==================== deserializer
deserializer, gate-type map:
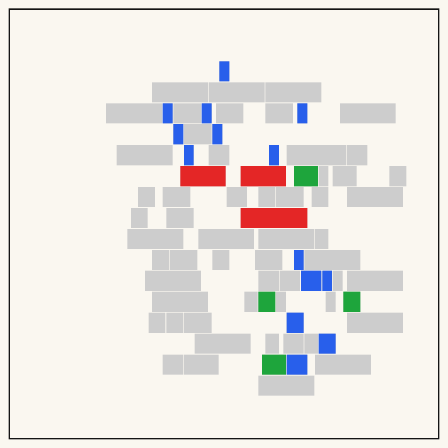
deserializer, metal layers overlaid:
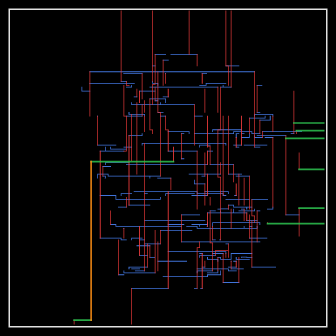
deserializer, placement density heat map:
11 x 11 tiles, from white (low) to dark blue (high), 0 to 100% covered.
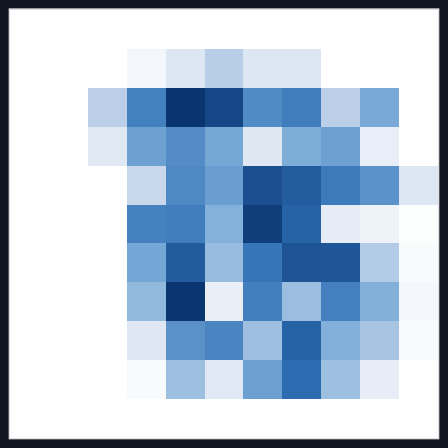
==> config.mk <==
export PLATFORM = sky130hd
export DESIGN_NAME = deserializer
export DESIGN_NICKNAME = d
export VERILOG_FILES = /design/src/rtl/deserializer.sv
export SDC_FILE = /design/constraint.sdc
export NUM_CORES = 1
export LEC_CHECK = 0
export CAP_MARGIN = 15
export CORE_MARGIN = 4
export CORE_UTILIZATION = 35
export DETAILED_ROUTE_END_ITERATION = 7
export DONT_BUFFER_PORTS = 1
export SLEW_MARGIN = 20
export SYNTH_ARGS = -nofsm -noshare
export SYNTH_HDL_FRONTEND = slang
export SYNTH_SLANG_ARGS = --single-unit
==> constraint.sdc <==
create_clock -name clock -period 2 [get_ports clock]
set_clock_uncertainty 0.15 [all_clocks]
set_input_delay 0.6 -clock clock [delete_from_list [all_inputs] [get_ports clock]]
set_output_delay 0.6 -clock clock [all_outputs]
set_load 0.01 [all_outputs]
==> src/rtl/deserializer.sv <==
// Serial-to-parallel receive stage: recovers start/data/parity/stop frames from io_sIn
// and presents good packets on a valid/ready parallel port with error pulses.
module deserializer #(
    parameter int PKT_W     = 4,
    parameter int PARITY_EN = 1,
    parameter int MSB_FIRST = 1
) (
    input  logic             clock,
    input  logic             reset,
    input  logic             io_sIn,
    output logic [PKT_W-1:0] io_pOut,
    output logic             io_validOut,
    input  logic             io_readyOut,
    output logic             io_frameErr,
    output logic             io_parityErr,
    output logic             io_overflow,
    output logic             io_busy
);

    localparam int CNT_W = (PKT_W > 2) ? $clog2(PKT_W) : 1;
    localparam logic [CNT_W-1:0] CNT_LAST = CNT_W'(PKT_W - 1);

    typedef enum logic [2:0] {
        S_IDLE,
        S_DATA,
        S_PARITY,
        S_STOP,
        S_RESYNC
    } state_e;

    state_e           state_q, state_d;
    logic [CNT_W-1:0] cnt_q, cnt_d;
    logic [PKT_W-1:0] shift_q, shift_d;
    logic             parity_q, parity_d;
    logic [PKT_W-1:0] pout_q, pout_d;
    logic             valid_q, valid_d;
    logic             ferr_q, ferr_d;
    logic             perr_q, perr_d;
    logic             ovf_q, ovf_d;
    logic             parity_bad;

    // Even parity over data plus parity bit; a set XOR means a flipped bit.
    assign parity_bad = (PARITY_EN != 0) && ((^shift_q) ^ parity_q);

    always_comb begin
        // NOTE: every next-state variable gets a default here so no latch is inferred.
        state_d  = state_q;
        cnt_d    = cnt_q;
        shift_d  = shift_q;
        parity_d = parity_q;
        pout_d   = pout_q;
        valid_d  = valid_q;
        ovf_d    = ovf_q;
        ferr_d   = 1'b0;
        perr_d   = 1'b0;

        if (valid_q && io_readyOut) begin
            valid_d = 1'b0;
        end

        case (state_q)
            S_IDLE: begin
                if (io_sIn) begin
                    state_d = S_DATA;
                    cnt_d   = '0;
                end
            end
            S_DATA: begin
                if (MSB_FIRST != 0) begin
                    shift_d = {shift_q[PKT_W-2:0], io_sIn};
                end else begin
                    shift_d = {io_sIn, shift_q[PKT_W-1:1]};
                end
                cnt_d = cnt_q + CNT_W'(1);
                if (cnt_q == CNT_LAST) begin
                    state_d = (PARITY_EN != 0) ? S_PARITY : S_STOP;
                end
            end
            S_PARITY: begin
                parity_d = io_sIn;
                state_d  = S_STOP;
            end
            S_STOP: begin
                state_d = io_sIn ? S_RESYNC : S_IDLE;
                if (io_sIn) begin
                    ferr_d = 1'b1;
                end else if (parity_bad) begin
                    perr_d = 1'b1;
                end else if (!valid_q || io_readyOut) begin
                    // A slot freed by this cycle's transfer is reused on the same edge.
                    pout_d  = shift_q;
                    valid_d = 1'b1;
                end else begin
                    ovf_d = 1'b1;
                end
            end
            S_RESYNC: begin
                if (!io_sIn) begin
                    state_d = S_IDLE;
                end
            end
            default: state_d = S_IDLE;
        endcase
    end

    always_ff @(posedge clock) begin
        if (!reset) begin
            state_q  <= S_IDLE;
            cnt_q    <= '0;
            shift_q  <= '0;
            parity_q <= 1'b0;
            pout_q   <= '0;
            valid_q  <= 1'b0;
            ferr_q   <= 1'b0;
            perr_q   <= 1'b0;
            ovf_q    <= 1'b0;
        end else begin
            state_q  <= state_d;
            cnt_q    <= cnt_d;
            shift_q  <= shift_d;
            parity_q <= parity_d;
            pout_q   <= pout_d;
            valid_q  <= valid_d;
            ferr_q   <= ferr_d;
            perr_q   <= perr_d;
            ovf_q    <= ovf_d;
        end
    end

    assign io_pOut      = pout_q;
    assign io_validOut  = valid_q;
    assign io_frameErr  = ferr_q;
    assign io_parityErr = perr_q;
    assign io_overflow  = ovf_q;
    assign io_busy      = (state_q != S_IDLE);

endmodule

==> impl_metrics.toml <==
# implementation run metrics
[synth]
synth-adder-area-share = 0.0158
top_cells_by_area = "dfxtp_1 (45%), mux2i_1 (13%), nor2b_1 (7.1%)"
ys_sh_simple = 0.246
syn_area_per_cell_um2 = 10.3
synth-compound-area-share = 0.0648
yosysWarnings = 0
flop_cell = "dfxtp_1"
synth_flops = 18
mux_share = 0.126
ys_types = 25
netlist_area_um2 = 792
synthTopCellsByCount = "dfxtp_1 (18), mux2i_1 (10), nand2_1 (10)"

[global_routing]
met2_usage = 0.139
grt_max_degree = 21
globalRoute.totalOverflow = 0
antenna_found_initial = 0

[setup_path]
r2r_setup_slack_ns = 0.21
worst-path-stages = 1
cp.arrival_ns = 1.08
path_buffers = 0
max_stage_delay_ns = 0.42
start_kind = "register"
critPathLaunch = "state_q[1]"

[clock_tree]
insertion_delay_ns = 0.28
post-cts-setup-buffers = 0
h-tree-depth = 1
cts_root_buf = "clkbuf_4"
clkTransAtPathRegs_ns = 0.09
cts_sinks = 18
cts.path.max_buffers = 2
cts_tree = "built"

[power]
p_switching_mw = 0.125
clk-power_mw = 0.170
peakVddDrop_mv = 0.270

[timing]
fin_crit_sh = 0.917
fmax_mhz = 545
hold_violations = 0
drv_slew = 0
period_needed_ns = 1.83
tightest_slew_ns = 0.386
timing.final.ws_setup_ns = 0.166

[cells_and_area]
fill_cells = 209
finalCoreUtilization = 0.404
syn_to_final_growth_pct = 5.06
layout.cells.most_common = "dfxtp_1"
buf_share = 0
n_antenna_cell = 0
comb_share = 0.499

[die]
taps = 27
initial_core_util = 0.384
die_x_um = 55.6

[routing]
finalWirelength_um = 1190
wl_met1_um = 522
first_pass_iters = 3
viasPerCell = 4.85
ant_nets = 0
drc = 0

[outcome]
status = "finished, final reports clean"

[hold_path]
hold_start = "reset"
## Picture notes: 'gate-type map' of deserializer
family	color	cells
and/or cells	green	4
xor and xnor cells	red	3
nand cells	blue	14

## Picture notes: 'metal layers overlaid' of deserializer
layer	color	wire length
M1	blue	522 µm
M3	green	52.7 µm
M2	red	587 µm
M4	orange	27.9 µm

## Picture notes: 'placement density heat map' of deserializer
fullest tile	99%
nearly empty tiles	45%
mean over tiles	26%


==================== mem_arbiter
mem_arbiter, placement density heat map:
12 x 11 tiles, from white (low) to dark blue (high), 0 to 100% covered.
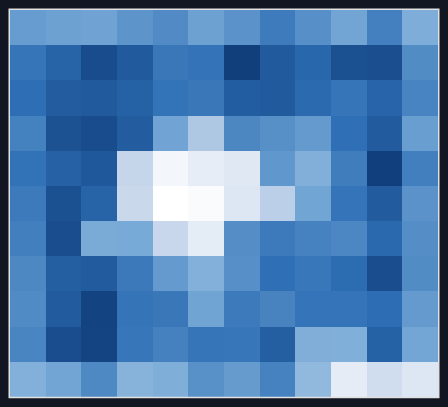
==> config.mk <==
export PLATFORM = sky130hd
export DESIGN_NAME = mem_arbiter
export DESIGN_NICKNAME = d
export VERILOG_FILES = /design/src/rtl/mem_arbiter_pkg.sv /design/src/rtl/mem_arb_rr.sv /design/src/rtl/mem_arbiter.sv
export SDC_FILE = /design/constraint.sdc
export NUM_CORES = 1
export LEC_CHECK = 0
export ABC_AREA = 1
export CORE_ASPECT_RATIO = 0.9
export CORE_MARGIN = 2
export CORE_UTILIZATION = 44
export CTS_BUF_LIST = sky130_fd_sc_hd__clkbuf_4 sky130_fd_sc_hd__clkbuf_8
export DETAILED_ROUTE_END_ITERATION = 12
export PLACE_DENSITY = 0.94
export SETUP_SLACK_MARGIN = 0.1
export SLEW_MARGIN = 30
export SYNTH_ARGS = -nofsm -noshare
export SYNTH_HDL_FRONTEND = slang
export SYNTH_SLANG_ARGS = --single-unit
==> constraint.sdc <==
create_clock -name CLK -period 4.2 [get_ports CLK]
set_clock_uncertainty 0.05 [all_clocks]
set_input_delay 0.84 -clock CLK [delete_from_list [all_inputs] [get_ports CLK]]
set_output_delay 0.84 -clock CLK [all_outputs]
set_load 0.005 [all_outputs]
==> src/rtl/mem_arbiter_pkg.sv <==
// ----------------------------------------------------------------------------
//  mem_arbiter_pkg
//  Shared widths, state encodings and the latched-transaction record for the
//  two-port memory arbiter.
//  Revision: 1.0
// ----------------------------------------------------------------------------
`default_nettype none

package mem_arbiter_pkg;

  localparam int LC_MEM_ADDR_WIDTH = 32;
  localparam int LC_MEM_DATA_WIDTH = 32;
  localparam int AW = LC_MEM_ADDR_WIDTH - 2;
  localparam int DW = LC_MEM_DATA_WIDTH;

  localparam logic [1:0] MARB_IDLE = 2'd0;
  localparam logic [1:0] MARB_MREQ = 2'd1;
  localparam logic [1:0] MARB_MREL = 2'd2;
  localparam logic [1:0] MARB_CACK = 2'd3;

  typedef struct packed {
    logic          write;
    logic [AW-1:0] addr;
    logic [DW-1:0] data;
  } mem_txn_t;

endpackage

`default_nettype wire

==> src/rtl/mem_arb_rr.sv <==
// ----------------------------------------------------------------------------
//  mem_arb_rr
//  Combinational 2-way round-robin picker: a tie goes to the port not served
//  last.
//  Revision: 1.0
// ----------------------------------------------------------------------------
`default_nettype none

module mem_arb_rr (
  input  logic [1:0] req,
  input  logic       last,
  output logic       valid,
  output logic       winner
);

  always_comb begin
    valid  = |req;
    winner = (req == 2'b11) ? ~last : req[1];
  end

endmodule

`default_nettype wire

==> src/rtl/mem_arbiter.sv <==
// ----------------------------------------------------------------------------
//  mem_arbiter
//  Round-robin arbiter sharing one mem_ctrl between two 4-phase REQ/ACK
//  requesters; the winner's bus is latched once at grant.
//  Revision: 1.0
// ----------------------------------------------------------------------------
`default_nettype none

module mem_arbiter
  import mem_arbiter_pkg::*;
#(
  parameter int MEM_TIMEOUT = 255
) (
  input  logic          CLK,
  input  logic          RESETn,
  input  logic          P0_REQ,
  input  logic          P0_WRITE,
  input  logic [AW-1:0] P0_ADDR,
  input  logic [DW-1:0] P0_DIN,
  input  logic          P1_REQ,
  input  logic          P1_WRITE,
  input  logic [AW-1:0] P1_ADDR,
  input  logic [DW-1:0] P1_DIN,
  output logic          P0_ACK,
  output logic          P1_ACK,
  output logic [DW-1:0] RD_DATA,
  output logic          MEM_REQ_OUT,
  output logic          MEM_WRITE,
  output logic [AW-1:0] MEM_AOUT,
  output logic [DW-1:0] MEM_DOUT,
  input  logic [DW-1:0] MEM_DIN,
  input  logic          MEM_ACK_IN,
  output logic          GRANT,
  output logic          BUSY,
  output logic          TIMEOUT_ERR
);

  localparam logic [7:0] TIMEOUT_LIM = 8'(MEM_TIMEOUT);

  logic [1:0]    state_q, state_d;
  logic          grant_q, grant_d;
  logic          last_q, last_d;
  logic [7:0]    cnt_q, cnt_d;
  mem_txn_t      txn_q, txn_d;
  logic          mem_req_q, mem_req_d;
  logic [DW-1:0] rd_data_q, rd_data_d;
  logic [1:0]    ack_q, ack_d;
  logic          busy_q, busy_d;
  logic          timeout_q, timeout_d;

  logic [1:0]    req_vec;
  logic          arb_valid;
  logic          arb_winner;
  logic [7:0]    cnt_inc;

  assign req_vec = {P1_REQ, P0_REQ};
  assign cnt_inc = cnt_q + 8'd1;

  mem_arb_rr u_rr (
    .req    (req_vec),
    .last   (last_q),
    .valid  (arb_valid),
    .winner (arb_winner)
  );

  always_comb begin
    state_d   = state_q;
    grant_d   = grant_q;
    last_d    = last_q;
    cnt_d     = cnt_q;
    txn_d     = txn_q;
    mem_req_d = mem_req_q;
    rd_data_d = rd_data_q;
    ack_d     = ack_q;
    timeout_d = 1'b0;

    case (state_q)
      MARB_IDLE: begin
        if (arb_valid) begin
          grant_d = arb_winner;
          if (arb_winner) begin
            txn_d.write = P1_WRITE;
            txn_d.addr  = P1_ADDR;
            txn_d.data  = P1_DIN;
          end else begin
            txn_d.write = P0_WRITE;
            txn_d.addr  = P0_ADDR;
            txn_d.data  = P0_DIN;
          end
          cnt_d     = 8'd0;
          mem_req_d = 1'b1;
          state_d   = MARB_MREQ;
        end
      end
      MARB_MREQ: begin
        cnt_d = cnt_inc;
        // A late acknowledge on the same edge as the limit still wins.
        if (MEM_ACK_IN) begin
          rd_data_d = MEM_DIN;
          mem_req_d = 1'b0;
          state_d   = MARB_MREL;
        end else if (cnt_inc == TIMEOUT_LIM) begin
          rd_data_d = '1;
          timeout_d = 1'b1;
          mem_req_d = 1'b0;
          state_d   = MARB_MREL;
        end
      end
      MARB_MREL: begin
        if (!MEM_ACK_IN) begin
          ack_d[grant_q] = 1'b1;
          state_d        = MARB_CACK;
        end
      end
      MARB_CACK: begin
        if (!req_vec[grant_q]) begin
          ack_d   = 2'b00;
          last_d  = grant_q;
          state_d = MARB_IDLE;
        end
      end
      default: state_d = MARB_IDLE;
    endcase

    busy_d = (state_d != MARB_IDLE);
  end

  always_ff @(posedge CLK or negedge RESETn) begin
    if (!RESETn) begin
      state_q   <= MARB_IDLE;
      grant_q   <= 1'b0;
      last_q    <= 1'b1;
      cnt_q     <= 8'd0;
      txn_q     <= '0;
      mem_req_q <= 1'b0;
      rd_data_q <= '0;
      ack_q     <= 2'b00;
      busy_q    <= 1'b0;
      timeout_q <= 1'b0;
    end else begin
      state_q   <= state_d;
      grant_q   <= grant_d;
      last_q    <= last_d;
      cnt_q     <= cnt_d;
      txn_q     <= txn_d;
      mem_req_q <= mem_req_d;
      rd_data_q <= rd_data_d;
      ack_q     <= ack_d;
      busy_q    <= busy_d;
      timeout_q <= timeout_d;
    end
  end

  assign P0_ACK      = ack_q[0];
  assign P1_ACK      = ack_q[1];
  assign RD_DATA     = rd_data_q;
  assign MEM_REQ_OUT = mem_req_q;
  assign MEM_WRITE   = txn_q.write;
  assign MEM_AOUT    = txn_q.addr;
  assign MEM_DOUT    = txn_q.data;
  assign GRANT       = grant_q;
  assign BUSY        = busy_q;
  assign TIMEOUT_ERR = timeout_q;

endmodule

`default_nettype wire

==> impl_metrics.toml <==
# implementation run metrics
[outcome]
status = "finished, final reports clean"

[die]
fp.coreArea_um2 = 11300
die_x_um = 117
ios = 264
die_h_um = 106
num_rows = 37

[setup_path]
worst-path-stages = 5
r2r-start = "cnt_q[1]"
r2r_cells = 10
path_cells = "clkdlybuf4s50_1, o21ai_4, buf_4, nand2_1, o22ai_1"
cp-end-kind = "register"
cp_max_fo = 67
endpoint = "cnt_q[7]"

[placement]
place_area_um2 = 7790
place_ws_ns = 1.39
gp_congestion = 0.850

[routing]
drtIter0Drc = 299
first_pass_iters = 5
wl_met1_um = 5860
routed-wl-met2_um = 7540
dr.max_layer_used = "met4"
num_vias = 4933
wl_met3_um = 1460

[synth]
flop_cell = "dfrtp_1"
yosys_area_um2 = 5040
yosysWarnings = 0
mux_share = 0
synth-adder-area-share = 0.00496
fp_nets = 759
synthTopLogicFamily = "AND-OR/OR-AND gates"

[power]
powerDensity_nw_per_um2 = 606
power.internal_mw = 3.10
p_total_mw = 4.84

[hold_path]
hold_path.class = "reg -> reg"
whs_endpoint = "MEM_DOUT[15]"
whs_path_depth = 2

[cells_and_area]
comb_cells = 395
fin_cells = 1002
flop-count = 112
logic_area_um2 = 1910
comb_share = 0.239

[global_routing]
grt_pass1_wl_um = 23800
antenna_found_initial = 0
first_global_vias = 4945
grt_max_degree = 68

[timing]
slew_headroom = 0.496
setup-tns-final_ns = 0

[clock_tree]
cts_resized = 0
clkTransAtPathRegs_ns = 0.10
cts_root_buf = "clkbuf_8"
cts_sinks = 112
cts_buffers = 9

[run]
warnings = 27
Notes on 'placement density heat map' of mem_arbiter above:
fullest tile	94%
mean over tiles	63%
emptiest ninth of the die	middle
nearly empty tiles	0.80%
tiles over 75% full	30%


==================== vadd_result_stage
`config.mk`:
```
export PLATFORM = sky130hd
export DESIGN_NAME = vadd_result_stage
export DESIGN_NICKNAME = d
export VERILOG_FILES = /design/src/rtl/vadd_result_stage.sv
export SDC_FILE = /design/constraint.sdc
export NUM_CORES = 1
export LEC_CHECK = 0
export CORE_MARGIN = 10
export CORE_UTILIZATION = 50
export DETAILED_ROUTE_END_ITERATION = 7
export GPL_ROUTABILITY_DRIVEN = 0
export HOLD_SLACK_MARGIN = 0.06
export PLACE_DENSITY = 0.84
export SKIP_LAST_GASP = 1
export SLEW_MARGIN = 5
export SYNTH_ARGS = -nofsm -noshare
export SYNTH_HDL_FRONTEND = slang
export SYNTH_SLANG_ARGS = --single-unit
```
`constraint.sdc`:
```
create_clock -name clk -period 3.2 [get_ports clk]
set_input_delay 0.64 -clock clk [delete_from_list [all_inputs] [get_ports clk]]
set_output_delay 0.64 -clock clk [all_outputs]
set_load 0.005 [all_outputs]
```
`src/rtl/vadd_result_stage.sv`:
```
// Result stage behind the guard-bit vector adder: strips guard bits, derives per-element
// carry / less-than flags, applies min/max select, and hands results on via valid/ready.
module vadd_result_stage #(
  parameter int unsigned REQ_DATA_WIDTH  = 64,
  parameter int unsigned RESP_DATA_WIDTH = 64,
  parameter int unsigned SEW_WIDTH       = 2,
  parameter bit          ENABLE_64_BIT   = 1'b1
) (
  input  logic                       clk,
  input  logic                       rst_n,
  input  logic                       flush,
  input  logic                       in_valid,
  output logic                       in_ready,
  input  logic [RESP_DATA_WIDTH+16:0] sum,
  input  logic [REQ_DATA_WIDTH-1:0]  vec0,
  input  logic [REQ_DATA_WIDTH-1:0]  vec1,
  input  logic [SEW_WIDTH-1:0]       sew,
  input  logic [1:0]                 op,
  output logic                       out_valid,
  input  logic                       out_ready,
  output logic [RESP_DATA_WIDTH-1:0] out_data,
  output logic [7:0]                 out_mask
);

  // Eight byte lanes; the element-index arithmetic below relies on that.
  localparam int unsigned Lanes = 8;

  // Stage 1 state
  logic                       s1_valid_q;
  logic [RESP_DATA_WIDTH-1:0] s1_data_q;
  logic [Lanes-1:0]           s1_top_q;
  logic [REQ_DATA_WIDTH-1:0]  s1_vec0_q;
  logic [REQ_DATA_WIDTH-1:0]  s1_vec1_q;
  logic [1:0]                 s1_esew_q;
  logic [1:0]                 s1_op_q;

  // Stage 2 state
  logic                       s2_valid_q;
  logic [RESP_DATA_WIDTH-1:0] out_data_q;
  logic [7:0]                 out_mask_q;

  logic adv1, adv2, s1_load, s2_load;

  assign adv2     = ~s2_valid_q | out_ready;
  assign adv1     = ~s1_valid_q | adv2;
  assign in_ready = adv1 & ~flush;
  assign s1_load  = in_valid & in_ready;
  assign s2_load  = s1_valid_q & adv2 & ~flush;

  assign out_valid = s2_valid_q;
  assign out_data  = out_data_q;
  assign out_mask  = out_mask_q;

  // Guard-bit unpacking of the incoming adder word
  logic [1:0]                 esew;
  logic [RESP_DATA_WIDTH-1:0] in_data;
  logic [Lanes-1:0]           in_top;
  logic                       unused_sum_bits;

  always_comb begin
    esew = sew[1:0];
    if (sew[1:0] == 2'b11 && !ENABLE_64_BIT) esew = 2'b10;
    in_data         = '0;
    in_top          = '0;
    unused_sum_bits = sum[RESP_DATA_WIDTH+16];
    for (int i = 0; i < Lanes; i++) begin
      in_data[8*i +: 8] = sum[10*i+1 +: 8];
      in_top[i]         = sum[10*i+9];
      unused_sum_bits   = unused_sum_bits ^ sum[10*i];
    end
  end

  // Flag and result formation from stage 1
  logic [2:0]                 grp;
  logic [2:0]                 top;
  logic [Lanes-1:0]           lane_flag;
  logic [RESP_DATA_WIDTH-1:0] res_data;
  logic [7:0]                 res_mask;

  always_comb begin
    case (s1_esew_q)
      2'b00:   grp = 3'd0;
      2'b01:   grp = 3'd1;
      2'b10:   grp = 3'd3;
      default: grp = 3'd7;
    endcase
    top       = '0;
    lane_flag = '0;
    res_data  = '0;
    res_mask  = '0;
    for (int i = 0; i < Lanes; i++) begin
      // Every lane of an element looks at the element's top lane.
      top          = 3'(i) | grp;
      lane_flag[i] = s1_op_q[1] ? s1_top_q[top] : ~s1_top_q[top];
      case (s1_op_q)
        2'b10:   res_data[8*i +: 8] = lane_flag[i] ? s1_vec0_q[8*i +: 8] : s1_vec1_q[8*i +: 8];
        2'b11:   res_data[8*i +: 8] = lane_flag[i] ? s1_vec1_q[8*i +: 8] : s1_vec0_q[8*i +: 8];
        default: res_data[8*i +: 8] = s1_data_q[8*i +: 8];
      endcase
    end
    for (int e = 0; e < 8; e++) begin
      if (e < (8 >> s1_esew_q)) res_mask[e] = lane_flag[3'(((e + 1) << s1_esew_q) - 1)];
    end
  end

  always_ff @(posedge clk or negedge rst_n) begin
    if (!rst_n) begin
      s1_valid_q <= 1'b0;
      s1_data_q  <= '0;
      s1_top_q   <= '0;
      s1_vec0_q  <= '0;
      s1_vec1_q  <= '0;
      s1_esew_q  <= '0;
      s1_op_q    <= '0;
      s2_valid_q <= 1'b0;
      out_data_q <= '0;
      out_mask_q <= '0;
    end else begin
      if (flush) begin
        s1_valid_q <= 1'b0;
        s2_valid_q <= 1'b0;
      end else begin
        if (adv1) s1_valid_q <= in_valid;
        if (adv2) s2_valid_q <= s1_valid_q;
      end
      if (s1_load) begin
        s1_data_q <= in_data;
        s1_top_q  <= in_top;
        s1_vec0_q <= vec0;
        s1_vec1_q <= vec1;
        s1_esew_q <= esew;
        s1_op_q   <= op;
      end
      if (s2_load) begin
        out_data_q <= res_data;
        out_mask_q <= res_mask;
      end
    end
  end

endmodule
```
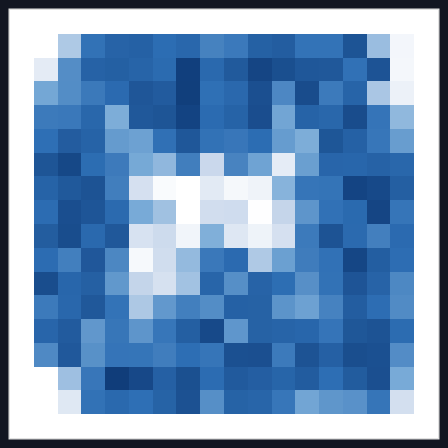
vadd_result_stage: placement density heat map
18 x 18 tiles, from white (low) to dark blue (high), 0 to 100% covered.
mean over tiles	52%
fullest tile	95%
emptiest ninth of the die	middle
tiles over 75% full	38%

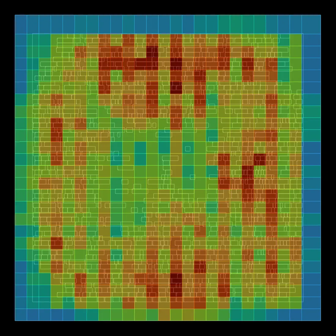
vadd_result_stage: congestion heat map
met1 Track Usage GR: 0.245
utilization after layout: 0.681

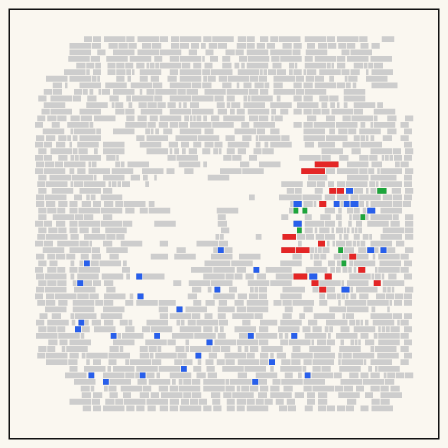
vadd_result_stage: gate-type map
family	color	cells
non-inverting ao/oa cells	blue	34
and/or cells	green	7
xor and xnor cells	red	16

==> impl_metrics.toml <==
# implementation run metrics
[outcome]
status = "finished, final reports clean"

[cells_and_area]
buffers = 308
drive_gt1_frac = 0.242
clkCellAreaFrac = 0.0600
inv_count = 6
nets = 1437
logic_area_um2 = 5020
buf_share = 0.189
stdcell_area_um2 = 16500

[die]
initial_core_util = 0.506
die_x_um = 177
taps = 324
dieArea_um2 = 31200

[clock_tree]
cts_tree = "built"
cts_sinks = 278
clkTransAtPathRegs_ns = 0.06
cts_hold_buf = 0
cts_resized = 0
cts_buffers = 29
cts_root_buf = "clkbuf_16"
cts.path.max_buffers = 3
post-cts-setup-buffers = 0

[setup_path]
path_buffers = 0
worst-path-stages = 6
start_kind = "register"
r2r_cells = 6
r2r_setup_slack_ns = 0.30
critPathLaunch = "s1_esew_q[1]"
critPathKind = "reg -> reg"
cp.arrival_ns = 3.33
crit_family = "XOR/XNOR gates"
path_cells = "ha_1, mux2i_1, xnor2_2, mux2i_1, a21oi_1, a21o_1"

[timing]
timing.final.ws_setup_ns = 0.298
tightest_slew_ns = 0.905
period_needed_ns = 2.90
fin_skew_ns = 0.0121
hold_violations = 0

[routing]
drc = 0
dr.max_layer_used = "met5"
finalWirelength_um = 32900
ant_nets = 0
first_pass_iters = 7
wl_met1_um = 13200
drtIter0Drc = 666

[placement]
post-place-cells = 1505
dpl.hpwl_um = 23200
place_area_um2 = 15500

[synth]
syn_area_per_cell_um2 = 13.1
yosysWarnings = 0
synthTopLogicFamily = "multiplexers"
ys_types = 52
fp_nets = 1160
synth_top_area_share = 0.567
synthArstFlopShare = 1.00
yosys.stat.seqShare = 0.567
synthTopCellsByCount = "dfrtp_1 (278), mux2_2 (207), mux2i_1 (74)"

[global_routing]
grt_usage = 0.205

[power]
seqPwrFrac = 0.421

==================== rand_range_draw
rand_range_draw, gate-type map:
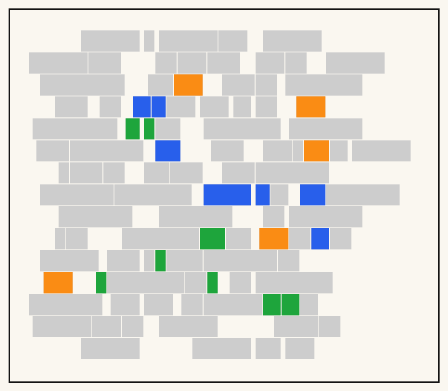
===== config.mk =====
export PLATFORM = sky130hd
export DESIGN_NAME = rand_range_draw
export DESIGN_NICKNAME = d
export VERILOG_FILES = /design/src/rtl/rand_pkg.sv /design/src/rtl/rand_accept.sv /design/src/rtl/rand_range_draw.sv
export SDC_FILE = /design/constraint.sdc
export NUM_CORES = 1
export LEC_CHECK = 0
export CAP_MARGIN = 40
export CORE_AREA = 2 2 51 44
export CTS_BUF_LIST = sky130_fd_sc_hd__clkbuf_16
export DETAILED_ROUTE_END_ITERATION = 8
export DIE_AREA = 0 0 53 46
export HOLD_SLACK_MARGIN = 0.03
export PLACE_DENSITY = 0.71
export SYNTH_ARGS = -nofsm -noshare
export SYNTH_HDL_FRONTEND = slang
export SYNTH_HIERARCHICAL = 1
export SYNTH_SLANG_ARGS = --single-unit
export TNS_END_PERCENT = 1

===== constraint.sdc =====
create_clock -name clk -period 1.57 [get_ports clk]
set_input_delay 0.314 -clock clk [delete_from_list [all_inputs] [get_ports clk]]
set_output_delay 0.314 -clock clk [all_outputs]
set_load 0.1 [all_outputs]

===== src/rtl/rand_pkg.sv =====
// Shared constants for the bounded random-draw block: word widths and FSM encoding.
package rand_pkg;

  localparam int RAND_W = 5;
  localparam int TRY_W  = 4;

  localparam logic [0:0] ST_IDLE   = 1'b0;
  localparam logic [0:0] ST_SAMPLE = 1'b1;

endpackage


===== src/rtl/rand_accept.sv =====
// Combinational accept/reject decision and wrap-at-RANGE fallback value.
// With NO_REPEAT_EN defined, a sample equal to the previous draw is also rejected.
module rand_accept
  import rand_pkg::*;
#(
  parameter int RANGE = 20
) (
  input  logic [RAND_W-1:0] raw,
  input  logic [RAND_W-1:0] prev,
  output logic              accept,
  output logic [RAND_W-1:0] fallback_val
);

  // One extra bit so that RANGE=32 compares correctly against a 5-bit sample.
  localparam logic [RAND_W:0]   RANGE_X = (RAND_W + 1)'(RANGE);
  localparam logic [RAND_W-1:0] LAST    = RAND_W'(RANGE - 1);

  logic in_range;
  logic not_repeat;

  assign in_range = ({1'b0, raw} < RANGE_X);

`ifdef NO_REPEAT_EN
  // A single-outcome range can only ever produce 0, so the repeat rule is bypassed.
  assign not_repeat = (RANGE == 1) || (raw != prev);
`else
  assign not_repeat = 1'b1;
`endif

  assign accept       = in_range && not_repeat;
  assign fallback_val = (prev == LAST) ? '0 : prev + RAND_W'(1);

endmodule


===== src/rtl/rand_range_draw.sv =====
// Bounded random draw in [0, RANGE-1] by rejection sampling with a bounded retry
// count and a deterministic fallback. Optional macro: NO_REPEAT_EN.
//
// Handshake: req is level-sampled only in IDLE; busy is high from the cycle after
// an accepted req until the draw completes; valid pulses for exactly one cycle
// when value is updated. A req seen while busy is dropped, not queued.
module rand_range_draw
  import rand_pkg::*;
#(
  parameter int RANGE     = 20,
  parameter int MAX_TRIES = 8
) (
  input  logic              clk,
  input  logic              rst_n,
  input  logic [RAND_W-1:0] raw,
  input  logic              req,
  output logic              busy,
  output logic              valid,
  output logic [RAND_W-1:0] value,
  output logic [TRY_W-1:0]  tries,
  output logic              stuck
);

  localparam logic [TRY_W-1:0] LAST_TRY = TRY_W'(MAX_TRIES - 1);

  logic [0:0]        state_q, state_d;
  logic              busy_q, busy_d;
  logic              valid_q, valid_d;
  logic [RAND_W-1:0] value_q, value_d;
  logic [RAND_W-1:0] prev_q, prev_d;
  logic [TRY_W-1:0]  tries_q, tries_d;
  logic              stuck_q, stuck_d;
  logic              zero_q, zero_d;

  logic              accept;
  logic [RAND_W-1:0] fallback_val;

  rand_accept #(
    .RANGE(RANGE)
  ) u_accept (
    .raw         (raw),
    .prev        (prev_q),
    .accept      (accept),
    .fallback_val(fallback_val)
  );

  always_comb begin
    state_d = state_q;
    busy_d  = busy_q;
    valid_d = 1'b0;
    value_d = value_q;
    prev_d  = prev_q;
    tries_d = tries_q;
    stuck_d = stuck_q;
    zero_d  = zero_q;
    if (state_q == ST_IDLE) begin
      if (req) begin
        state_d = ST_SAMPLE;
        busy_d  = 1'b1;
        tries_d = '0;
      end
    end else begin
      // zero_q remembers the previous SAMPLE cycle only; idle cycles leave it alone.
      zero_d = (raw == '0);
      if (zero_q && (raw == '0)) stuck_d = 1'b1;
      if (accept) begin
        value_d = raw;
        prev_d  = raw;
        valid_d = 1'b1;
        busy_d  = 1'b0;
        state_d = ST_IDLE;
      end else if (tries_q == LAST_TRY) begin
        value_d = fallback_val;
        prev_d  = fallback_val;
        valid_d = 1'b1;
        busy_d  = 1'b0;
        state_d = ST_IDLE;
      end else begin
        tries_d = tries_q + TRY_W'(1);
      end
    end
  end

  always_ff @(posedge clk or negedge rst_n) begin
    if (!rst_n) begin
      state_q <= ST_IDLE;
      busy_q  <= 1'b0;
      valid_q <= 1'b0;
      value_q <= '0;
      prev_q  <= '0;
      tries_q <= '0;
      stuck_q <= 1'b0;
      zero_q  <= 1'b0;
    end else begin
      state_q <= state_d;
      busy_q  <= busy_d;
      valid_q <= valid_d;
      value_q <= value_d;
      prev_q  <= prev_d;
      tries_q <= tries_d;
      stuck_q <= stuck_d;
      zero_q  <= zero_d;
    end
  end

  assign busy  = busy_q;
  assign valid = valid_q;
  assign value = value_q;
  assign tries = tries_q;
  assign stuck = stuck_q;

endmodule


==> impl_metrics.toml <==
# implementation run metrics
[routing]
num_vias = 647
wl_per_cell_um = 14.2
finalWirelength_um = 1800

[placement]
post-place-cells = 123
place_ws_ns = -0.273

[global_routing]
grt_pass1_wl_um = 3140
globalRoute.totalOverflow = 0
first_global_vias = 722

[synth]
synthTopCellsByCount = "dfrtp_1 (14), mux2_2 (10), inv_1 (4), nand2_1 (4), nor2b_1 (4)"
synth_top_area_share = 0.454

[setup_path]
start_kind = "register"
path_buffers = 0
cp.arrival_ns = 1.75
path_cells = "ha_4, nand2_1, mux2i_1, a22o_2, mux2_2, mux2_2"

[timing]
setup_viol = 1
fin_skew_ns = 0.00211
timing.final.ws_setup_ns = -0.0592

[cells_and_area]
flop-count = 14
n_antenna_cell = 0
comb_cells = 46

[die]
fp.coreArea_um2 = 1970
dieArea_um2 = 2440
ios = 20
num_rows = 15

[outcome]
failed_checks = "setup timing"
status = "complete, but fails checks"

[power]
power.internal_mw = 1.49
seqPwrFrac = 0.232

[clock_tree]
cts_hold_buf = 0
## Picture notes: 'gate-type map' of rand_range_draw
family	color	cells
nand cells	green	8
aoi and oai cells	blue	7
non-inverting ao/oa cells	orange	5


==================== ctc_int_arb
ctc_int_arb, metal layers overlaid:
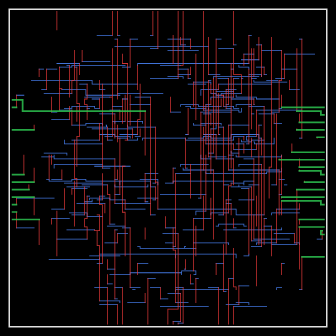
**src/rtl/ctc_int_arb.sv**
```systemverilog
// ctc_int_arb: interrupt scheduler for a Z80 CTC that latches zero-count events, drives int_n and the IM2 vector, and tracks in-service state until RETI.
// Compile-time option: CTC_INT_ARB_AUTO_EOI_EN removes in-service tracking, so ack ends the interrupt and the RETI snoop has no effect.
module ctc_int_arb #(
    parameter int DWID = 8,
    parameter int NCH  = 4
) (
    input  logic            clk,
    input  logic            reset,
    input  logic [NCH-1:0]  zc_to,
    input  logic [NCH-1:0]  int_en,
    input  logic [DWID-1:0] vec_base,
    input  logic            m1_n,
    input  logic            iorq_n,
    input  logic            rd_n,
    input  logic [DWID-1:0] din,
    input  logic            iei,
    output logic            ieo,
    output logic            int_n,
    output logic [DWID-1:0] dout,
    output logic            oe_n,
    output logic [NCH-1:0]  irq_pending,
    output logic [NCH-1:0]  in_service
);

    typedef enum logic [0:0] {RETI_IDLE, RETI_GOT_ED} reti_state_t;
    reti_state_t state, state_nxt;

    logic [NCH-1:0]  pending, eligible, ack_set, reti_clr, pend_nxt, insv_nxt;
    logic [DWID-1:0] din_samp;
    logic [1:0]      ch;
    logic            ack, ack_d, ack_take;
    logic            fetch, fetch_d, fetch_end, reti;
    logic            blocked;
    logic            unused_vec_lsbs;

    assign unused_vec_lsbs = ^vec_base[2:0];

    assign ack       = ~m1_n & ~iorq_n;
    assign ack_take  = ack & ~ack_d & iei & (|eligible);
    assign fetch     = ~m1_n & ~rd_n & iorq_n;
    assign fetch_end = fetch_d & ~fetch;

    assign irq_pending = pending;

`ifdef CTC_INT_ARB_AUTO_EOI_EN
    assign ieo = ~reset & iei & ~(|pending);
`else
    // Held low during reset so the chain is quiet until the block is released.
    assign ieo = ~reset & iei & ~(|in_service) & ~(|pending);
`endif

    // A channel is blocked by its own or any higher-priority in-service flag.
    always_comb begin
        blocked  = 1'b0;
        eligible = '0;
        for (int unsigned i = 0; i < NCH; i++) begin
`ifdef CTC_INT_ARB_AUTO_EOI_EN
            eligible[i] = pending[i];
`else
            blocked     = blocked | in_service[i];
            eligible[i] = pending[i] & ~blocked;
`endif
        end
    end

    always_comb begin
        ch = '0;
        for (int unsigned i = NCH; i > 0; i--) begin
            if (eligible[i-1]) begin
                ch = 2'(i - 1);
            end
        end
    end

    always_comb begin
        ack_set  = ack_take ? (eligible & (-eligible)) : '0;
        reti_clr = (reti && iei) ? (in_service & (-in_service)) : '0;
        // Set wins over ack-clear; a disabled channel is dropped regardless.
        pend_nxt = ((pending & ~ack_set) | (zc_to & int_en)) & int_en;
`ifdef CTC_INT_ARB_AUTO_EOI_EN
        insv_nxt = '0;
`else
        insv_nxt = (in_service & ~reti_clr) | ack_set;
`endif
    end

    always_ff @(posedge clk or posedge reset) begin
        if (reset) begin
            state <= RETI_IDLE;
        end else begin
            state <= state_nxt;
        end
    end

    always_comb begin
        state_nxt = state;
        if (fetch_end) begin
            unique case (state)
                RETI_IDLE:   state_nxt = (din_samp == DWID'(8'hED)) ? RETI_GOT_ED : RETI_IDLE;
                RETI_GOT_ED: state_nxt = (din_samp == DWID'(8'hED)) ? RETI_GOT_ED : RETI_IDLE;
                default:     state_nxt = RETI_IDLE;
            endcase
        end
    end

    always_comb begin
        reti = 1'b0;
        if (fetch_end && state == RETI_GOT_ED && din_samp == DWID'(8'h4D)) begin
            reti = 1'b1;
        end
    end

    always_ff @(posedge clk or posedge reset) begin
        if (reset) begin
            pending    <= '0;
            in_service <= '0;
            int_n      <= 1'b1;
            dout       <= '0;
            oe_n       <= 1'b1;
            ack_d      <= 1'b0;
            fetch_d    <= 1'b0;
            din_samp   <= '0;
        end else begin
            pending    <= pend_nxt;
            in_service <= insv_nxt;
            int_n      <= ~(iei & (|eligible));
            ack_d      <= ack;
            fetch_d    <= fetch;
            if (fetch) begin
                din_samp <= din;
            end
            if (ack_take) begin
                dout <= {vec_base[DWID-1:3], ch, 1'b0};
                oe_n <= 1'b0;
            end else begin
                dout <= '0;
                oe_n <= 1'b1;
            end
        end
    end

endmodule
```
**config.mk**
```make
export PLATFORM = sky130hd
export DESIGN_NAME = ctc_int_arb
export DESIGN_NICKNAME = d
export VERILOG_FILES = /design/src/rtl/ctc_int_arb.sv
export SDC_FILE = /design/constraint.sdc
export NUM_CORES = 1
export LEC_CHECK = 0
export CAP_MARGIN = 30
export CORE_UTILIZATION = 40
export CTS_CLUSTER_DIAMETER = 40
export DETAILED_ROUTE_END_ITERATION = 8
export PLACE_DENSITY = 0.74
export SLEW_MARGIN = 10
export SYNTH_ARGS = -nofsm -noshare
export SYNTH_HDL_FRONTEND = slang
export SYNTH_SLANG_ARGS = --single-unit
```
**constraint.sdc**
```tcl
create_clock -name clk -period 2.7 [get_ports clk]
set_input_delay 0.54 -clock clk [delete_from_list [all_inputs] [get_ports clk]]
set_output_delay 0.54 -clock clk [all_outputs]
set_load 0.02 [all_outputs]
```
==> impl_metrics.toml <==
# implementation run metrics
[outcome]
status = "complete, but fails checks"
failed_checks = "DRC"

[global_routing]
grt_usage = 0.162
globalRoute.totalOverflow = 0
grt.met3_usage = 0.0204
grt_pass1_wl_um = 4120
first_global_vias = 972
grt_max_degree = 21

[timing]
fin_skew_ns = 0.0107

[setup_path]
r2r_setup_slack_ns = 1.14
worst-path-stages = 4
cp.arrival_ns = 1.96

[routing]
wl_met3_um = 135
drc = 5
finalWirelength_um = 2400

[cells_and_area]
clkCellAreaFrac = 0.0150
final_cell_mix = "clkdlybuf4s50_1 (43), dfrtp_1 (26), mux2_2 (8)"
largestClassByArea = "sequential cells"
nets = 178
seq_share = 0.403

[synth]
postSynthCellCount = 98
synth-compound-area-share = 0.127
fp_nets = 128

[clock_tree]
post-cts-setup-buffers = 0

[placement]
place_area_um2 = 1720
port_buffers = 44

[die]
taps = 31
dieArea_um2 = 3310

[run]
warnings = 29

[power]
p_total_mw = 0.992
About 'metal layers overlaid' of ctc_int_arb:
layer	color	wire length
M2	red	1270 µm
M1	blue	1000 µm
M3	green	136 µm


==================== fetch_sequencer
fetch_sequencer, gate-type map:
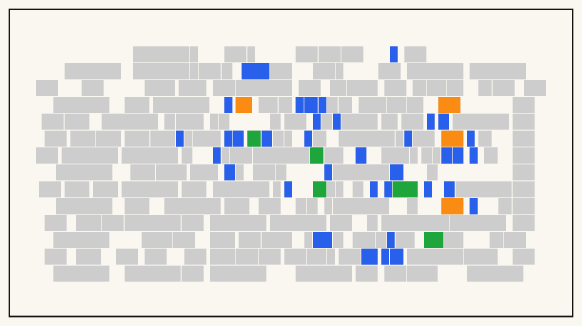
fetch_sequencer, congestion heat map:
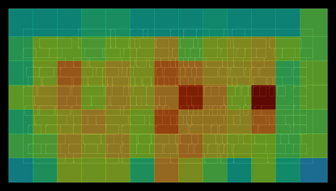
`config.mk`:
```
export PLATFORM = sky130hd
export DESIGN_NAME = fetch_sequencer
export DESIGN_NICKNAME = d
export VERILOG_FILES = /design/src/rtl/fetch_sequencer.sv
export SDC_FILE = /design/constraint.sdc
export NUM_CORES = 1
export LEC_CHECK = 0
export ABC_CLOCK_PERIOD_IN_PS = 2700
export CAP_MARGIN = 0
export CORE_ASPECT_RATIO = 0.5
export CORE_MARGIN = 4
export CORE_UTILIZATION = 49
export CTS_CLUSTER_DIAMETER = 40
export CTS_CLUSTER_SIZE = 12
export DETAILED_ROUTE_END_ITERATION = 10
export GPL_TIMING_DRIVEN = 0
export PLACE_DENSITY = 0.85
export SLEW_MARGIN = 10
export SYNTH_ARGS = -nofsm -noshare
export SYNTH_HDL_FRONTEND = slang
export SYNTH_SLANG_ARGS = --single-unit
```
`constraint.sdc`:
```
create_clock -name clk -period 2.7 [get_ports clk]
set_input_delay 0.81 -clock clk [delete_from_list [all_inputs] [get_ports clk]]
set_output_delay 0.81 -clock clk [all_outputs]
set_load 0.05 [all_outputs]
```
`src/rtl/fetch_sequencer.sv`:
```
`default_nettype none
// ============================================================================
//  Module   : fetch_sequencer
//  Brief    : Phase counter, program counter and OPR/OPA/second-word latches
//             sitting between the instruction ROM and the decoder.
//  Revision : 1.0  initial release
// ============================================================================
module fetch_sequencer #(
  parameter int ADDR_W = 12,
  parameter int NIB_W  = 4,
  parameter int PHASES = 8,
  parameter int M1_IDX = 3,
  parameter int M2_IDX = 4
) (
  input  logic                      clk,
  input  logic                      rst,
  input  logic [NIB_W-1:0]          romNibble,
  input  logic                      twoWordReq,
  input  logic                      pcLoad,
  input  logic [ADDR_W-1:0]         pcNew,
  input  logic                      hold,
  output logic [$clog2(PHASES)-1:0] cycle,
  output logic                      sync,
  output logic [ADDR_W-1:0]         pcAddr,
  output logic [NIB_W-1:0]          opr,
  output logic [NIB_W-1:0]          opa,
  output logic [2*NIB_W-1:0]        word2,
  output logic                      secondWord,
  output logic                      instrDone
);

  localparam int              CYC_W  = $clog2(PHASES);
  localparam logic [CYC_W-1:0] c_LAST = CYC_W'(PHASES - 1);
  localparam logic [CYC_W-1:0] c_M1   = CYC_W'(M1_IDX);
  localparam logic [CYC_W-1:0] c_M2   = CYC_W'(M2_IDX);

  logic [CYC_W-1:0]   r_cycle;
  logic [ADDR_W-1:0]  r_pcAddr;
  logic [NIB_W-1:0]   r_opr;
  logic [NIB_W-1:0]   r_opa;
  logic [2*NIB_W-1:0] r_word2;
  logic               r_secondWord;
  logic               r_instrDone;

  logic [CYC_W-1:0]   w_cycleNext;
  logic [ADDR_W-1:0]  w_pcAddrNext;
  logic [NIB_W-1:0]   w_oprNext;
  logic [NIB_W-1:0]   w_opaNext;
  logic [2*NIB_W-1:0] w_word2Next;
  logic               w_secondWordNext;
  logic               w_instrDoneNext;
  logic               w_isLast;
  logic               w_stall;

  assign w_isLast = (r_cycle == c_LAST);
  // A stall is only honoured on the last phase; the whole sequencer freezes.
  assign w_stall  = w_isLast && hold;

  always_comb begin
    w_cycleNext      = r_cycle;
    w_pcAddrNext     = r_pcAddr;
    w_oprNext        = r_opr;
    w_opaNext        = r_opa;
    w_word2Next      = r_word2;
    w_secondWordNext = r_secondWord;
    w_instrDoneNext  = r_instrDone;

    if (!w_stall) begin
      w_cycleNext     = w_isLast ? '0 : r_cycle + CYC_W'(1);
      w_instrDoneNext = 1'b0;

      if (r_cycle == c_M1) begin
        if (r_secondWord) w_word2Next[2*NIB_W-1:NIB_W] = romNibble;
        else              w_oprNext = romNibble;
      end

      if (r_cycle == c_M2) begin
        if (r_secondWord) w_word2Next[NIB_W-1:0] = romNibble;
        else              w_opaNext = romNibble;
        w_pcAddrNext = r_pcAddr + ADDR_W'(1);
      end

      // Jump target overrides the increment even when M2 is the last phase.
      if (w_isLast) begin
        if (pcLoad) begin
          w_pcAddrNext     = pcNew;
          w_secondWordNext = 1'b0;
          w_instrDoneNext  = 1'b1;
        end else if (!r_secondWord && twoWordReq) begin
          w_secondWordNext = 1'b1;
        end else begin
          w_secondWordNext = 1'b0;
          w_instrDoneNext  = 1'b1;
        end
      end
    end
  end

  always_ff @(posedge clk or posedge rst) begin
    if (rst) begin
      r_cycle      <= '0;
      r_pcAddr     <= '0;
      r_opr        <= '0;
      r_opa        <= '0;
      r_word2      <= '0;
      r_secondWord <= 1'b0;
      r_instrDone  <= 1'b0;
    end else begin
      r_cycle      <= w_cycleNext;
      r_pcAddr     <= w_pcAddrNext;
      r_opr        <= w_oprNext;
      r_opa        <= w_opaNext;
      r_word2      <= w_word2Next;
      r_secondWord <= w_secondWordNext;
      r_instrDone  <= w_instrDoneNext;
    end
  end

  assign cycle      = r_cycle;
  assign sync       = rst || (r_cycle == '0);
  assign pcAddr     = r_pcAddr;
  assign opr        = r_opr;
  assign opa        = r_opa;
  assign word2      = r_word2;
  assign secondWord = r_secondWord;
  assign instrDone  = r_instrDone;

endmodule
`default_nettype wire
```
==> impl_metrics.toml <==
# implementation run metrics
[cells_and_area]
layout.cells.most_common = "clkdlybuf4s50_1"
syn_to_final_growth_pct = 41.6
comb_share = 0.338
inv_count = 9
final_cell_mix = "clkdlybuf4s50_1 (52), dfrtp_1 (33), nand2_1 (22)"
clock_buffers = 6

[die]
die_h_um = 49.3
dieArea_um2 = 4470
ios = 55

[synth]
synth-adder-area-share = 0.0374
synth_flops = 33
yosysTopAreaCell = "dfrtp_1"
netlist_area_um2 = 1670
yosys.stat.seqShare = 0.494
mux_share = 0.108
top_cell = "dfrtp_1"
top_cells_by_area = "dfrtp_1 (49%), mux2_2 (11%), nand2_1 (4.9%)"

[clock_tree]
cts_hold_buf = 0

[power]
leakage_nw = 0.985
power.internal_mw = 1.77
p_clk_frac = 0.139

[timing]
fin_crit_sh = 0.919

[routing]
first_pass_iters = 4
drc = 0
routed-wl-met2_um = 2090
drtIter0Drc = 123

[outcome]
status = "finished, final reports clean"

[setup_path]
max_stage_delay_ns = 0.49

[placement]
dpl.hpwl_um = 3140
About 'gate-type map' of fetch_sequencer:
family	color	cells	most used
non-inverting ao/oa cells	orange	4	o311a_1
nand cells	blue	36	nand2_1
and/or cells	green	5	and2_1

About 'congestion heat map' of fetch_sequencer:
utilization after layout: 0.755
Top Usage Layer GRT: met2
GRT met3 Usage: 0.0555
Tot GR Track Use: 0.205
GR Util met2: 0.341


==================== ex_mem_pipe_mlane
ex_mem_pipe_mlane, met2 routing:
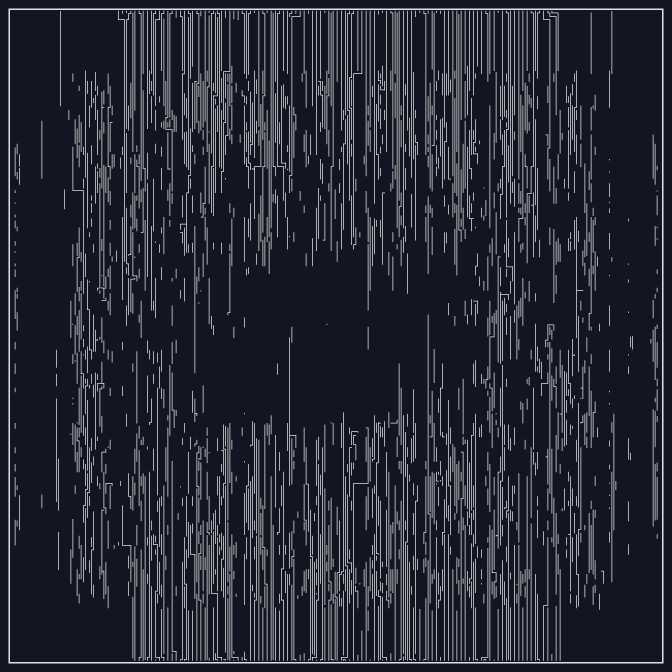
ex_mem_pipe_mlane, placement density heat map:
15 x 15 tiles, from white (low) to dark blue (high), 0 to 100% covered.
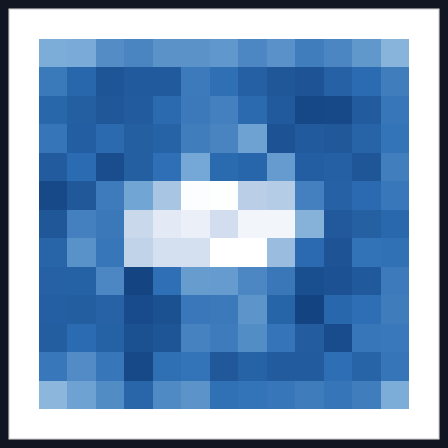
File: config.mk
export PLATFORM = sky130hd
export DESIGN_NAME = ex_mem_pipe_mlane
export DESIGN_NICKNAME = d
export VERILOG_FILES = /design/src/rtl/exmem_pkg.sv /design/src/rtl/ex_mem_lane_reg.sv /design/src/rtl/ex_mem_pipe_mlane.sv
export SDC_FILE = /design/constraint.sdc
export NUM_CORES = 1
export LEC_CHECK = 0
export CORE_MARGIN = 10
export CORE_UTILIZATION = 44
export DETAILED_ROUTE_END_ITERATION = 10
export PLACE_DENSITY = 0.84
export SYNTH_ARGS = -nofsm -noshare
export SYNTH_HDL_FRONTEND = slang
export SYNTH_HIERARCHICAL = 1
export SYNTH_SLANG_ARGS = --single-unit
File: constraint.sdc
create_clock -name clk -period 1.93 [get_ports clk]
set_input_delay 0.4825 -clock clk [delete_from_list [all_inputs] [get_ports clk]]
set_output_delay 0.4825 -clock clk [all_outputs]
set_load 0.01 [all_outputs]
File: src/rtl/exmem_pkg.sv
// Shared definitions for the multi-lane EX/MEM pipeline register: writeback
// select codes, the per-lane control bundle and default widths.
package exmem_pkg;

    localparam logic [1:0] MEMTOREG_ALU = 2'd0;
    localparam logic [1:0] MEMTOREG_MEM = 2'd1;
    localparam logic [1:0] MEMTOREG_PC  = 2'd2;

    localparam int unsigned DEF_NUM_LANES = 2;
    localparam int unsigned DEF_DATA_W    = 32;
    localparam int unsigned DEF_REG_AW    = 5;
    localparam int unsigned DEF_PC_W      = 8;
    localparam int unsigned DEF_CNT_W     = 16;

    typedef struct packed {
        logic       valid;
        logic       mem_rd;
        logic       mem_wr;
        logic       reg_wr;
        logic [1:0] mem_to_reg;
    } lane_ctrl_t;

endpackage

File: src/rtl/ex_mem_lane_reg.sv
// One lane of the EX/MEM register. Priority: reset > flush > stall > kill > load.
module ex_mem_lane_reg
    import exmem_pkg::*;
#(
    parameter int unsigned DATA_W = DEF_DATA_W,
    parameter int unsigned REG_AW = DEF_REG_AW,
    parameter int unsigned PC_W   = DEF_PC_W
) (
    input  logic              clk,
    input  logic              reset,
    input  logic              stall,
    input  logic              flush,
    input  logic              kill,
    input  lane_ctrl_t        ctrl_ex,
    input  logic [DATA_W-1:0] alu_out_ex,
    input  logic [DATA_W-1:0] rd2_ex,
    input  logic [REG_AW-1:0] dest_ex,
    input  logic [PC_W-1:0]   pc_ex,
    output lane_ctrl_t        ctrl_mem,
    output logic [DATA_W-1:0] alu_out_mem,
    output logic [DATA_W-1:0] rd2_mem,
    output logic [REG_AW-1:0] dest_mem,
    output logic [PC_W-1:0]   pc_mem
);

    // NOTE: every register here uses <= so all lanes and fields update
    // together from pre-edge values; a blocking = would order-couple them.
    always_ff @(posedge clk) begin
        if (!reset) begin
            ctrl_mem    <= '0;
            alu_out_mem <= '0;
            rd2_mem     <= '0;
            dest_mem    <= '0;
            pc_mem      <= '0;
        end else if (flush) begin
            // Squash to a bubble; payload is kept for trace visibility.
            ctrl_mem <= '0;
        end else if (!stall) begin
            alu_out_mem <= alu_out_ex;
            rd2_mem     <= rd2_ex;
            dest_mem    <= dest_ex;
            pc_mem      <= pc_ex;
            if (kill) begin
                ctrl_mem <= '0;
            end else begin
                // Enables are gated by valid so a bubble never writes anything.
                ctrl_mem.valid      <= ctrl_ex.valid;
                ctrl_mem.mem_rd     <= ctrl_ex.mem_rd & ctrl_ex.valid;
                ctrl_mem.mem_wr     <= ctrl_ex.mem_wr & ctrl_ex.valid;
                ctrl_mem.reg_wr     <= ctrl_ex.reg_wr & ctrl_ex.valid;
                ctrl_mem.mem_to_reg <= ctrl_ex.mem_to_reg;
            end
        end
    end

endmodule

File: src/rtl/ex_mem_pipe_mlane.sv
// Multi-lane EX->MEM pipeline register with stall, flush and per-lane kill.
// Define EXMEM_PERF_CNT_EN to add saturating stall/bubble counters.
module ex_mem_pipe_mlane
    import exmem_pkg::*;
#(
    parameter int unsigned NUM_LANES = DEF_NUM_LANES,
    parameter int unsigned DATA_W    = DEF_DATA_W,
    parameter int unsigned REG_AW    = DEF_REG_AW,
    parameter int unsigned PC_W      = DEF_PC_W,
    parameter int unsigned CNT_W     = DEF_CNT_W
) (
    input  logic                        clk,
    input  logic                        reset,
    input  logic                        stall,
    input  logic                        flush,
    input  logic [NUM_LANES-1:0]        kill_ex,
    input  logic [NUM_LANES-1:0]        valid_ex,
    input  logic [NUM_LANES*DATA_W-1:0] alu_out_ex,
    input  logic [NUM_LANES*DATA_W-1:0] rd2_ex,
    input  logic [NUM_LANES*REG_AW-1:0] dest_ex,
    input  logic [NUM_LANES*PC_W-1:0]   pc_ex,
    input  logic [NUM_LANES-1:0]        mem_rd_ex,
    input  logic [NUM_LANES-1:0]        mem_wr_ex,
    input  logic [NUM_LANES-1:0]        reg_wr_ex,
    input  logic [NUM_LANES*2-1:0]      mem_to_reg_ex,
    output logic [NUM_LANES-1:0]        valid_mem,
    output logic [NUM_LANES*DATA_W-1:0] alu_out_mem,
    output logic [NUM_LANES*DATA_W-1:0] rd2_mem,
    output logic [NUM_LANES*REG_AW-1:0] dest_mem,
    output logic [NUM_LANES*PC_W-1:0]   pc_mem,
    output logic [NUM_LANES-1:0]        mem_rd_mem,
    output logic [NUM_LANES-1:0]        mem_wr_mem,
    output logic [NUM_LANES-1:0]        reg_wr_mem,
    output logic [NUM_LANES*2-1:0]      mem_to_reg_mem
`ifdef EXMEM_PERF_CNT_EN
    ,
    output logic [CNT_W-1:0]            stall_cnt,
    output logic [CNT_W-1:0]            bubble_cnt
`endif
);

    for (genvar i = 0; i < NUM_LANES; i++) begin : g_lane
        lane_ctrl_t ctrl_in;
        lane_ctrl_t ctrl_q;

        assign ctrl_in = '{valid:      valid_ex[i],
                           mem_rd:     mem_rd_ex[i],
                           mem_wr:     mem_wr_ex[i],
                           reg_wr:     reg_wr_ex[i],
                           mem_to_reg: mem_to_reg_ex[i*2 +: 2]};

        ex_mem_lane_reg #(
            .DATA_W (DATA_W),
            .REG_AW (REG_AW),
            .PC_W   (PC_W)
        ) u_lane (
            .clk         (clk),
            .reset       (reset),
            .stall       (stall),
            .flush       (flush),
            .kill        (kill_ex[i]),
            .ctrl_ex     (ctrl_in),
            .alu_out_ex  (alu_out_ex[i*DATA_W +: DATA_W]),
            .rd2_ex      (rd2_ex[i*DATA_W +: DATA_W]),
            .dest_ex     (dest_ex[i*REG_AW +: REG_AW]),
            .pc_ex       (pc_ex[i*PC_W +: PC_W]),
            .ctrl_mem    (ctrl_q),
            .alu_out_mem (alu_out_mem[i*DATA_W +: DATA_W]),
            .rd2_mem     (rd2_mem[i*DATA_W +: DATA_W]),
            .dest_mem    (dest_mem[i*REG_AW +: REG_AW]),
            .pc_mem      (pc_mem[i*PC_W +: PC_W])
        );

        assign valid_mem[i]             = ctrl_q.valid;
        assign mem_rd_mem[i]            = ctrl_q.mem_rd;
        assign mem_wr_mem[i]            = ctrl_q.mem_wr;
        assign reg_wr_mem[i]            = ctrl_q.reg_wr;
        assign mem_to_reg_mem[i*2 +: 2] = ctrl_q.mem_to_reg;
    end

`ifdef EXMEM_PERF_CNT_EN
    logic any_bubble;

    // A lane enters MEM as a bubble when it is invalid or killed.
    assign any_bubble = |(~valid_ex | kill_ex);

    always_ff @(posedge clk) begin
        if (!reset) begin
            stall_cnt  <= '0;
            bubble_cnt <= '0;
        end else if (!flush) begin
            if (stall) begin
                if (stall_cnt != '1) stall_cnt <= stall_cnt + CNT_W'(1);
            end else if (any_bubble && bubble_cnt != '1) begin
                bubble_cnt <= bubble_cnt + CNT_W'(1);
            end
        end
    end
`endif

endmodule
==> impl_metrics.toml <==
# implementation run metrics
[cells_and_area]
final_cell_mix = "clkdlybuf4s50_1 (335), dfxtp_1 (166), a21oi_1 (160)"
drive_gt1_frac = 0.0602
n_antenna_cell = 0
reg.largest.list = "g_lane.u_lane/alu_out_mem: 64 flops, g_lane.u_lane/rd2_mem: 64 flops, g_lane.u_lane/pc_mem: 16 flops"
logic_area_um2 = 3110
buffers = 364

[power]
p_comb_mw = 1.29
combPwrFrac = 0.153
leakage_nw = 3.85
powerDensity_nw_per_um2 = 766
power.internal_mw = 6.49

[setup_path]
r2r_cells = 2
start_kind = "register"
critPathLaunch = "g_lane[0].u_lane/pc_mem[0]"
worst-path-stages = 1
cp-end-kind = "output port"
r2r_setup_slack_ns = 1.22

[timing]
period_needed_ns = 1.85
setup_viol = 0

[routing]
routed-wl-met2_um = 12200
drtIter0Drc = 362

[outcome]
status = "finished, final reports clean"

[global_routing]
antenna_found_initial = 0
met2_usage = 0.367

[clock_tree]
clkTransAtPathRegs_ns = 0.06
cts_root_buf = "clkbuf_16"
h-tree-depth = 4

[synth]
synth_flops = 166

[placement]
dpl.hpwl_um = 17700

[die]
die_h_um = 145

[run]
warnings = 26
About 'met2 routing' of ex_mem_pipe_mlane:
share of all routed wire	51%
nets with wire on the layer	1012
wire length on this layer	12200 µm
longest straight run	53.9 µm
main direction	vertical

About 'placement density heat map' of ex_mem_pipe_mlane:
mean over tiles	51%
tiles over 75% full	34%
fullest tile	92%


==================== commit_rec_cmp
--- config.mk ---
export PLATFORM = sky130hd
export DESIGN_NAME = commit_rec_cmp
export DESIGN_NICKNAME = d
export VERILOG_FILES = /design/src/rtl/commit_checker_pkg.sv /design/src/rtl/commit_rec_cmp.sv
export SDC_FILE = /design/constraint.sdc
export NUM_CORES = 1
export LEC_CHECK = 0
export ABC_AREA = 1
export CORE_MARGIN = 1.5
export CORE_UTILIZATION = 24
export DETAILED_ROUTE_END_ITERATION = 6
export PLACE_DENSITY = 0.78
export SYNTH_ARGS = -nofsm -noshare
export SYNTH_HDL_FRONTEND = slang
export SYNTH_SLANG_ARGS = --single-unit
--- constraint.sdc ---
create_clock -name vclk -period 1.1
set_input_delay 0.275 -clock vclk [all_inputs]
set_output_delay 0.275 -clock vclk [all_outputs]
set_load 0.005 [all_outputs]
--- src/rtl/commit_checker_pkg.sv ---
// Shared types for the commit checker: golden record layout, FSM states and
// mismatch-mask bit positions.
package commit_pkg;

   typedef struct packed {
      logic [31:0] pc;
      logic [31:0] inst;
      logic [4:0]  Ard;
      logic [31:0] data;
   } commit_rec_t;

   localparam int REC_W = $bits(commit_rec_t);

   typedef enum logic [1:0] {
      ST_LOAD,
      ST_RUN,
      ST_PASS,
      ST_FAIL
   } chk_state_e;

   localparam int MASK_PC   = 3;
   localparam int MASK_INST = 2;
   localparam int MASK_ARD  = 1;
   localparam int MASK_DATA = 0;

endpackage

--- src/rtl/commit_rec_cmp.sv ---
// Combinational golden-vs-retired record compare producing the 4-bit field
// mismatch mask.
module commit_rec_cmp
   import commit_pkg::*;
(
   input  logic [REC_W-1:0] golden,
   input  logic [REC_W-1:0] actual,
   output logic [3:0]       mask
);

   commit_rec_t g;
   commit_rec_t a;

   assign g = commit_rec_t'(golden);
   assign a = commit_rec_t'(actual);

   always_comb begin
      mask            = 4'b0000;
      mask[MASK_PC]   = (g.pc   != a.pc);
      mask[MASK_INST] = (g.inst != a.inst);
      mask[MASK_ARD]  = (g.Ard  != a.Ard);
      // Writeback data is meaningless when the golden record writes x0.
      mask[MASK_DATA] = (g.Ard != 5'd0) && (g.data != a.data);
   end

endmodule

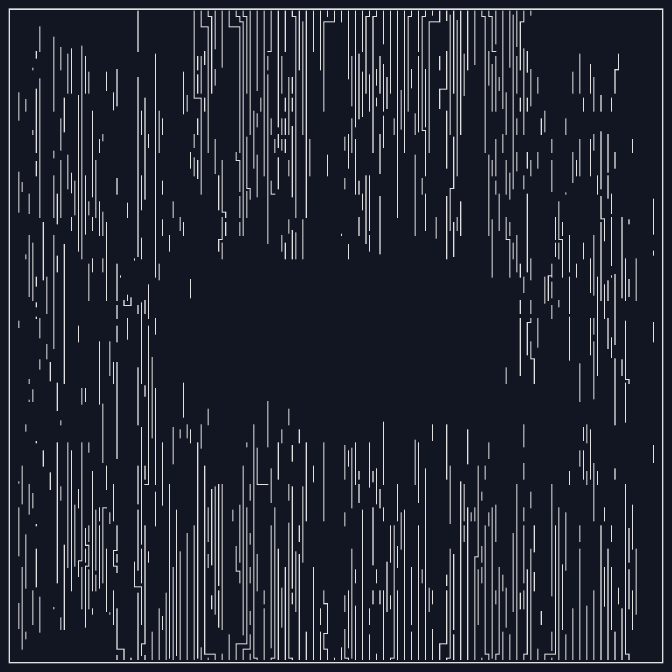
commit_rec_cmp: met2 routing
share of all routed wire	57%
main direction	vertical
longest straight run	30.6 µm
wire length on this layer	3880 µm
nets with wire on the layer	613

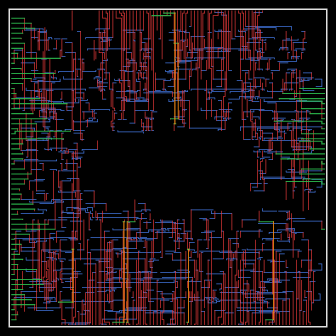
commit_rec_cmp: metal layers overlaid
layer	color	wire length
M2	red	3880 µm
M3	green	451 µm
M4	orange	165 µm
M1	blue	2270 µm

==> impl_metrics.toml <==
# implementation run metrics
[power]
seqPwrFrac = 0
powerDensity_nw_per_um2 = 333
leakage_nw = 2.03

[global_routing]
first_global_vias = 2629
grt_max_degree = 4

[run]
max-cap-violations = 0

[placement]
place_area_um2 = 3790
dpl.hpwl_um = 6010
gp_congestion = 0.845

[routing]
drc = 5
finalWirelength_um = 6760
drtIter0Drc = 27
wl_met3_um = 450
routed-wl-met2_um = 3880

[synth]
synthTopLogicFamily = "simple AND/OR/NAND/NOR gates"
synth_top_area_share = 0.280
top_cell = "nand2_1"
top_cells_by_area = "nand2_1 (28%), xnor2_1 (20%), inv_1 (17%)"
syn_area_per_cell_um2 = 4.66

[outcome]
failed_checks = "DRC, setup timing"
status = "complete, but fails checks"

[timing]
hold_violations = 0
hold_slack_ns = 0.858
timing.final.ws_setup_ns = -0.266
setup_viol = 4
period_needed_ns = 1.37
drv_slew = 0

[clock_tree]
post-cts-setup-buffers = 0

[setup_path]
max_stage_delay_ns = 0.14
cp-end-kind = "output port"

[cells_and_area]
fin_cells = 634
clkCellAreaFrac = 0
clock_buffers = 0

==================== free_list
free_list, metal layers overlaid:
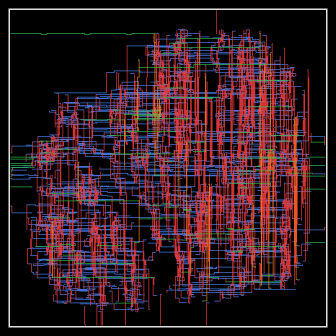
free_list, placement density heat map:
20 x 20 tiles, from white (low) to dark blue (high), 0 to 100% covered.
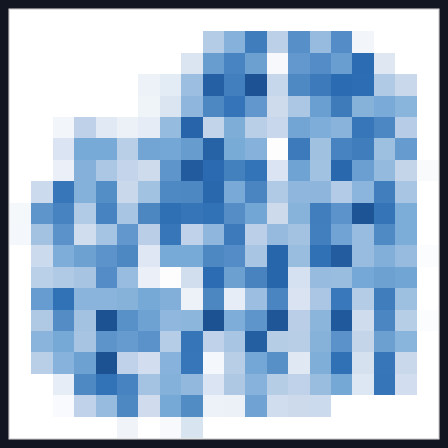
File: src/rtl/free_list.sv
// Physical-register free list: circular FIFO of free tags with per-ROB head
// checkpoints so a branch squash restores the allocation state in one cycle.
module free_list #(
    parameter int NUM_PR   = 64,
    parameter int NUM_ARCH = 32,
    parameter int NUM_ROB  = 8
) (
    input  logic                               clock,
    input  logic                               reset,
    input  logic                               en,
    input  logic                               dispatch_en,
    input  logic [$clog2(NUM_ROB)-1:0]         ROB_idx,
    input  logic                               retire_en,
    input  logic [$clog2(NUM_PR)-1:0]          retire_T_old,
    input  logic                               rollback_en,
    input  logic [$clog2(NUM_ROB)-1:0]         ROB_rollback_idx,
    output logic [$clog2(NUM_PR)-1:0]          free_T_idx,
    output logic                               free_valid,
    output logic [$clog2(NUM_PR-NUM_ARCH+1)-1:0] free_count
);

    localparam int PRW   = $clog2(NUM_PR);
    localparam int DEPTH = NUM_PR - NUM_ARCH;
    localparam int PW    = $clog2(DEPTH) + 1;
    localparam int CW    = $clog2(DEPTH + 1);

    logic [PRW-1:0] entries [DEPTH];
    logic [PW-1:0]  head_ckpt [NUM_ROB];
    logic [PW-1:0]  head;
    logic [PW-1:0]  tail;
    logic [PW-2:0]  head_idx;
    logic [PW-2:0]  tail_idx;
    logic           empty;
    logic           full;
    logic           pop;
    logic           push;

    assign head_idx = head[PW-2:0];
    assign tail_idx = tail[PW-2:0];
    assign empty    = (head == tail);
    assign full     = (head_idx == tail_idx) && (head[PW-1] != tail[PW-1]);

    // Rollback wins over a same-cycle dispatch; retire is independent of both.
    assign pop  = dispatch_en && !empty && !rollback_en;
    assign push = retire_en && !full;

    assign free_T_idx = entries[head_idx];
    assign free_valid = !empty;
    assign free_count = CW'(tail - head);

    always_ff @(posedge clock) begin
        if (reset) begin
            for (int i = 0; i < DEPTH; i++) begin
                entries[i] <= PRW'(NUM_ARCH + i);
            end
            for (int r = 0; r < NUM_ROB; r++) begin
                head_ckpt[r] <= '0;
            end
            head <= '0;
            tail <= PW'(DEPTH);
        end else if (en) begin
            if (rollback_en) begin
                head <= head_ckpt[ROB_rollback_idx];
            end else if (pop) begin
                head               <= head + PW'(1);
                head_ckpt[ROB_idx] <= head;
            end
            if (push) begin
                entries[tail_idx] <= retire_T_old;
                tail              <= tail + PW'(1);
            end
        end
    end

`ifndef SYNTHESIS
    always_ff @(posedge clock) begin
        if (!reset && en && retire_en) begin
            assert (!full) else $error("free_list: retire while full, tag dropped");
        end
    end
`endif

endmodule
File: config.mk
export PLATFORM = sky130hd
export DESIGN_NAME = free_list
export DESIGN_NICKNAME = d
export VERILOG_FILES = /design/src/rtl/free_list.sv
export SDC_FILE = /design/constraint.sdc
export NUM_CORES = 1
export LEC_CHECK = 0
export CORE_MARGIN = 8
export CORE_UTILIZATION = 35
export DETAILED_ROUTE_END_ITERATION = 8
export PLACE_DENSITY_LB_ADDON = 0.1
export RECOVER_POWER = 25
export SYNTH_ARGS = -nofsm -noshare
export SYNTH_HDL_FRONTEND = slang
export SYNTH_SLANG_ARGS = --single-unit
File: constraint.sdc
create_clock -name clock -period 3.5 [get_ports clock]
set_input_delay 1.05 -clock clock [delete_from_list [all_inputs] [get_ports clock]]
set_output_delay 1.05 -clock clock [all_outputs]
set_load 0.02 [all_outputs]
==> impl_metrics.toml <==
# implementation run metrics
[global_routing]
busiest_layer = "met2"
grt_util_met1 = 0.202
grt.met3_usage = 0.0252

[setup_path]
r2r_cells = 8
path_cells = "buf_12, buf_12, buf_16, mux4_2, mux4_2, mux2_4, buf_6"
endpoint = "free_T_idx[1]"
crit_family = "multiplexers"
r2r-start = "head[4]"

[cells_and_area]
fin_cells = 1387
comb_share = 0.293
layout.cells.most_common = "edfxtp_1"
stdcell_area_um2 = 14100
syn_to_final_growth_pct = 16.9
logic_area_um2 = 4130

[die]
initial_core_util = 0.353
ios = 31
die_x_um = 202
die_h_um = 202

[clock_tree]
cts_root_buf = "clkbuf_16"
post-cts-setup-buffers = 6
cts_sinks = 257

[power]
clk-power_mw = 3.10
p_total_mw = 7.24
p_switching_mw = 1.62
leakage_nw = 4.27

[synth]
synth_top_area_share = 0.598
syn_area_per_cell_um2 = 13.9
mux_share = 0.146
ys_types = 48
netlist_area_um2 = 12100

[placement]
place_area_um2 = 13000

[outcome]
failed_checks = "setup timing"
status = "complete, but fails checks"

[routing]
first_pass_iters = 5
ant_nets = 0
drc = 0
viasPerCell = 5.30

[hold_path]
whs_endpoint = "tail[5]"

[timing]
timing.final.ws_setup_ns = -0.210
slew_headroom = 0.0900
setup_viol = 6
## Picture notes: 'metal layers overlaid' of free_list
layer	color	wire length
M3	green	1600 µm
M1	blue	13600 µm
M2	red	18100 µm
M4	orange	1280 µm

## Picture notes: 'placement density heat map' of free_list
emptiest ninth of the die	top left
tiles over 75% full	5.5%
densest ninth of the die	middle


==================== fan_alarm_driver
fan_alarm_driver, met2 routing:
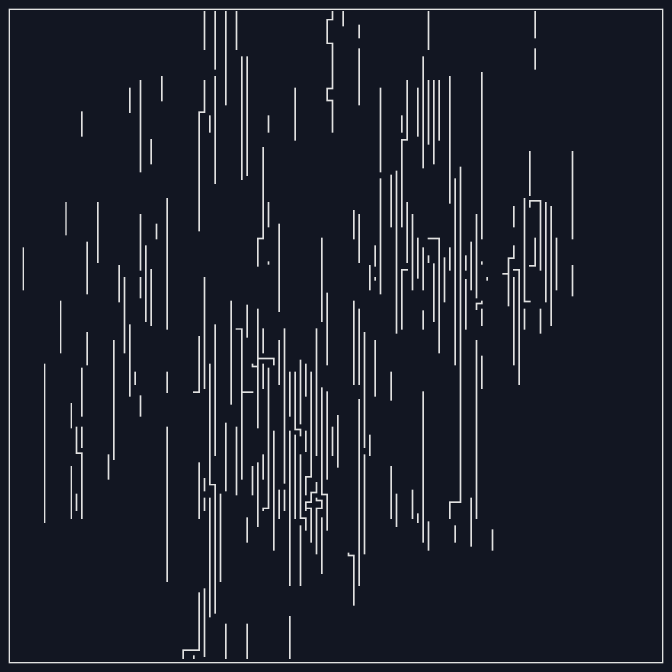
fan_alarm_driver, placement density heat map:
11 x 11 tiles, from white (low) to dark blue (high), 0 to 100% covered.
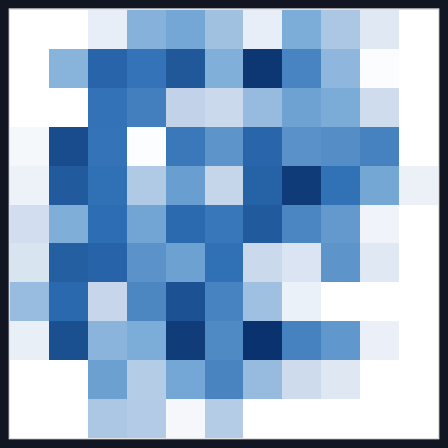
--- config.mk ---
export PLATFORM = sky130hd
export DESIGN_NAME = fan_alarm_driver
export DESIGN_NICKNAME = d
export VERILOG_FILES = /design/src/rtl/fan_alarm_driver_pkg.sv /design/src/rtl/fan_pwm_gen.sv /design/src/rtl/fan_alarm_driver.sv
export SDC_FILE = /design/constraint.sdc
export NUM_CORES = 1
export LEC_CHECK = 0
export CAP_MARGIN = 30
export CORE_MARGIN = 1
export CORE_UTILIZATION = 36
export DETAILED_ROUTE_END_ITERATION = 16
export MAX_ROUTING_LAYER = met4
export PLACE_DENSITY_LB_ADDON = 0.2
export SYNTH_ARGS = -nofsm -noshare
export SYNTH_HDL_FRONTEND = slang
export SYNTH_SLANG_ARGS = --single-unit
--- constraint.sdc ---
create_clock -name CLK -period 5.23 [get_ports CLK]
set_input_delay 1.046 -clock CLK [delete_from_list [all_inputs] [get_ports CLK]]
set_output_delay 1.046 -clock CLK [all_outputs]
set_load 0.01 [all_outputs]
--- src/rtl/fan_alarm_driver_pkg.sv ---
// Shared encodings for fan_alarm_driver and the upstream fan/alarm controller FSM.
package fan_alarm_driver_pkg;

    typedef enum logic [1:0] {
        BeepIdle = 2'd0,
        BeepOn   = 2'd1,
        BeepOff  = 2'd2
    } beep_state_e;

    // Controller state codes, identical to the encoding driven on Estado.
    typedef enum logic [1:0] {
        CtrlState0 = 2'd0,
        CtrlState1 = 2'd1,
        CtrlState2 = 2'd2,
        CtrlState3 = 2'd3
    } ctrl_state_e;

    localparam int unsigned DUTY_W   = 4;
    localparam logic [3:0]  DUTY_MAX = 4'd15;

    localparam logic [3:0] LED_STATE0 = 4'b0001;
    localparam logic [3:0] LED_STATE1 = 4'b0010;
    localparam logic [3:0] LED_STATE2 = 4'b0100;
    localparam logic [3:0] LED_STATE3 = 4'b1000;

    function automatic logic [3:0] led_decode(input logic [1:0] state);
        logic [3:0] leds;
        leds = LED_STATE0;
        unique case (ctrl_state_e'(state))
            CtrlState0: leds = LED_STATE0;
            CtrlState1: leds = LED_STATE1;
            CtrlState2: leds = LED_STATE2;
            CtrlState3: leds = LED_STATE3;
            default:    leds = LED_STATE0;
        endcase
        return leds;
    endfunction

endpackage

--- src/rtl/fan_pwm_gen.sv ---
// Free-running 4-bit PWM: counter plus registered compare against the current duty.
module fan_pwm_gen
    import fan_alarm_driver_pkg::*;
(
    input  logic              CLK,
    input  logic              Reset,
    input  logic [DUTY_W-1:0] duty,
    output logic              Fan_PWM
);

    logic [DUTY_W-1:0] r_cnt;
    logic              r_pwm;

    always_ff @(posedge CLK) begin
        if (Reset) begin
            r_cnt <= '0;
            r_pwm <= 1'b0;
        end else begin
            r_cnt <= r_cnt + DUTY_W'(1);
            r_pwm <= (r_cnt < duty);
        end
    end

    assign Fan_PWM = r_pwm;

endmodule

--- src/rtl/fan_alarm_driver.sv ---
// Fan/alarm back end: soft-ramped PWM fan, pulsed buzzer and one-hot state LEDs.
// Optional FAN_BOOST_EN: while Alarma is high the fan duty is forced to full scale.
module fan_alarm_driver
    import fan_alarm_driver_pkg::*;
#(
    parameter int unsigned TICK_DIV     = 4,
    parameter int unsigned BEEP_ON_CYC  = 3,
    parameter int unsigned BEEP_OFF_CYC = 2
) (
    input  logic       CLK,
    input  logic       Reset,
    input  logic       Ventilador,
    input  logic       Alarma,
    input  logic [1:0] Estado,
    output logic       Fan_PWM,
    output logic [3:0] Fan_Duty,
    output logic       Buzzer,
    output logic [3:0] LEDs
);

    localparam int unsigned PRESC_W  = $clog2(TICK_DIV);
    localparam int unsigned BEEP_MAX = (BEEP_ON_CYC > BEEP_OFF_CYC) ? BEEP_ON_CYC : BEEP_OFF_CYC;
    localparam int unsigned BEEP_CW  = (BEEP_MAX > 1) ? $clog2(BEEP_MAX) : 1;

    localparam logic [PRESC_W-1:0] PRESC_LAST = PRESC_W'(TICK_DIV - 1);
    localparam logic [BEEP_CW-1:0] ON_LAST    = BEEP_CW'(BEEP_ON_CYC - 1);
    localparam logic [BEEP_CW-1:0] OFF_LAST   = BEEP_CW'(BEEP_OFF_CYC - 1);

    logic [PRESC_W-1:0] r_presc;
    logic               w_tick;
    logic [3:0]         r_duty;
    logic [3:0]         w_duty_next;
    beep_state_e        r_beep_state;
    beep_state_e        w_beep_state_next;
    logic [BEEP_CW-1:0] r_beep_cnt;
    logic [BEEP_CW-1:0] w_beep_cnt_next;
    logic               r_alarm_q;
    logic               r_buzzer;
    logic [3:0]         r_leds;

    assign w_tick = (r_presc == PRESC_LAST);

    always_ff @(posedge CLK) begin
        if (Reset) begin
            r_presc <= '0;
        end else if (w_tick) begin
            r_presc <= '0;
        end else begin
            r_presc <= r_presc + PRESC_W'(1);
        end
    end

    // Ramp uses the current Ventilador, so a request change on a tick cycle takes effect at once.
    always_comb begin
        w_duty_next = r_duty;
        if (w_tick) begin
            if (Ventilador && (r_duty != DUTY_MAX)) begin
                w_duty_next = r_duty + 4'd1;
            end else if (!Ventilador && (r_duty != 4'd0)) begin
                w_duty_next = r_duty - 4'd1;
            end
        end
`ifdef FAN_BOOST_EN
        if (Alarma) begin
            w_duty_next = DUTY_MAX;
        end
`else
`endif
    end

    always_ff @(posedge CLK) begin
        if (Reset) begin
            r_duty <= 4'd0;
        end else begin
            r_duty <= w_duty_next;
        end
    end

    fan_pwm_gen u_fan_pwm_gen (
        .CLK     (CLK),
        .Reset   (Reset),
        .duty    (r_duty),
        .Fan_PWM (Fan_PWM)
    );

    always_comb begin
        w_beep_state_next = r_beep_state;
        w_beep_cnt_next   = r_beep_cnt;
        unique case (r_beep_state)
            BeepIdle: begin
                if (Alarma && !r_alarm_q) begin
                    w_beep_state_next = BeepOn;
                    w_beep_cnt_next   = '0;
                end
            end
            BeepOn: begin
                if (!Alarma) begin
                    w_beep_state_next = BeepIdle;
                    w_beep_cnt_next   = '0;
                end else if (r_beep_cnt == ON_LAST) begin
                    w_beep_state_next = BeepOff;
                    w_beep_cnt_next   = '0;
                end else begin
                    w_beep_cnt_next = r_beep_cnt + BEEP_CW'(1);
                end
            end
            BeepOff: begin
                if (!Alarma) begin
                    w_beep_state_next = BeepIdle;
                    w_beep_cnt_next   = '0;
                end else if (r_beep_cnt == OFF_LAST) begin
                    w_beep_state_next = BeepOn;
                    w_beep_cnt_next   = '0;
                end else begin
                    w_beep_cnt_next = r_beep_cnt + BEEP_CW'(1);
                end
            end
            default: begin
                w_beep_state_next = BeepIdle;
                w_beep_cnt_next   = '0;
            end
        endcase
    end

    // Buzzer register mirrors the next beep state so it is high exactly while in BeepOn.
    always_ff @(posedge CLK) begin
        if (Reset) begin
            r_beep_state <= BeepIdle;
            r_beep_cnt   <= '0;
            r_alarm_q    <= 1'b0;
            r_buzzer     <= 1'b0;
            r_leds       <= LED_STATE0;
        end else begin
            r_beep_state <= w_beep_state_next;
            r_beep_cnt   <= w_beep_cnt_next;
            r_alarm_q    <= Alarma;
            r_buzzer     <= (w_beep_state_next == BeepOn);
            r_leds       <= led_decode(Estado);
        end
    end

    assign Fan_Duty = r_duty;
    assign Buzzer   = r_buzzer;
    assign LEDs     = r_leds;

endmodule

==> impl_metrics.toml <==
# implementation run metrics
[run]
max-cap-violations = 0

[power]
power.internal_mw = 0.226
p_clk_frac = 0.256
powerDensity_nw_per_um2 = 241
peakVddDrop_mv = 0.206
p_total_mw = 0.305
clk-power_mw = 0.0783
seqPwrFrac = 0.577

[synth]
fp_nets = 132
yosysTopAreaCell = "dfxtp_1"
edf_count = 0
synthTopCellsByCount = "dfxtp_1 (21), ha_1 (11), a21oi_1 (10), nand2_1 (10), inv_1 (7)"
postSynthCellCount = 114
yosys_area_um2 = 1060
mux_share = 0.0272
ys_types = 34
yosys.stat.seqShare = 0.397
syn_area_per_cell_um2 = 9.30
flop_cell = "dfxtp_1"
ys_sh_xor = 0.0248

[routing]
first_pass_iters = 4
wl_met3_um = 72
dr.max_layer_used = "met4"
finalWirelength_um = 2030

[cells_and_area]
clkCellAreaFrac = 0.0207
fin_cells = 162
n_antenna_cell = 0
comb_cells = 84
inv_count = 7
flop-count = 21
layout.cells.most_common = "dfxtp_1"
stdcell_area_um2 = 1270
seq_share = 0.332
flop_area_um2 = 420
clock_buffers = 4
drive_gt1_frac = 0.0534
largestClassByArea = "logic gates"

[setup_path]
cp.required_ns = 5.44
r2r_setup_slack_ns = 3.14
path_cells = "clkdlybuf4s50_1, nand2_1, ha_1, nand3_1, a211oi_1, o211ai_2, mux2_4"
critPathKind = "in -> reg"
r2r-start = "Fan_Duty[0]"
endpoint = "Fan_Duty[3]"
cp-end-kind = "register"

[placement]
place_ws_ns = 2.30
port_buffers = 15
gp_congestion = 0.781

[timing]
period_needed_ns = 2.65
drv_slew = 0
hold_violations = 0
slew_headroom = 0.504

[hold_path]
whs_path_depth = 1
whs_endpoint = "r_presc[0]"
hold_path.class = "reg -> reg"

[global_routing]
first_global_vias = 810
grt_pass1_wl_um = 3350
busiest_layer = "met2"

[clock_tree]
cts_sinks = 21
cts_tree = "built"
cts_resized = 0
cts_buffers = 3
clkTransAtPathRegs_ns = 0.12

[die]
die_x_um = 56.3
initial_core_util = 0.381
taps = 31
dieArea_um2 = 3160
num_rows = 19

[outcome]
status = "finished, final reports clean"
## Picture notes: 'met2 routing' of fan_alarm_driver
share of all routed wire	51%
nets with wire on the layer	119
longest straight run	28.9 µm

## Picture notes: 'placement density heat map' of fan_alarm_driver
nearly empty tiles	23%
tiles over 75% full	15%
densest ninth of the die	middle


==================== ssd_scan_mux
--- src/rtl/ssd_scan_mux.sv ---
`default_nettype none
// ============================================================================
// Module      : ssd_scan_mux
// Description : Time-multiplexed 7-segment digit scanner. Holds a double-
//               buffered multi-digit hex value with per-digit decimal points.
//               It steps through the digits at a fixed refresh rate and drives
//               one nibble/dp pair plus an active-low one-hot anode. A guard
//               interval at the start of each slot keeps the anodes dark to
//               prevent ghosting.
//               Optional leading-zero blanking: define SSD_SCAN_BLANK_EN.
// Revision    : 1.0 - initial release
// ============================================================================
module ssd_scan_mux #(
    parameter int NUM_DIGITS   = 8,
    parameter int REFRESH_DIV  = 100000,
    parameter int GUARD_CYCLES = 16
) (
    input  logic                    ssd_scan_port_clk,
    input  logic                    ssd_scan_port_rst_n,
    input  logic [4*NUM_DIGITS-1:0] ssd_scan_port_value,
    input  logic [NUM_DIGITS-1:0]   ssd_scan_port_dp,
    input  logic [NUM_DIGITS-1:0]   ssd_scan_port_en,
    input  logic                    ssd_scan_port_load,
    output logic [3:0]              ssd_scan_port_nibble,
    output logic                    ssd_scan_port_dp_out,
    output logic [NUM_DIGITS-1:0]   ssd_scan_port_an,
    output logic                    ssd_scan_port_frame_done
);

    localparam int c_cw = (REFRESH_DIV > 1) ? $clog2(REFRESH_DIV) : 1;
    localparam int c_iw = (NUM_DIGITS > 1) ? $clog2(NUM_DIGITS) : 1;
    localparam int c_vw = 4 * NUM_DIGITS;
    localparam logic [c_cw-1:0] c_presc_max = c_cw'(REFRESH_DIV - 1);
    localparam logic [c_cw-1:0] c_guard     = c_cw'(GUARD_CYCLES);
    localparam logic [c_iw-1:0] c_idx_max   = c_iw'(NUM_DIGITS - 1);

    logic [c_cw-1:0]       r_presc;
    logic [c_iw-1:0]       r_idx;
    logic [c_vw-1:0]       r_act_val;
    logic [NUM_DIGITS-1:0] r_act_dp;
    logic [c_vw-1:0]       r_pend_val;
    logic [NUM_DIGITS-1:0] r_pend_dp;
    logic                  r_pend_vld;
    logic [3:0]            r_nibble;
    logic                  r_dp_out;
    logic [NUM_DIGITS-1:0] r_an;
    logic                  r_frame_done;

    logic                  w_tick;
    logic                  w_boundary;
    logic [c_cw-1:0]       w_presc_nx;
    logic [c_iw-1:0]       w_idx_nx;
    logic [c_vw-1:0]       w_act_val_nx;
    logic [NUM_DIGITS-1:0] w_act_dp_nx;
    logic [NUM_DIGITS-1:0] w_blank;
    logic                  w_light;
    logic [NUM_DIGITS-1:0] w_an_nx;
    logic [3:0]            w_nibble_nx;

    assign w_tick     = (r_presc == c_presc_max);
    assign w_boundary = w_tick && (r_idx == c_idx_max);

    // Next prescaler/index and next active buffer; outputs are computed from
    // these so that the registered outputs line up with the new slot.
    always_comb begin
        w_presc_nx   = w_tick ? '0 : r_presc + 1'b1;
        w_idx_nx     = r_idx;
        w_act_val_nx = r_act_val;
        w_act_dp_nx  = r_act_dp;
        if (w_tick) begin
            w_idx_nx = (r_idx == c_idx_max) ? '0 : r_idx + 1'b1;
        end
        if (w_boundary && ssd_scan_port_load) begin
            w_act_val_nx = ssd_scan_port_value;
            w_act_dp_nx  = ssd_scan_port_dp;
        end else if (w_boundary && r_pend_vld) begin
            w_act_val_nx = r_pend_val;
            w_act_dp_nx  = r_pend_dp;
        end
    end

`ifdef SSD_SCAN_BLANK_EN
    // Leading-zero blanking: a digit is dark while it and all digits above
    // it are zero with dp clear; digit 0 always lights.
    always_comb begin : p_blank
        logic v_run;
        w_blank = '0;
        v_run   = 1'b1;
        for (int i = NUM_DIGITS - 1; i > 0; i--) begin
            v_run      = v_run && (w_act_val_nx[4*i +: 4] == 4'h0) && !w_act_dp_nx[i];
            w_blank[i] = v_run;
        end
    end
`else
    assign w_blank = '0;
`endif

    // Anode select for the upcoming cycle; enable mask is sampled live.
    always_comb begin
        w_light     = ssd_scan_port_en[w_idx_nx] && (w_presc_nx >= c_guard) && !w_blank[w_idx_nx];
        w_an_nx     = '1;
        if (w_light) begin
            w_an_nx[w_idx_nx] = 1'b0;
        end
        w_nibble_nx = w_act_val_nx[{w_idx_nx, 2'b00} +: 4];
    end

    // Prescaler and digit index.
    always_ff @(posedge ssd_scan_port_clk or negedge ssd_scan_port_rst_n) begin
        if (!ssd_scan_port_rst_n) begin
            r_presc <= '0;
            r_idx   <= '0;
        end else begin
            r_presc <= w_presc_nx;
            r_idx   <= w_idx_nx;
        end
    end

    // Double buffer: pending collects loads, active swaps on frame boundary.
    always_ff @(posedge ssd_scan_port_clk or negedge ssd_scan_port_rst_n) begin
        if (!ssd_scan_port_rst_n) begin
            r_act_val  <= '0;
            r_act_dp   <= '0;
            r_pend_val <= '0;
            r_pend_dp  <= '0;
            r_pend_vld <= 1'b0;
        end else begin
            r_act_val <= w_act_val_nx;
            r_act_dp  <= w_act_dp_nx;
            if (w_boundary) begin
                r_pend_vld <= 1'b0;
            end else if (ssd_scan_port_load) begin
                r_pend_val <= ssd_scan_port_value;
                r_pend_dp  <= ssd_scan_port_dp;
                r_pend_vld <= 1'b1;
            end
        end
    end

    // Registered display outputs.
    always_ff @(posedge ssd_scan_port_clk or negedge ssd_scan_port_rst_n) begin
        if (!ssd_scan_port_rst_n) begin
            r_nibble     <= 4'h0;
            r_dp_out     <= 1'b0;
            r_an         <= '1;
            r_frame_done <= 1'b0;
        end else begin
            r_nibble     <= w_nibble_nx;
            r_dp_out     <= w_act_dp_nx[w_idx_nx];
            r_an         <= w_an_nx;
            r_frame_done <= w_boundary;
        end
    end

    assign ssd_scan_port_nibble     = r_nibble;
    assign ssd_scan_port_dp_out     = r_dp_out;
    assign ssd_scan_port_an         = r_an;
    assign ssd_scan_port_frame_done = r_frame_done;

endmodule
`default_nettype wire

--- config.mk ---
export PLATFORM = sky130hd
export DESIGN_NAME = ssd_scan_mux
export DESIGN_NICKNAME = d
export VERILOG_FILES = /design/src/rtl/ssd_scan_mux.sv
export SDC_FILE = /design/constraint.sdc
export NUM_CORES = 1
export LEC_CHECK = 0
export CORE_MARGIN = 1.5
export CORE_UTILIZATION = 55
export DETAILED_ROUTE_END_ITERATION = 7
export GPL_TIMING_DRIVEN = 0
export PLACE_DENSITY = 0.83
export SKIP_LAST_GASP = 1
export SLEW_MARGIN = 30
export SYNTH_ARGS = -nofsm -noshare
export SYNTH_HDL_FRONTEND = slang
export SYNTH_SLANG_ARGS = --single-unit
export TNS_END_PERCENT = 10
--- constraint.sdc ---
create_clock -name ssd_scan_port_clk -period 2.7 [get_ports ssd_scan_port_clk]
set_input_delay 0.675 -clock ssd_scan_port_clk [delete_from_list [all_inputs] [get_ports ssd_scan_port_clk]]
set_output_delay 0.675 -clock ssd_scan_port_clk [all_outputs]
set_load 0.02 [all_outputs]
==> impl_metrics.toml <==
# implementation run metrics
[cells_and_area]
buffers = 104
final_cell_mix = "dfrtp_1 (106), clkdlybuf4s50_1 (63), nand2_1 (62)"
drive_gt1_frac = 0.215
buf_share = 0.123

[timing]
setup_viol = 0
timing.final.ws_setup_ns = 0.0729
hold_slack_ns = -0.00453
hold_violations = 1

[routing]
num_vias = 4649
ant_nets = 0
wl_per_cell_um = 21.5
first_pass_iters = 5

[outcome]
failed_checks = "hold timing"
status = "complete, but fails checks"

[setup_path]
cp.required_ns = 3.17
critPathKind = "reg -> reg"
cp_max_fo = 10
critPathLaunch = "r_presc[11]"
start_kind = "register"
path_cells = "buf_6, or4b_4, or4_4, o21ai_1, a22oi_1, nand4_1"

[clock_tree]
cts_tree = "built"

[synth]
yosysWarnings = 0
syn_area_per_cell_um2 = 11.2
ys_sh_simple = 0.140
ys_types = 48
synth-adder-area-share = 0.00688

[global_routing]
grt.met3_usage = 0.0685
grt_usage = 0.308
met2_usage = 0.522

[power]
powerDensity_nw_per_um2 = 634
p_total_mw = 4.48
power.internal_mw = 3.55
clk-power_mw = 2.43

[placement]
place_area_um2 = 6300

[die]
num_rows = 36
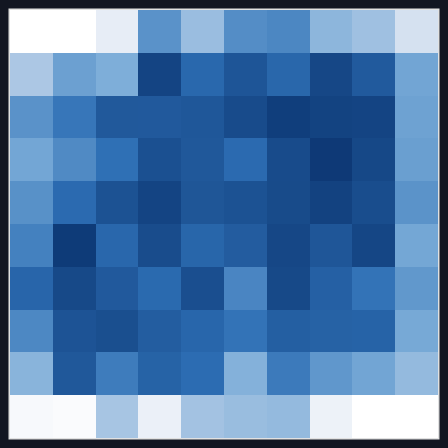
ssd_scan_mux: placement density heat map
10 x 10 tiles, from white (low) to dark blue (high), 0 to 100% covered.
tiles over 75% full	52%
fullest tile	96%
mean over tiles	66%
nearly empty tiles	4.0%

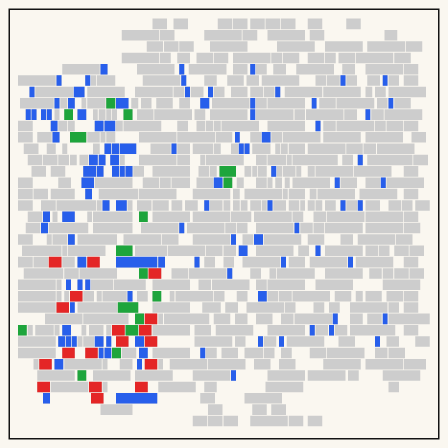
ssd_scan_mux: gate-type map
family	color	cells
nand cells	blue	107
xor and xnor cells	red	18
and/or cells	green	16


==================== control_alarma_temp
control_alarma_temp, placement density heat map:
11 x 11 tiles, from white (low) to dark blue (high), 0 to 100% covered.
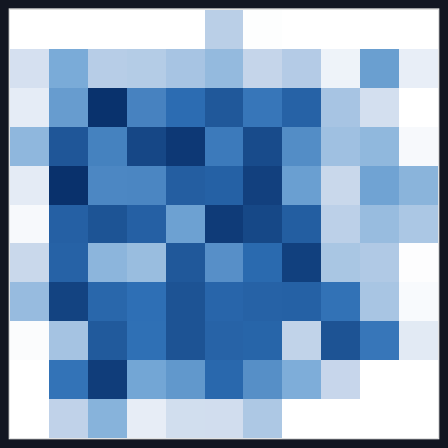
--- config.mk ---
export PLATFORM = sky130hd
export DESIGN_NAME = control_alarma_temp
export DESIGN_NICKNAME = d
export VERILOG_FILES = /design/src/rtl/temp_pkg.sv /design/src/rtl/comparador_temp.sv /design/src/rtl/control_alarma_temp.sv
export SDC_FILE = /design/constraint.sdc
export NUM_CORES = 1
export LEC_CHECK = 0
export CAP_MARGIN = 20
export CORE_MARGIN = 2
export CORE_UTILIZATION = 36
export CTS_CLUSTER_DIAMETER = 40
export DETAILED_ROUTE_END_ITERATION = 8
export GPL_ROUTABILITY_DRIVEN = 1
export PLACE_DENSITY = 0.66
export SLEW_MARGIN = 15
export SYNTH_ARGS = -nofsm -noshare
export SYNTH_HDL_FRONTEND = slang
export SYNTH_HIERARCHICAL = 1
export SYNTH_SLANG_ARGS = --single-unit
--- constraint.sdc ---
create_clock -name clk -period 1.9 [get_ports clk]
set_input_delay 0.285 -clock clk [delete_from_list [all_inputs] [get_ports clk]]
set_output_delay 0.285 -clock clk [all_outputs]
set_load 0.01 [all_outputs]
--- src/rtl/temp_pkg.sv ---
// Shared types and constants for the temperature alarm controller.
package temp_pkg;

    // FSM state encoding; the values are visible on the estado output.
    typedef enum logic [1:0] {
        StNormal   = 2'b00,
        StSospecha = 2'b01,
        StAlarma   = 2'b10,
        StRecupera = 2'b11
    } estado_t;

    // Cause codes reported on tipo.
    localparam logic [1:0] TIPO_NINGUNO = 2'b00;
    localparam logic [1:0] TIPO_FRIO    = 2'b01;
    localparam logic [1:0] TIPO_CALOR   = 2'b10;

    // Default normal-range limits, degrees C scaled x10.
    localparam int TEMP_FRIO_DEF = 180;
    localparam int TEMP_ALTO_DEF = 250;

    localparam int TEMP_W = 11;

endpackage

--- src/rtl/comparador_temp.sv ---
// Combinational range test of one signed temperature sample.
module comparador_temp
    import temp_pkg::*;
#(
    parameter int TEMP_FRIO = TEMP_FRIO_DEF,
    parameter int TEMP_ALTO = TEMP_ALTO_DEF
) (
    input  logic signed [TEMP_W-1:0] temp,
    output logic                     fuera_rango,
    output logic                     es_frio
);

    localparam logic signed [TEMP_W-1:0] LIM_FRIO = TEMP_W'(TEMP_FRIO);
    localparam logic signed [TEMP_W-1:0] LIM_ALTO = TEMP_W'(TEMP_ALTO);

    logic es_calor;

    // Limits themselves count as in range.
    always_comb begin
        es_frio     = (temp < LIM_FRIO);
        es_calor    = (temp > LIM_ALTO);
        fuera_rango = es_frio | es_calor;
    end

endmodule

--- src/rtl/control_alarma_temp.sv ---
// Temperature alarm controller: confirms N_CONFIRM consecutive out-of-range
// samples before alarming and N_NORMAL consecutive in-range samples to clear.
module control_alarma_temp
    import temp_pkg::*;
#(
    parameter int TEMP_FRIO = TEMP_FRIO_DEF,
    parameter int TEMP_ALTO = TEMP_ALTO_DEF,
    parameter int N_CONFIRM = 4,
    parameter int N_NORMAL  = 4
) (
    input  logic                     clk,
    input  logic                     rst_n,
    input  logic                     muestra_valida,
    input  logic signed [TEMP_W-1:0] temp_in,
    input  logic                     ack,
    output logic signed [TEMP_W-1:0] temp_reg,
    output logic                     alarma,
    output logic                     alarma_pend,
    output logic [1:0]               tipo,
    output logic [1:0]               estado
);

    localparam logic [2:0] N_CONF_C = 3'(N_CONFIRM);
    localparam logic [2:0] N_NORM_C = 3'(N_NORMAL);

    estado_t                   state_q, state_d;
    logic [2:0]                cnt_q, cnt_d;
    logic signed [TEMP_W-1:0]  temp_q, temp_d;
    logic [1:0]                tipo_q, tipo_d;
    logic                      pend_q, pend_d;
    logic                      fuera;
    logic                      es_frio;
    logic                      entrada;

    comparador_temp #(
        .TEMP_FRIO (TEMP_FRIO),
        .TEMP_ALTO (TEMP_ALTO)
    ) u_comparador (
        .temp        (temp_in),
        .fuera_rango (fuera),
        .es_frio     (es_frio)
    );

    // Next-state, counter, cause and pending-flag logic.
    always_comb begin
        state_d = state_q;
        cnt_d   = cnt_q;
        temp_d  = temp_q;
        tipo_d  = tipo_q;
        entrada = 1'b0;

        if (muestra_valida) begin
            temp_d = temp_in;
            unique case (state_q)
                StNormal: begin
                    if (fuera) begin
                        if (N_CONF_C == 3'd1) begin
                            state_d = StAlarma;
                            cnt_d   = 3'd0;
                            entrada = 1'b1;
                        end else begin
                            state_d = StSospecha;
                            cnt_d   = 3'd1;
                        end
                    end else begin
                        cnt_d = 3'd0;
                    end
                end
                StSospecha: begin
                    if (fuera) begin
                        if (cnt_q + 3'd1 == N_CONF_C) begin
                            state_d = StAlarma;
                            cnt_d   = 3'd0;
                            entrada = 1'b1;
                        end else begin
                            cnt_d = cnt_q + 3'd1;
                        end
                    end else begin
                        state_d = StNormal;
                        cnt_d   = 3'd0;
                    end
                end
                StAlarma: begin
                    if (!fuera) begin
                        if (N_NORM_C == 3'd1) begin
                            state_d = StNormal;
                            cnt_d   = 3'd0;
                            tipo_d  = TIPO_NINGUNO;
                        end else begin
                            state_d = StRecupera;
                            cnt_d   = 3'd1;
                        end
                    end
                end
                StRecupera: begin
                    if (!fuera) begin
                        if (cnt_q + 3'd1 == N_NORM_C) begin
                            state_d = StNormal;
                            cnt_d   = 3'd0;
                            tipo_d  = TIPO_NINGUNO;
                        end else begin
                            cnt_d = cnt_q + 3'd1;
                        end
                    end else begin
                        // Re-entry keeps the original cause and does not re-raise pend.
                        state_d = StAlarma;
                        cnt_d   = 3'd0;
                    end
                end
                default: begin
                    state_d = StNormal;
                    cnt_d   = 3'd0;
                end
            endcase
        end

        if (entrada) begin
            tipo_d = es_frio ? TIPO_FRIO : TIPO_CALOR;
        end

        // A new alarm event wins over a simultaneous acknowledge.
        pend_d = entrada | (pend_q & ~ack);
    end

    // All state in one register bank with asynchronous active-low reset.
    always_ff @(posedge clk or negedge rst_n) begin
        if (!rst_n) begin
            state_q <= StNormal;
            cnt_q   <= 3'd0;
            temp_q  <= '0;
            tipo_q  <= TIPO_NINGUNO;
            pend_q  <= 1'b0;
        end else begin
            state_q <= state_d;
            cnt_q   <= cnt_d;
            temp_q  <= temp_d;
            tipo_q  <= tipo_d;
            pend_q  <= pend_d;
        end
    end

    // ALARMA and RECUPERA share the high state bit.
    always_comb begin
        temp_reg    = temp_q;
        alarma      = state_q[1];
        alarma_pend = pend_q;
        tipo        = tipo_q;
        estado      = state_q;
    end

endmodule
==> impl_metrics.toml <==
# implementation run metrics
[outcome]
status = "finished, final reports clean"

[cells_and_area]
fin_cells = 151
nets = 139
clock_buffers = 4
n_antenna_cell = 0
drive_gt1_frac = 0.289
finalCoreUtilization = 0.575
final_cell_mix = "clkdlybuf4s50_1 (25), dfrtp_1 (19), mux2_2 (12)"
stdcell_area_um2 = 1410
clkCellAreaFrac = 0.0186
comb_cells = 53
layout.cells.most_common = "clkdlybuf4s50_1"

[placement]
port_buffers = 31
gp_congestion = 0.817
post-place-cells = 146

[synth]
postSynthCellCount = 78
synthArstFlopShare = 1.00
ys_sh_simple = 0.102
netlist_area_um2 = 922
synthTopCellsByCount = "dfrtp_1 (19), mux2_2 (12), nand2_1 (6)"
yosys.stat.seqShare = 0.516
yosys_area_um2 = 922

[timing]
period_needed_ns = 1.82
hold_slack_ns = 0.285
timing.final.ws_setup_ns = 0.0813
tightest_slew_ns = 0.372
slew_headroom = 0.751
fin_crit_sh = 0.957

[power]
seqPwrFrac = 0.434
clk-power_mw = 0.201
power.share.switching = 0.347
p_total_mw = 1.40
combPwrFrac = 0.423

[routing]
drc = 0
finalWirelength_um = 2090
wl_met3_um = 97
drtIter0Drc = 3
wl_met1_um = 930

[setup_path]
path_cells = "clkdlybuf4s50_1, a211oi_1, o32a_1, a2111o_1, buf_6, and4_1, nand2_2, o31ai_1"
r2r_cells = 4
cp.required_ns = 2.10
cp.arrival_ns = 2.02
r2r-end = "alarma_pend"
endpoint = "tipo[1]"
cp_max_fo = 4

[die]
taps = 30
ios = 32

[run]
warnings = 27

[clock_tree]
cts_resized = 11
clkTransAtPathRegs_ns = 0.10
cts_tree = "built"
cts_sinks = 19
post-cts-setup-buffers = 1
h-tree-depth = 1

[global_routing]
grt_util_met1 = 0.192
grt_pass1_wl_um = 3370
busiest_layer = "met2"

[hold_path]
whs_endpoint = "temp_reg[4]"
About 'placement density heat map' of control_alarma_temp:
tiles over 75% full	29%
mean over tiles	46%
nearly empty tiles	17%


==================== bcd_stopwatch_ctrl
bcd_stopwatch_ctrl, met2 routing:
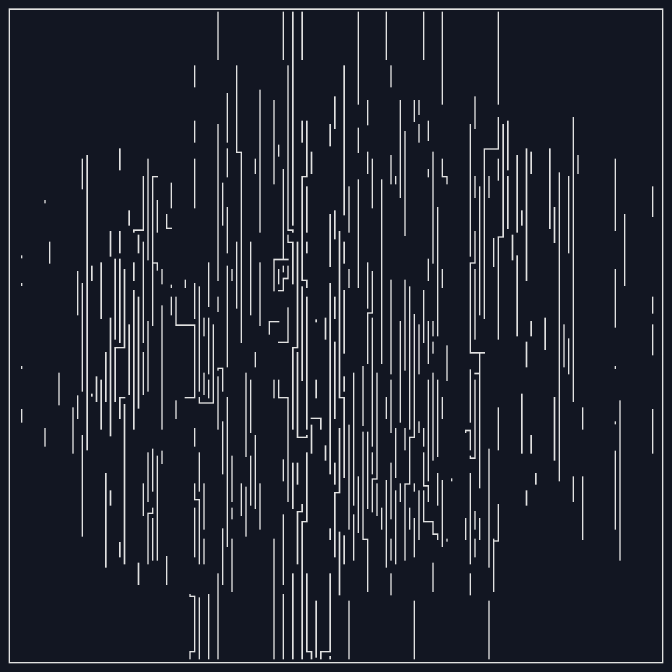
bcd_stopwatch_ctrl, gate-type map:
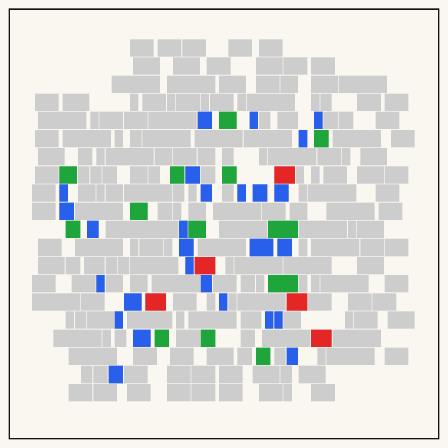
<file path="src/rtl/bcd_stopwatch_ctrl.sv">
`default_nettype none
// ============================================================================
// Module      : bcd_stopwatch_ctrl
// Description : Stopwatch controller with a cascaded BCD counter, IDLE/RUN/
//               PAUSE/LAP state machine, lap-freeze display register,
//               wrap-carry pulse and sticky overflow flag.
// Revision    : 1.0 - initial release
// ============================================================================
module bcd_stopwatch_ctrl #(
    parameter int DIGITS   = 4,
    parameter int SATURATE = 0
) (
    input  logic                  clk,
    input  logic                  rst,
    input  logic                  tick_i,
    input  logic                  start_i,
    input  logic                  stop_i,
    input  logic                  clear_i,
    input  logic                  lap_i,
    output logic [4*DIGITS-1:0]   cnt_o,
    output logic [4*DIGITS-1:0]   disp_o,
    output logic [1:0]            state_o,
    output logic                  carry_o,
    output logic                  ovf_o
);

    localparam int c_W = 4 * DIGITS;

    typedef enum logic [1:0] {
        ST_IDLE  = 2'b00,
        ST_RUN   = 2'b01,
        ST_PAUSE = 2'b10,
        ST_LAP   = 2'b11
    } state_t;

    state_t             r_state;
    logic [c_W-1:0]     r_cnt;
    logic [c_W-1:0]     r_lap;
    logic               r_carry;
    logic               r_ovf;

    state_t             w_next_state;
    logic               w_count_en;
    logic               w_lap_cap;

    // w_low9[k]  : digits 0..k-1 of the live count are all 9
    // w_step9[k] : digits 0..k-1 of the post-tick count are all 9
    logic [DIGITS:0]    w_low9;
    logic [DIGITS:0]    w_step9;
    logic [c_W-1:0]     w_inc;
    logic [c_W-1:0]     w_step;
    logic               w_all9;
    logic               w_step_all9;

    assign w_low9[0]  = 1'b1;
    assign w_step9[0] = 1'b1;

    // Per-digit ripple: a digit advances only when every lower digit is 9
    for (genvar gi = 0; gi < DIGITS; gi++) begin : g_digit
        logic [3:0] w_d;
        assign w_d                 = r_cnt[4*gi +: 4];
        assign w_inc[4*gi +: 4]    = !w_low9[gi]   ? w_d  :
                                     (w_d == 4'd9) ? 4'd0 : (w_d + 4'd1);
        assign w_low9[gi+1]        = w_low9[gi] & (w_d == 4'd9);
        assign w_step9[gi+1]       = w_step9[gi] & (w_step[4*gi +: 4] == 4'd9);
    end

    assign w_all9      = w_low9[DIGITS];
    // Saturating variant pins the count at all-nines instead of rolling over
    assign w_step      = ((SATURATE != 0) && w_all9) ? r_cnt : w_inc;
    assign w_step_all9 = w_step9[DIGITS];

    // Command decode: stop beats start beats lap; clear is handled at the register
    always_comb begin
        w_next_state = r_state;
        if (stop_i) begin
            if (r_state == ST_RUN || r_state == ST_LAP) begin
                w_next_state = ST_PAUSE;
            end
        end else if (start_i) begin
            if (r_state == ST_IDLE || r_state == ST_PAUSE) begin
                w_next_state = ST_RUN;
            end
        end else if (lap_i) begin
            if (r_state == ST_RUN) begin
                w_next_state = ST_LAP;
            end else if (r_state == ST_LAP) begin
                w_next_state = ST_RUN;
            end
        end
        // A stop in RUN/LAP always pauses, so it also freezes that cycle's tick
        w_count_en = (r_state == ST_RUN || r_state == ST_LAP) && tick_i && !stop_i && !clear_i;
        w_lap_cap  = (r_state == ST_RUN) && lap_i && !stop_i && !start_i && !clear_i;
    end

    // State, counter, lap register and flags; reset and clear zero everything
    always_ff @(posedge clk) begin
        if (rst || clear_i) begin
            r_state <= ST_IDLE;
            r_cnt   <= '0;
            r_lap   <= '0;
            r_carry <= 1'b0;
            r_ovf   <= 1'b0;
        end else begin
            r_state <= w_next_state;
            r_carry <= 1'b0;
            // Lap snapshot takes the pre-increment count
            if (w_lap_cap) begin
                r_lap <= r_cnt;
            end
            if (w_count_en) begin
                r_cnt <= w_step;
                if ((SATURATE == 0) && w_all9) begin
                    r_carry <= 1'b1;
                    r_ovf   <= 1'b1;
                end
                if ((SATURATE != 0) && w_step_all9) begin
                    r_ovf <= 1'b1;
                end
            end
        end
    end

    assign cnt_o   = r_cnt;
    assign disp_o  = (r_state == ST_LAP) ? r_lap : r_cnt;
    assign state_o = r_state;
    assign carry_o = r_carry;
    assign ovf_o   = r_ovf;

endmodule
`default_nettype wire
</file>
<file path="config.mk">
export PLATFORM = sky130hd
export DESIGN_NAME = bcd_stopwatch_ctrl
export DESIGN_NICKNAME = d
export VERILOG_FILES = /design/src/rtl/bcd_stopwatch_ctrl.sv
export SDC_FILE = /design/constraint.sdc
export NUM_CORES = 1
export LEC_CHECK = 0
export CAP_MARGIN = 20
export CORE_MARGIN = 3
export CORE_UTILIZATION = 52
export DETAILED_ROUTE_END_ITERATION = 6
export PLACE_DENSITY = 0.91
export SLEW_MARGIN = 5
export SYNTH_ARGS = -nofsm -noshare
export SYNTH_HDL_FRONTEND = slang
export SYNTH_SLANG_ARGS = --single-unit
</file>
<file path="constraint.sdc">
create_clock -name clk -period 3.6 [get_ports clk]
set_clock_uncertainty 0.05 [all_clocks]
set_input_delay 0.54 -clock clk [delete_from_list [all_inputs] [get_ports clk]]
set_output_delay 0.54 -clock clk [all_outputs]
set_load 0.05 [all_outputs]
</file>
==> impl_metrics.toml <==
# implementation run metrics
[routing]
wl_met1_um = 1770
ant_nets = 0
wl_met3_um = 163
first_pass_iters = 5
dr.max_layer_used = "met4"

[synth]
synth-compound-area-share = 0.0797
synth_flops = 36
synth-adder-area-share = 0
fp_nets = 199
syn_area_per_cell_um2 = 9.16
synthArstFlopShare = 0
yosysWarnings = 0

[timing]
hold_slack_ns = 0.440
setup-tns-final_ns = 0
fmax_mhz = 331
slew_headroom = 0.510
hold_violations = 0

[clock_tree]
h-tree-depth = 2
post-cts-setup-buffers = 0
clkTransAtPathRegs_ns = 0.10
cts_buffers = 5
cts_resized = 0
insertion_delay_ns = 0.35

[setup_path]
r2r-end = "ovf_o"
r2r-start = "state_o[0]"
path_buffers = 1
cp-end-kind = "output port"
max_stage_delay_ns = 0.81

[cells_and_area]
drive_gt1_frac = 0.133
clkCellAreaFrac = 0.0335
fill_cells = 236
comb_share = 0.431

[die]
die_h_um = 64.2
dieArea_um2 = 4120
num_rows = 20
die_x_um = 64.2
taps = 44

[power]
power_leader = "sequential cells"
combPwrFrac = 0.035
p_total_mw = 0.704
power.share.switching = 0.212
p_comb_mw = 0.0249
power.internal_mw = 0.555

[placement]
place_area_um2 = 2200
post-place-cells = 269

[run]
warnings = 26

[hold_path]
whs_endpoint = "ovf_o"

[outcome]
status = "finished, final reports clean"

[global_routing]
grt_util_met1 = 0.233
About 'met2 routing' of bcd_stopwatch_ctrl:
nets with wire on the layer	206
share of all routed wire	49%
wire length on this layer	1880 µm
longest straight run	30.3 µm
main direction	vertical

About 'gate-type map' of bcd_stopwatch_ctrl:
family	color	cells
and/or cells	green	13
nand cells	blue	27
xor and xnor cells	red	5


==================== mul_array_arbiter_flat
mul_array_arbiter_flat, met2 routing:
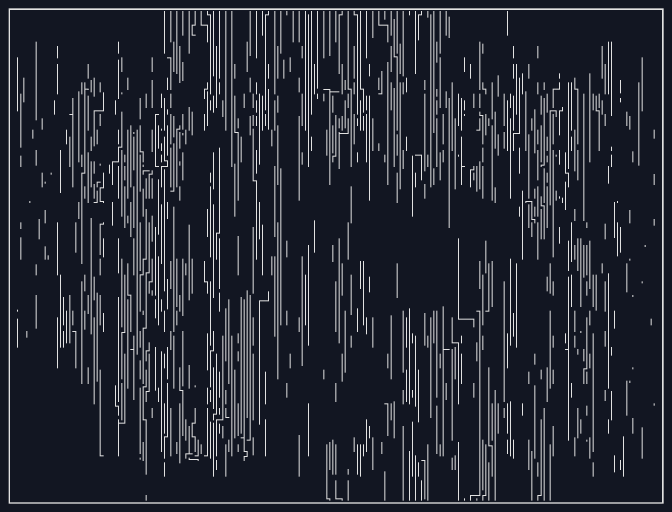
mul_array_arbiter_flat, placement density heat map:
10 x 7 tiles, from white (low) to dark blue (high), 0 to 100% covered.
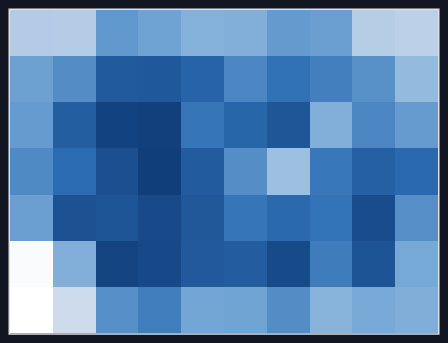
### src/rtl/mul_array_arbiter_if.sv
// rtl/mul_array_arbiter_if.sv - requester, multiplier and response signal bundle for mul_array_arbiter
interface mul_array_arbiter_if #(
    parameter int WIDTH = 8,
    parameter int NREQ  = 4,
    parameter int IDW   = 2
);
    localparam int CW = $clog2(WIDTH + 3);

    logic [NREQ-1:0]       req_valid;
    logic [NREQ-1:0]       req_ready;
    logic [NREQ*WIDTH-1:0] req_a;
    logic [NREQ*WIDTH-1:0] req_b;
    logic [WIDTH-1:0]      mul_a;
    logic [WIDTH-1:0]      mul_b;
    logic [2*WIDTH-1:0]    mul_y;
    logic                  rsp_valid;
    logic [IDW-1:0]        rsp_id;
    logic [2*WIDTH-1:0]    rsp_y;
    logic [CW-1:0]         in_flight;
    logic                  idle;

    // Requesters plus the multiplier model drive this side.
    modport master (
        output req_valid, req_a, req_b, mul_y,
        input  req_ready, mul_a, mul_b, rsp_valid, rsp_id, rsp_y, in_flight, idle
    );

    // The arbiter itself.
    modport slave (
        input  req_valid, req_a, req_b, mul_y,
        output req_ready, mul_a, mul_b, rsp_valid, rsp_id, rsp_y, in_flight, idle
    );
endinterface

### src/rtl/mul_array_arbiter.sv
// rtl/mul_array_arbiter.sv - round-robin sharing of one pipelined multiplier between NREQ requesters
module mul_array_arbiter #(
    parameter int WIDTH = 8,
    parameter int NREQ  = 4,
    parameter int IDW   = 2
) (
    input  logic              clk,
    input  logic              rst_n,
    mul_array_arbiter_if.slave bus
);
    localparam int CW = $clog2(WIDTH + 3);

    logic [IDW-1:0]     ptr;
    logic [IDW-1:0]     grant_idx;
    logic               grant_found;
    logic               issue;
    logic [IDW:0]       cand;
    logic [WIDTH:0]     vld;
    logic [IDW-1:0]     tag [0:WIDTH];
    logic               rsp_valid_q;
    logic [IDW-1:0]     rsp_id_q;
    logic [2*WIDTH-1:0] rsp_y_q;
    logic [CW-1:0]      in_flight_q;

    // First valid requester at or after ptr, wrapping at NREQ.
    always_comb begin
        grant_found = 1'b0;
        grant_idx   = '0;
        cand        = '0;
        for (int k = 0; k < NREQ; k++) begin
            cand = {1'b0, ptr} + (IDW+1)'(k);
            if (cand >= (IDW+1)'(NREQ)) begin
                cand = cand - (IDW+1)'(NREQ);
            end
            if (!grant_found && bus.req_valid[cand[IDW-1:0]]) begin
                grant_found = 1'b1;
                grant_idx   = cand[IDW-1:0];
            end
        end
    end

    // Nothing is granted while reset is held, so no operation enters the pipe.
    assign issue = grant_found & rst_n;

    // One-hot grant and operand steering; zero operands when idle.
    always_comb begin
        bus.req_ready = '0;
        bus.mul_a     = '0;
        bus.mul_b     = '0;
        for (int i = 0; i < NREQ; i++) begin
            if (issue && grant_idx == IDW'(i)) begin
                bus.req_ready[i] = 1'b1;
                bus.mul_a        = bus.req_a[i*WIDTH +: WIDTH];
                bus.mul_b        = bus.req_b[i*WIDTH +: WIDTH];
            end
        end
    end

    // Priority pointer moves to the requester just after the one served.
    always_ff @(posedge clk) begin
        if (!rst_n) begin
            ptr <= '0;
        end else if (issue) begin
            ptr <= (grant_idx == IDW'(NREQ - 1)) ? '0 : grant_idx + IDW'(1);
        end
    end

    // Valid shadow of the multiplier pipe; reset drops everything in flight.
    always_ff @(posedge clk) begin
        if (!rst_n) begin
            vld <= '0;
        end else begin
            vld <= {vld[WIDTH-1:0], issue};
        end
    end

    // Tag shadow; only meaningful where the matching vld bit is set.
    always_ff @(posedge clk) begin
        tag[0] <= grant_idx;
        for (int k = 1; k <= WIDTH; k++) begin
            tag[k] <= tag[k-1];
        end
    end

    // Capture the product when its tag reaches the end of the shadow pipe.
    always_ff @(posedge clk) begin
        if (!rst_n) begin
            rsp_valid_q <= 1'b0;
            rsp_id_q    <= '0;
            rsp_y_q     <= '0;
        end else begin
            rsp_valid_q <= vld[WIDTH];
            if (vld[WIDTH]) begin
                rsp_id_q <= tag[WIDTH];
                rsp_y_q  <= bus.mul_y;
            end
        end
    end

    // Outstanding count: up on issue, down on the edge that delivers a response.
    always_ff @(posedge clk) begin
        if (!rst_n) begin
            in_flight_q <= '0;
        end else begin
            case ({issue, vld[WIDTH]})
                2'b10:   in_flight_q <= in_flight_q + CW'(1);
                2'b01:   in_flight_q <= in_flight_q - CW'(1);
                default: in_flight_q <= in_flight_q;
            endcase
        end
    end

    assign bus.rsp_valid = rsp_valid_q;
    assign bus.rsp_id    = rsp_id_q;
    assign bus.rsp_y     = rsp_y_q;
    assign bus.in_flight = in_flight_q;
    assign bus.idle      = (in_flight_q == '0) && !issue;
endmodule

### src/flat_wrapper.sv
// flat-port wrapper written by rule: the top's interface ports become plain ports
module mul_array_arbiter_flat 
#(
    parameter int WIDTH = 8,
    parameter int NREQ  = 4,
    parameter int IDW   = 2
)
  (clk, rst_n, bus_req_valid, bus_req_a, bus_req_b, bus_mul_y, bus_req_ready, bus_mul_a, bus_mul_b, bus_rsp_valid, bus_rsp_id, bus_rsp_y, bus_in_flight, bus_idle);
  mul_array_arbiter_if #(.WIDTH(WIDTH), .NREQ(NREQ), .IDW(IDW)) bus_i ();
  input  logic clk;
  input  logic rst_n;
  input wire logic [$bits(bus_i.req_valid)-1:0] bus_req_valid;
  input wire logic [$bits(bus_i.req_a)-1:0] bus_req_a;
  input wire logic [$bits(bus_i.req_b)-1:0] bus_req_b;
  input wire logic [$bits(bus_i.mul_y)-1:0] bus_mul_y;
  output wire logic [$bits(bus_i.req_ready)-1:0] bus_req_ready;
  output wire logic [$bits(bus_i.mul_a)-1:0] bus_mul_a;
  output wire logic [$bits(bus_i.mul_b)-1:0] bus_mul_b;
  output wire logic [$bits(bus_i.rsp_valid)-1:0] bus_rsp_valid;
  output wire logic [$bits(bus_i.rsp_id)-1:0] bus_rsp_id;
  output wire logic [$bits(bus_i.rsp_y)-1:0] bus_rsp_y;
  output wire logic [$bits(bus_i.in_flight)-1:0] bus_in_flight;
  output wire logic [$bits(bus_i.idle)-1:0] bus_idle;
  assign bus_i.req_valid = bus_req_valid;
  assign bus_i.req_a = bus_req_a;
  assign bus_i.req_b = bus_req_b;
  assign bus_i.mul_y = bus_mul_y;
  assign bus_req_ready = bus_i.req_ready;
  assign bus_mul_a = bus_i.mul_a;
  assign bus_mul_b = bus_i.mul_b;
  assign bus_rsp_valid = bus_i.rsp_valid;
  assign bus_rsp_id = bus_i.rsp_id;
  assign bus_rsp_y = bus_i.rsp_y;
  assign bus_in_flight = bus_i.in_flight;
  assign bus_idle = bus_i.idle;
  mul_array_arbiter #(.WIDTH(WIDTH), .NREQ(NREQ), .IDW(IDW)) u_core (.clk(clk), .rst_n(rst_n), .bus(bus_i));
endmodule
### config.mk
export PLATFORM = sky130hd
export DESIGN_NAME = mul_array_arbiter_flat
export DESIGN_NICKNAME = d
export VERILOG_FILES = /design/src/rtl/mul_array_arbiter_if.sv /design/src/rtl/mul_array_arbiter.sv /design/src/flat_wrapper.sv
export SDC_FILE = /design/constraint.sdc
export NUM_CORES = 1
export LEC_CHECK = 0
export ABC_AREA = 1
export CORE_ASPECT_RATIO = 0.75
export CORE_UTILIZATION = 42
export DETAILED_ROUTE_END_ITERATION = 12
export PLACE_DENSITY = 0.81
export SLEW_MARGIN = 10
export SYNTH_ARGS = -nofsm -noshare
export SYNTH_HDL_FRONTEND = slang
export SYNTH_SLANG_ARGS = --single-unit
### constraint.sdc
create_clock -name clk -period 3.7 [get_ports clk]
set_input_delay 0.74 -clock clk [delete_from_list [all_inputs] [get_ports clk]]
set_output_delay 0.74 -clock clk [all_outputs]
set_load 0.005 [all_outputs]
==> impl_metrics.toml <==
# implementation run metrics
[synth]
synth-compound-area-share = 0.0578
synth-adder-area-share = 0.0302
yosysTopAreaCell = "dfxtp_1"
yosysWarnings = 0
ys_types = 29
syn_area_per_cell_um2 = 6.48

[cells_and_area]
finalCoreUtilization = 0.734
logic_area_um2 = 1580
final_cell_mix = "clkdlybuf4s50_1 (104), nand2_1 (94), inv_1 (66)"
stdcell_area_um2 = 4760
fin_cells = 665
clock_buffers = 6
inv_count = 79

[clock_tree]
cts_sinks = 52
post-cts-setup-buffers = 2
cts_root_buf = "clkbuf_8"
h-tree-depth = 2
clkTransAtPathRegs_ns = 0.09
cts_hold_buf = 0

[power]
leakage_nw = 2.39
p_comb_mw = 2.38
power.share.switching = 0.399
peakVddDrop_mv = 0.516
p_clk_frac = 0.093
combPwrFrac = 0.692

[hold_path]
hold_start = "u_core.tag[6][0]"

[outcome]
failed_checks = "DRC"
status = "complete, but fails checks"

[timing]
fmax_mhz = 279
slew_headroom = 0.536
fin_crit_sh = 0.968
hold_violations = 0

[setup_path]
r2r-start = "u_core.ptr[1]"
slowest_stage = "dlygate4sd2_1"
crit_family = "buffers and inverters"
path_cells = "dlygate4sd2_1, inv_1, nand2_2, nand3_4, nand2_4, a21oi_2, nand2_1, nand4_1, o21ai_2, buf_6, inv_6, ha_4, nand3_4, clkbuf_16, buf_4, nand2_2, inv_2, nand2_1, nand2_1, clkbuf_2"
max_stage_delay_ns = 0.24

[die]
taps = 81

[global_routing]
grt_pass1_wl_um = 13900
busiest_layer = "met2"
first_global_vias = 3219
globalRoute.totalOverflow = 0
grt_util_met1 = 0.289

[routing]
routed-wl-met2_um = 4040
wl_met1_um = 3690
drc = 11

[placement]
port_buffers = 129
## Picture notes: 'met2 routing' of mul_array_arbiter_flat
main direction	vertical
longest straight run	33.7 µm
wire length on this layer	4040 µm
share of all routed wire	49%
nets with wire on the layer	522

## Picture notes: 'placement density heat map' of mul_array_arbiter_flat
tiles over 75% full	37%
mean over tiles	64%
nearly empty tiles	1.4%
fullest tile	95%



## Gallery

Metal layers overlaid.
shot_01.png
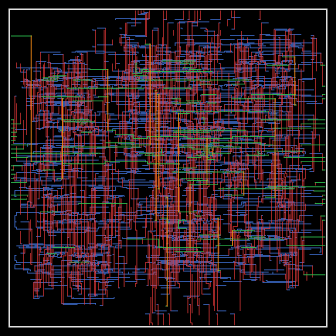
shot_02.png
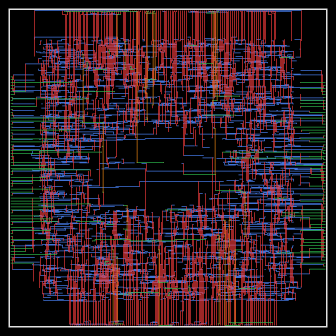
shot_03.png
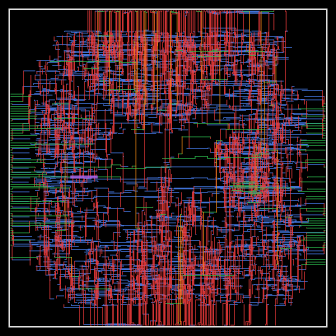
shot_04.png
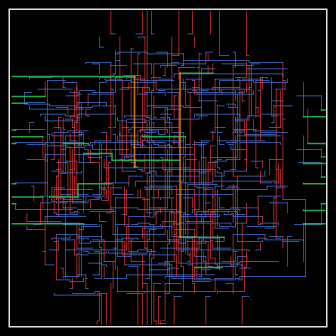
shot_05.png
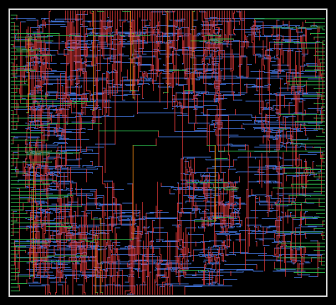
shot_06.png
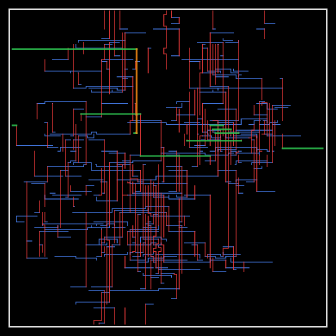
The one with the least wire is shot_06.png.
The one with the most wire is shot_03.png.
- shot_05.png = mem_arbiter
- shot_02.png = ex_mem_pipe_mlane
- shot_03.png = vadd_result_stage
- shot_04.png = bcd_stopwatch_ctrl
- shot_01.png = ssd_scan_mux
- shot_06.png = fan_alarm_driver


==> notes/layouts.md <==
Pictures saved along the way, in no particular order.

Gate-type map.
Plate I
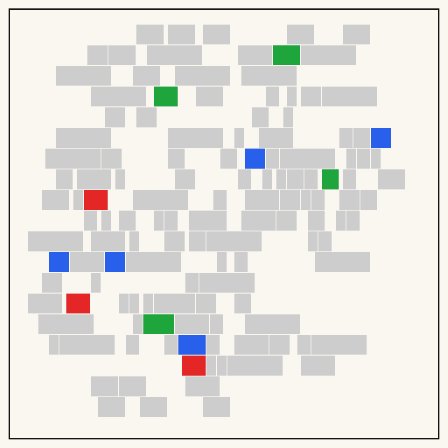
Plate II
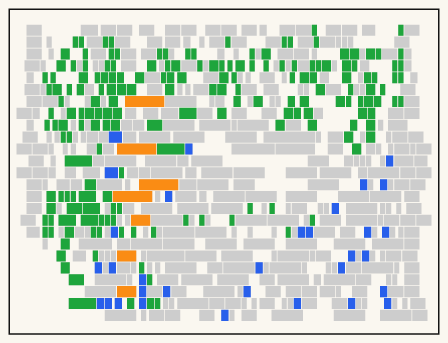
Plate III
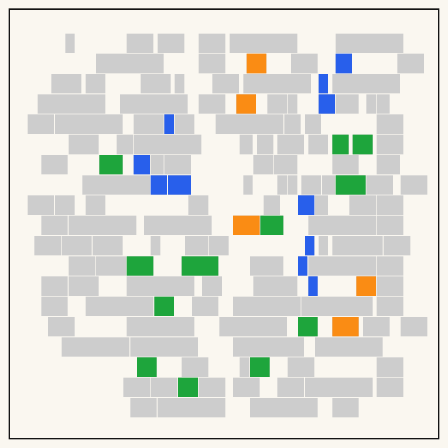
Plate IV
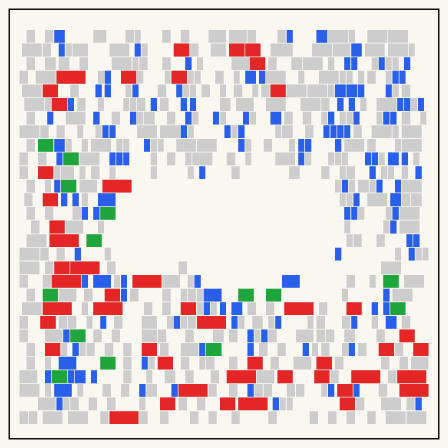
Plate V
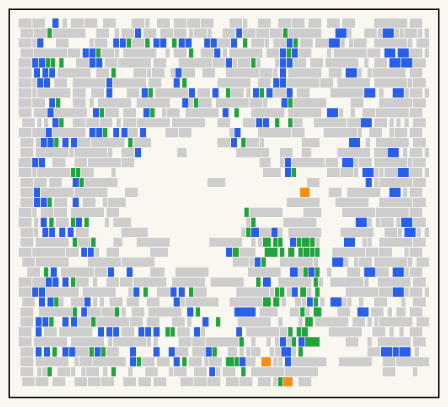
Plate VI
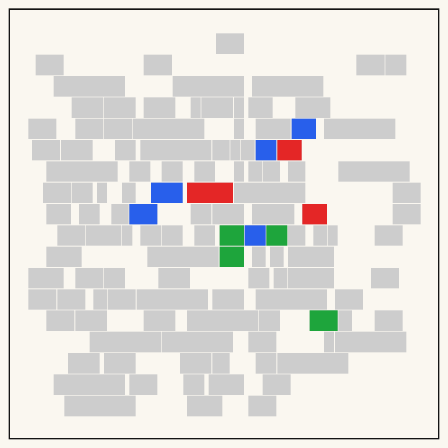
The one with the most cells is Plate V.
- Plate I = fan_alarm_driver
- Plate IV = commit_rec_cmp
- Plate II = mul_array_arbiter_flat
- Plate VI = control_alarma_temp
- Plate V = mem_arbiter
- Plate III = ctc_int_arb

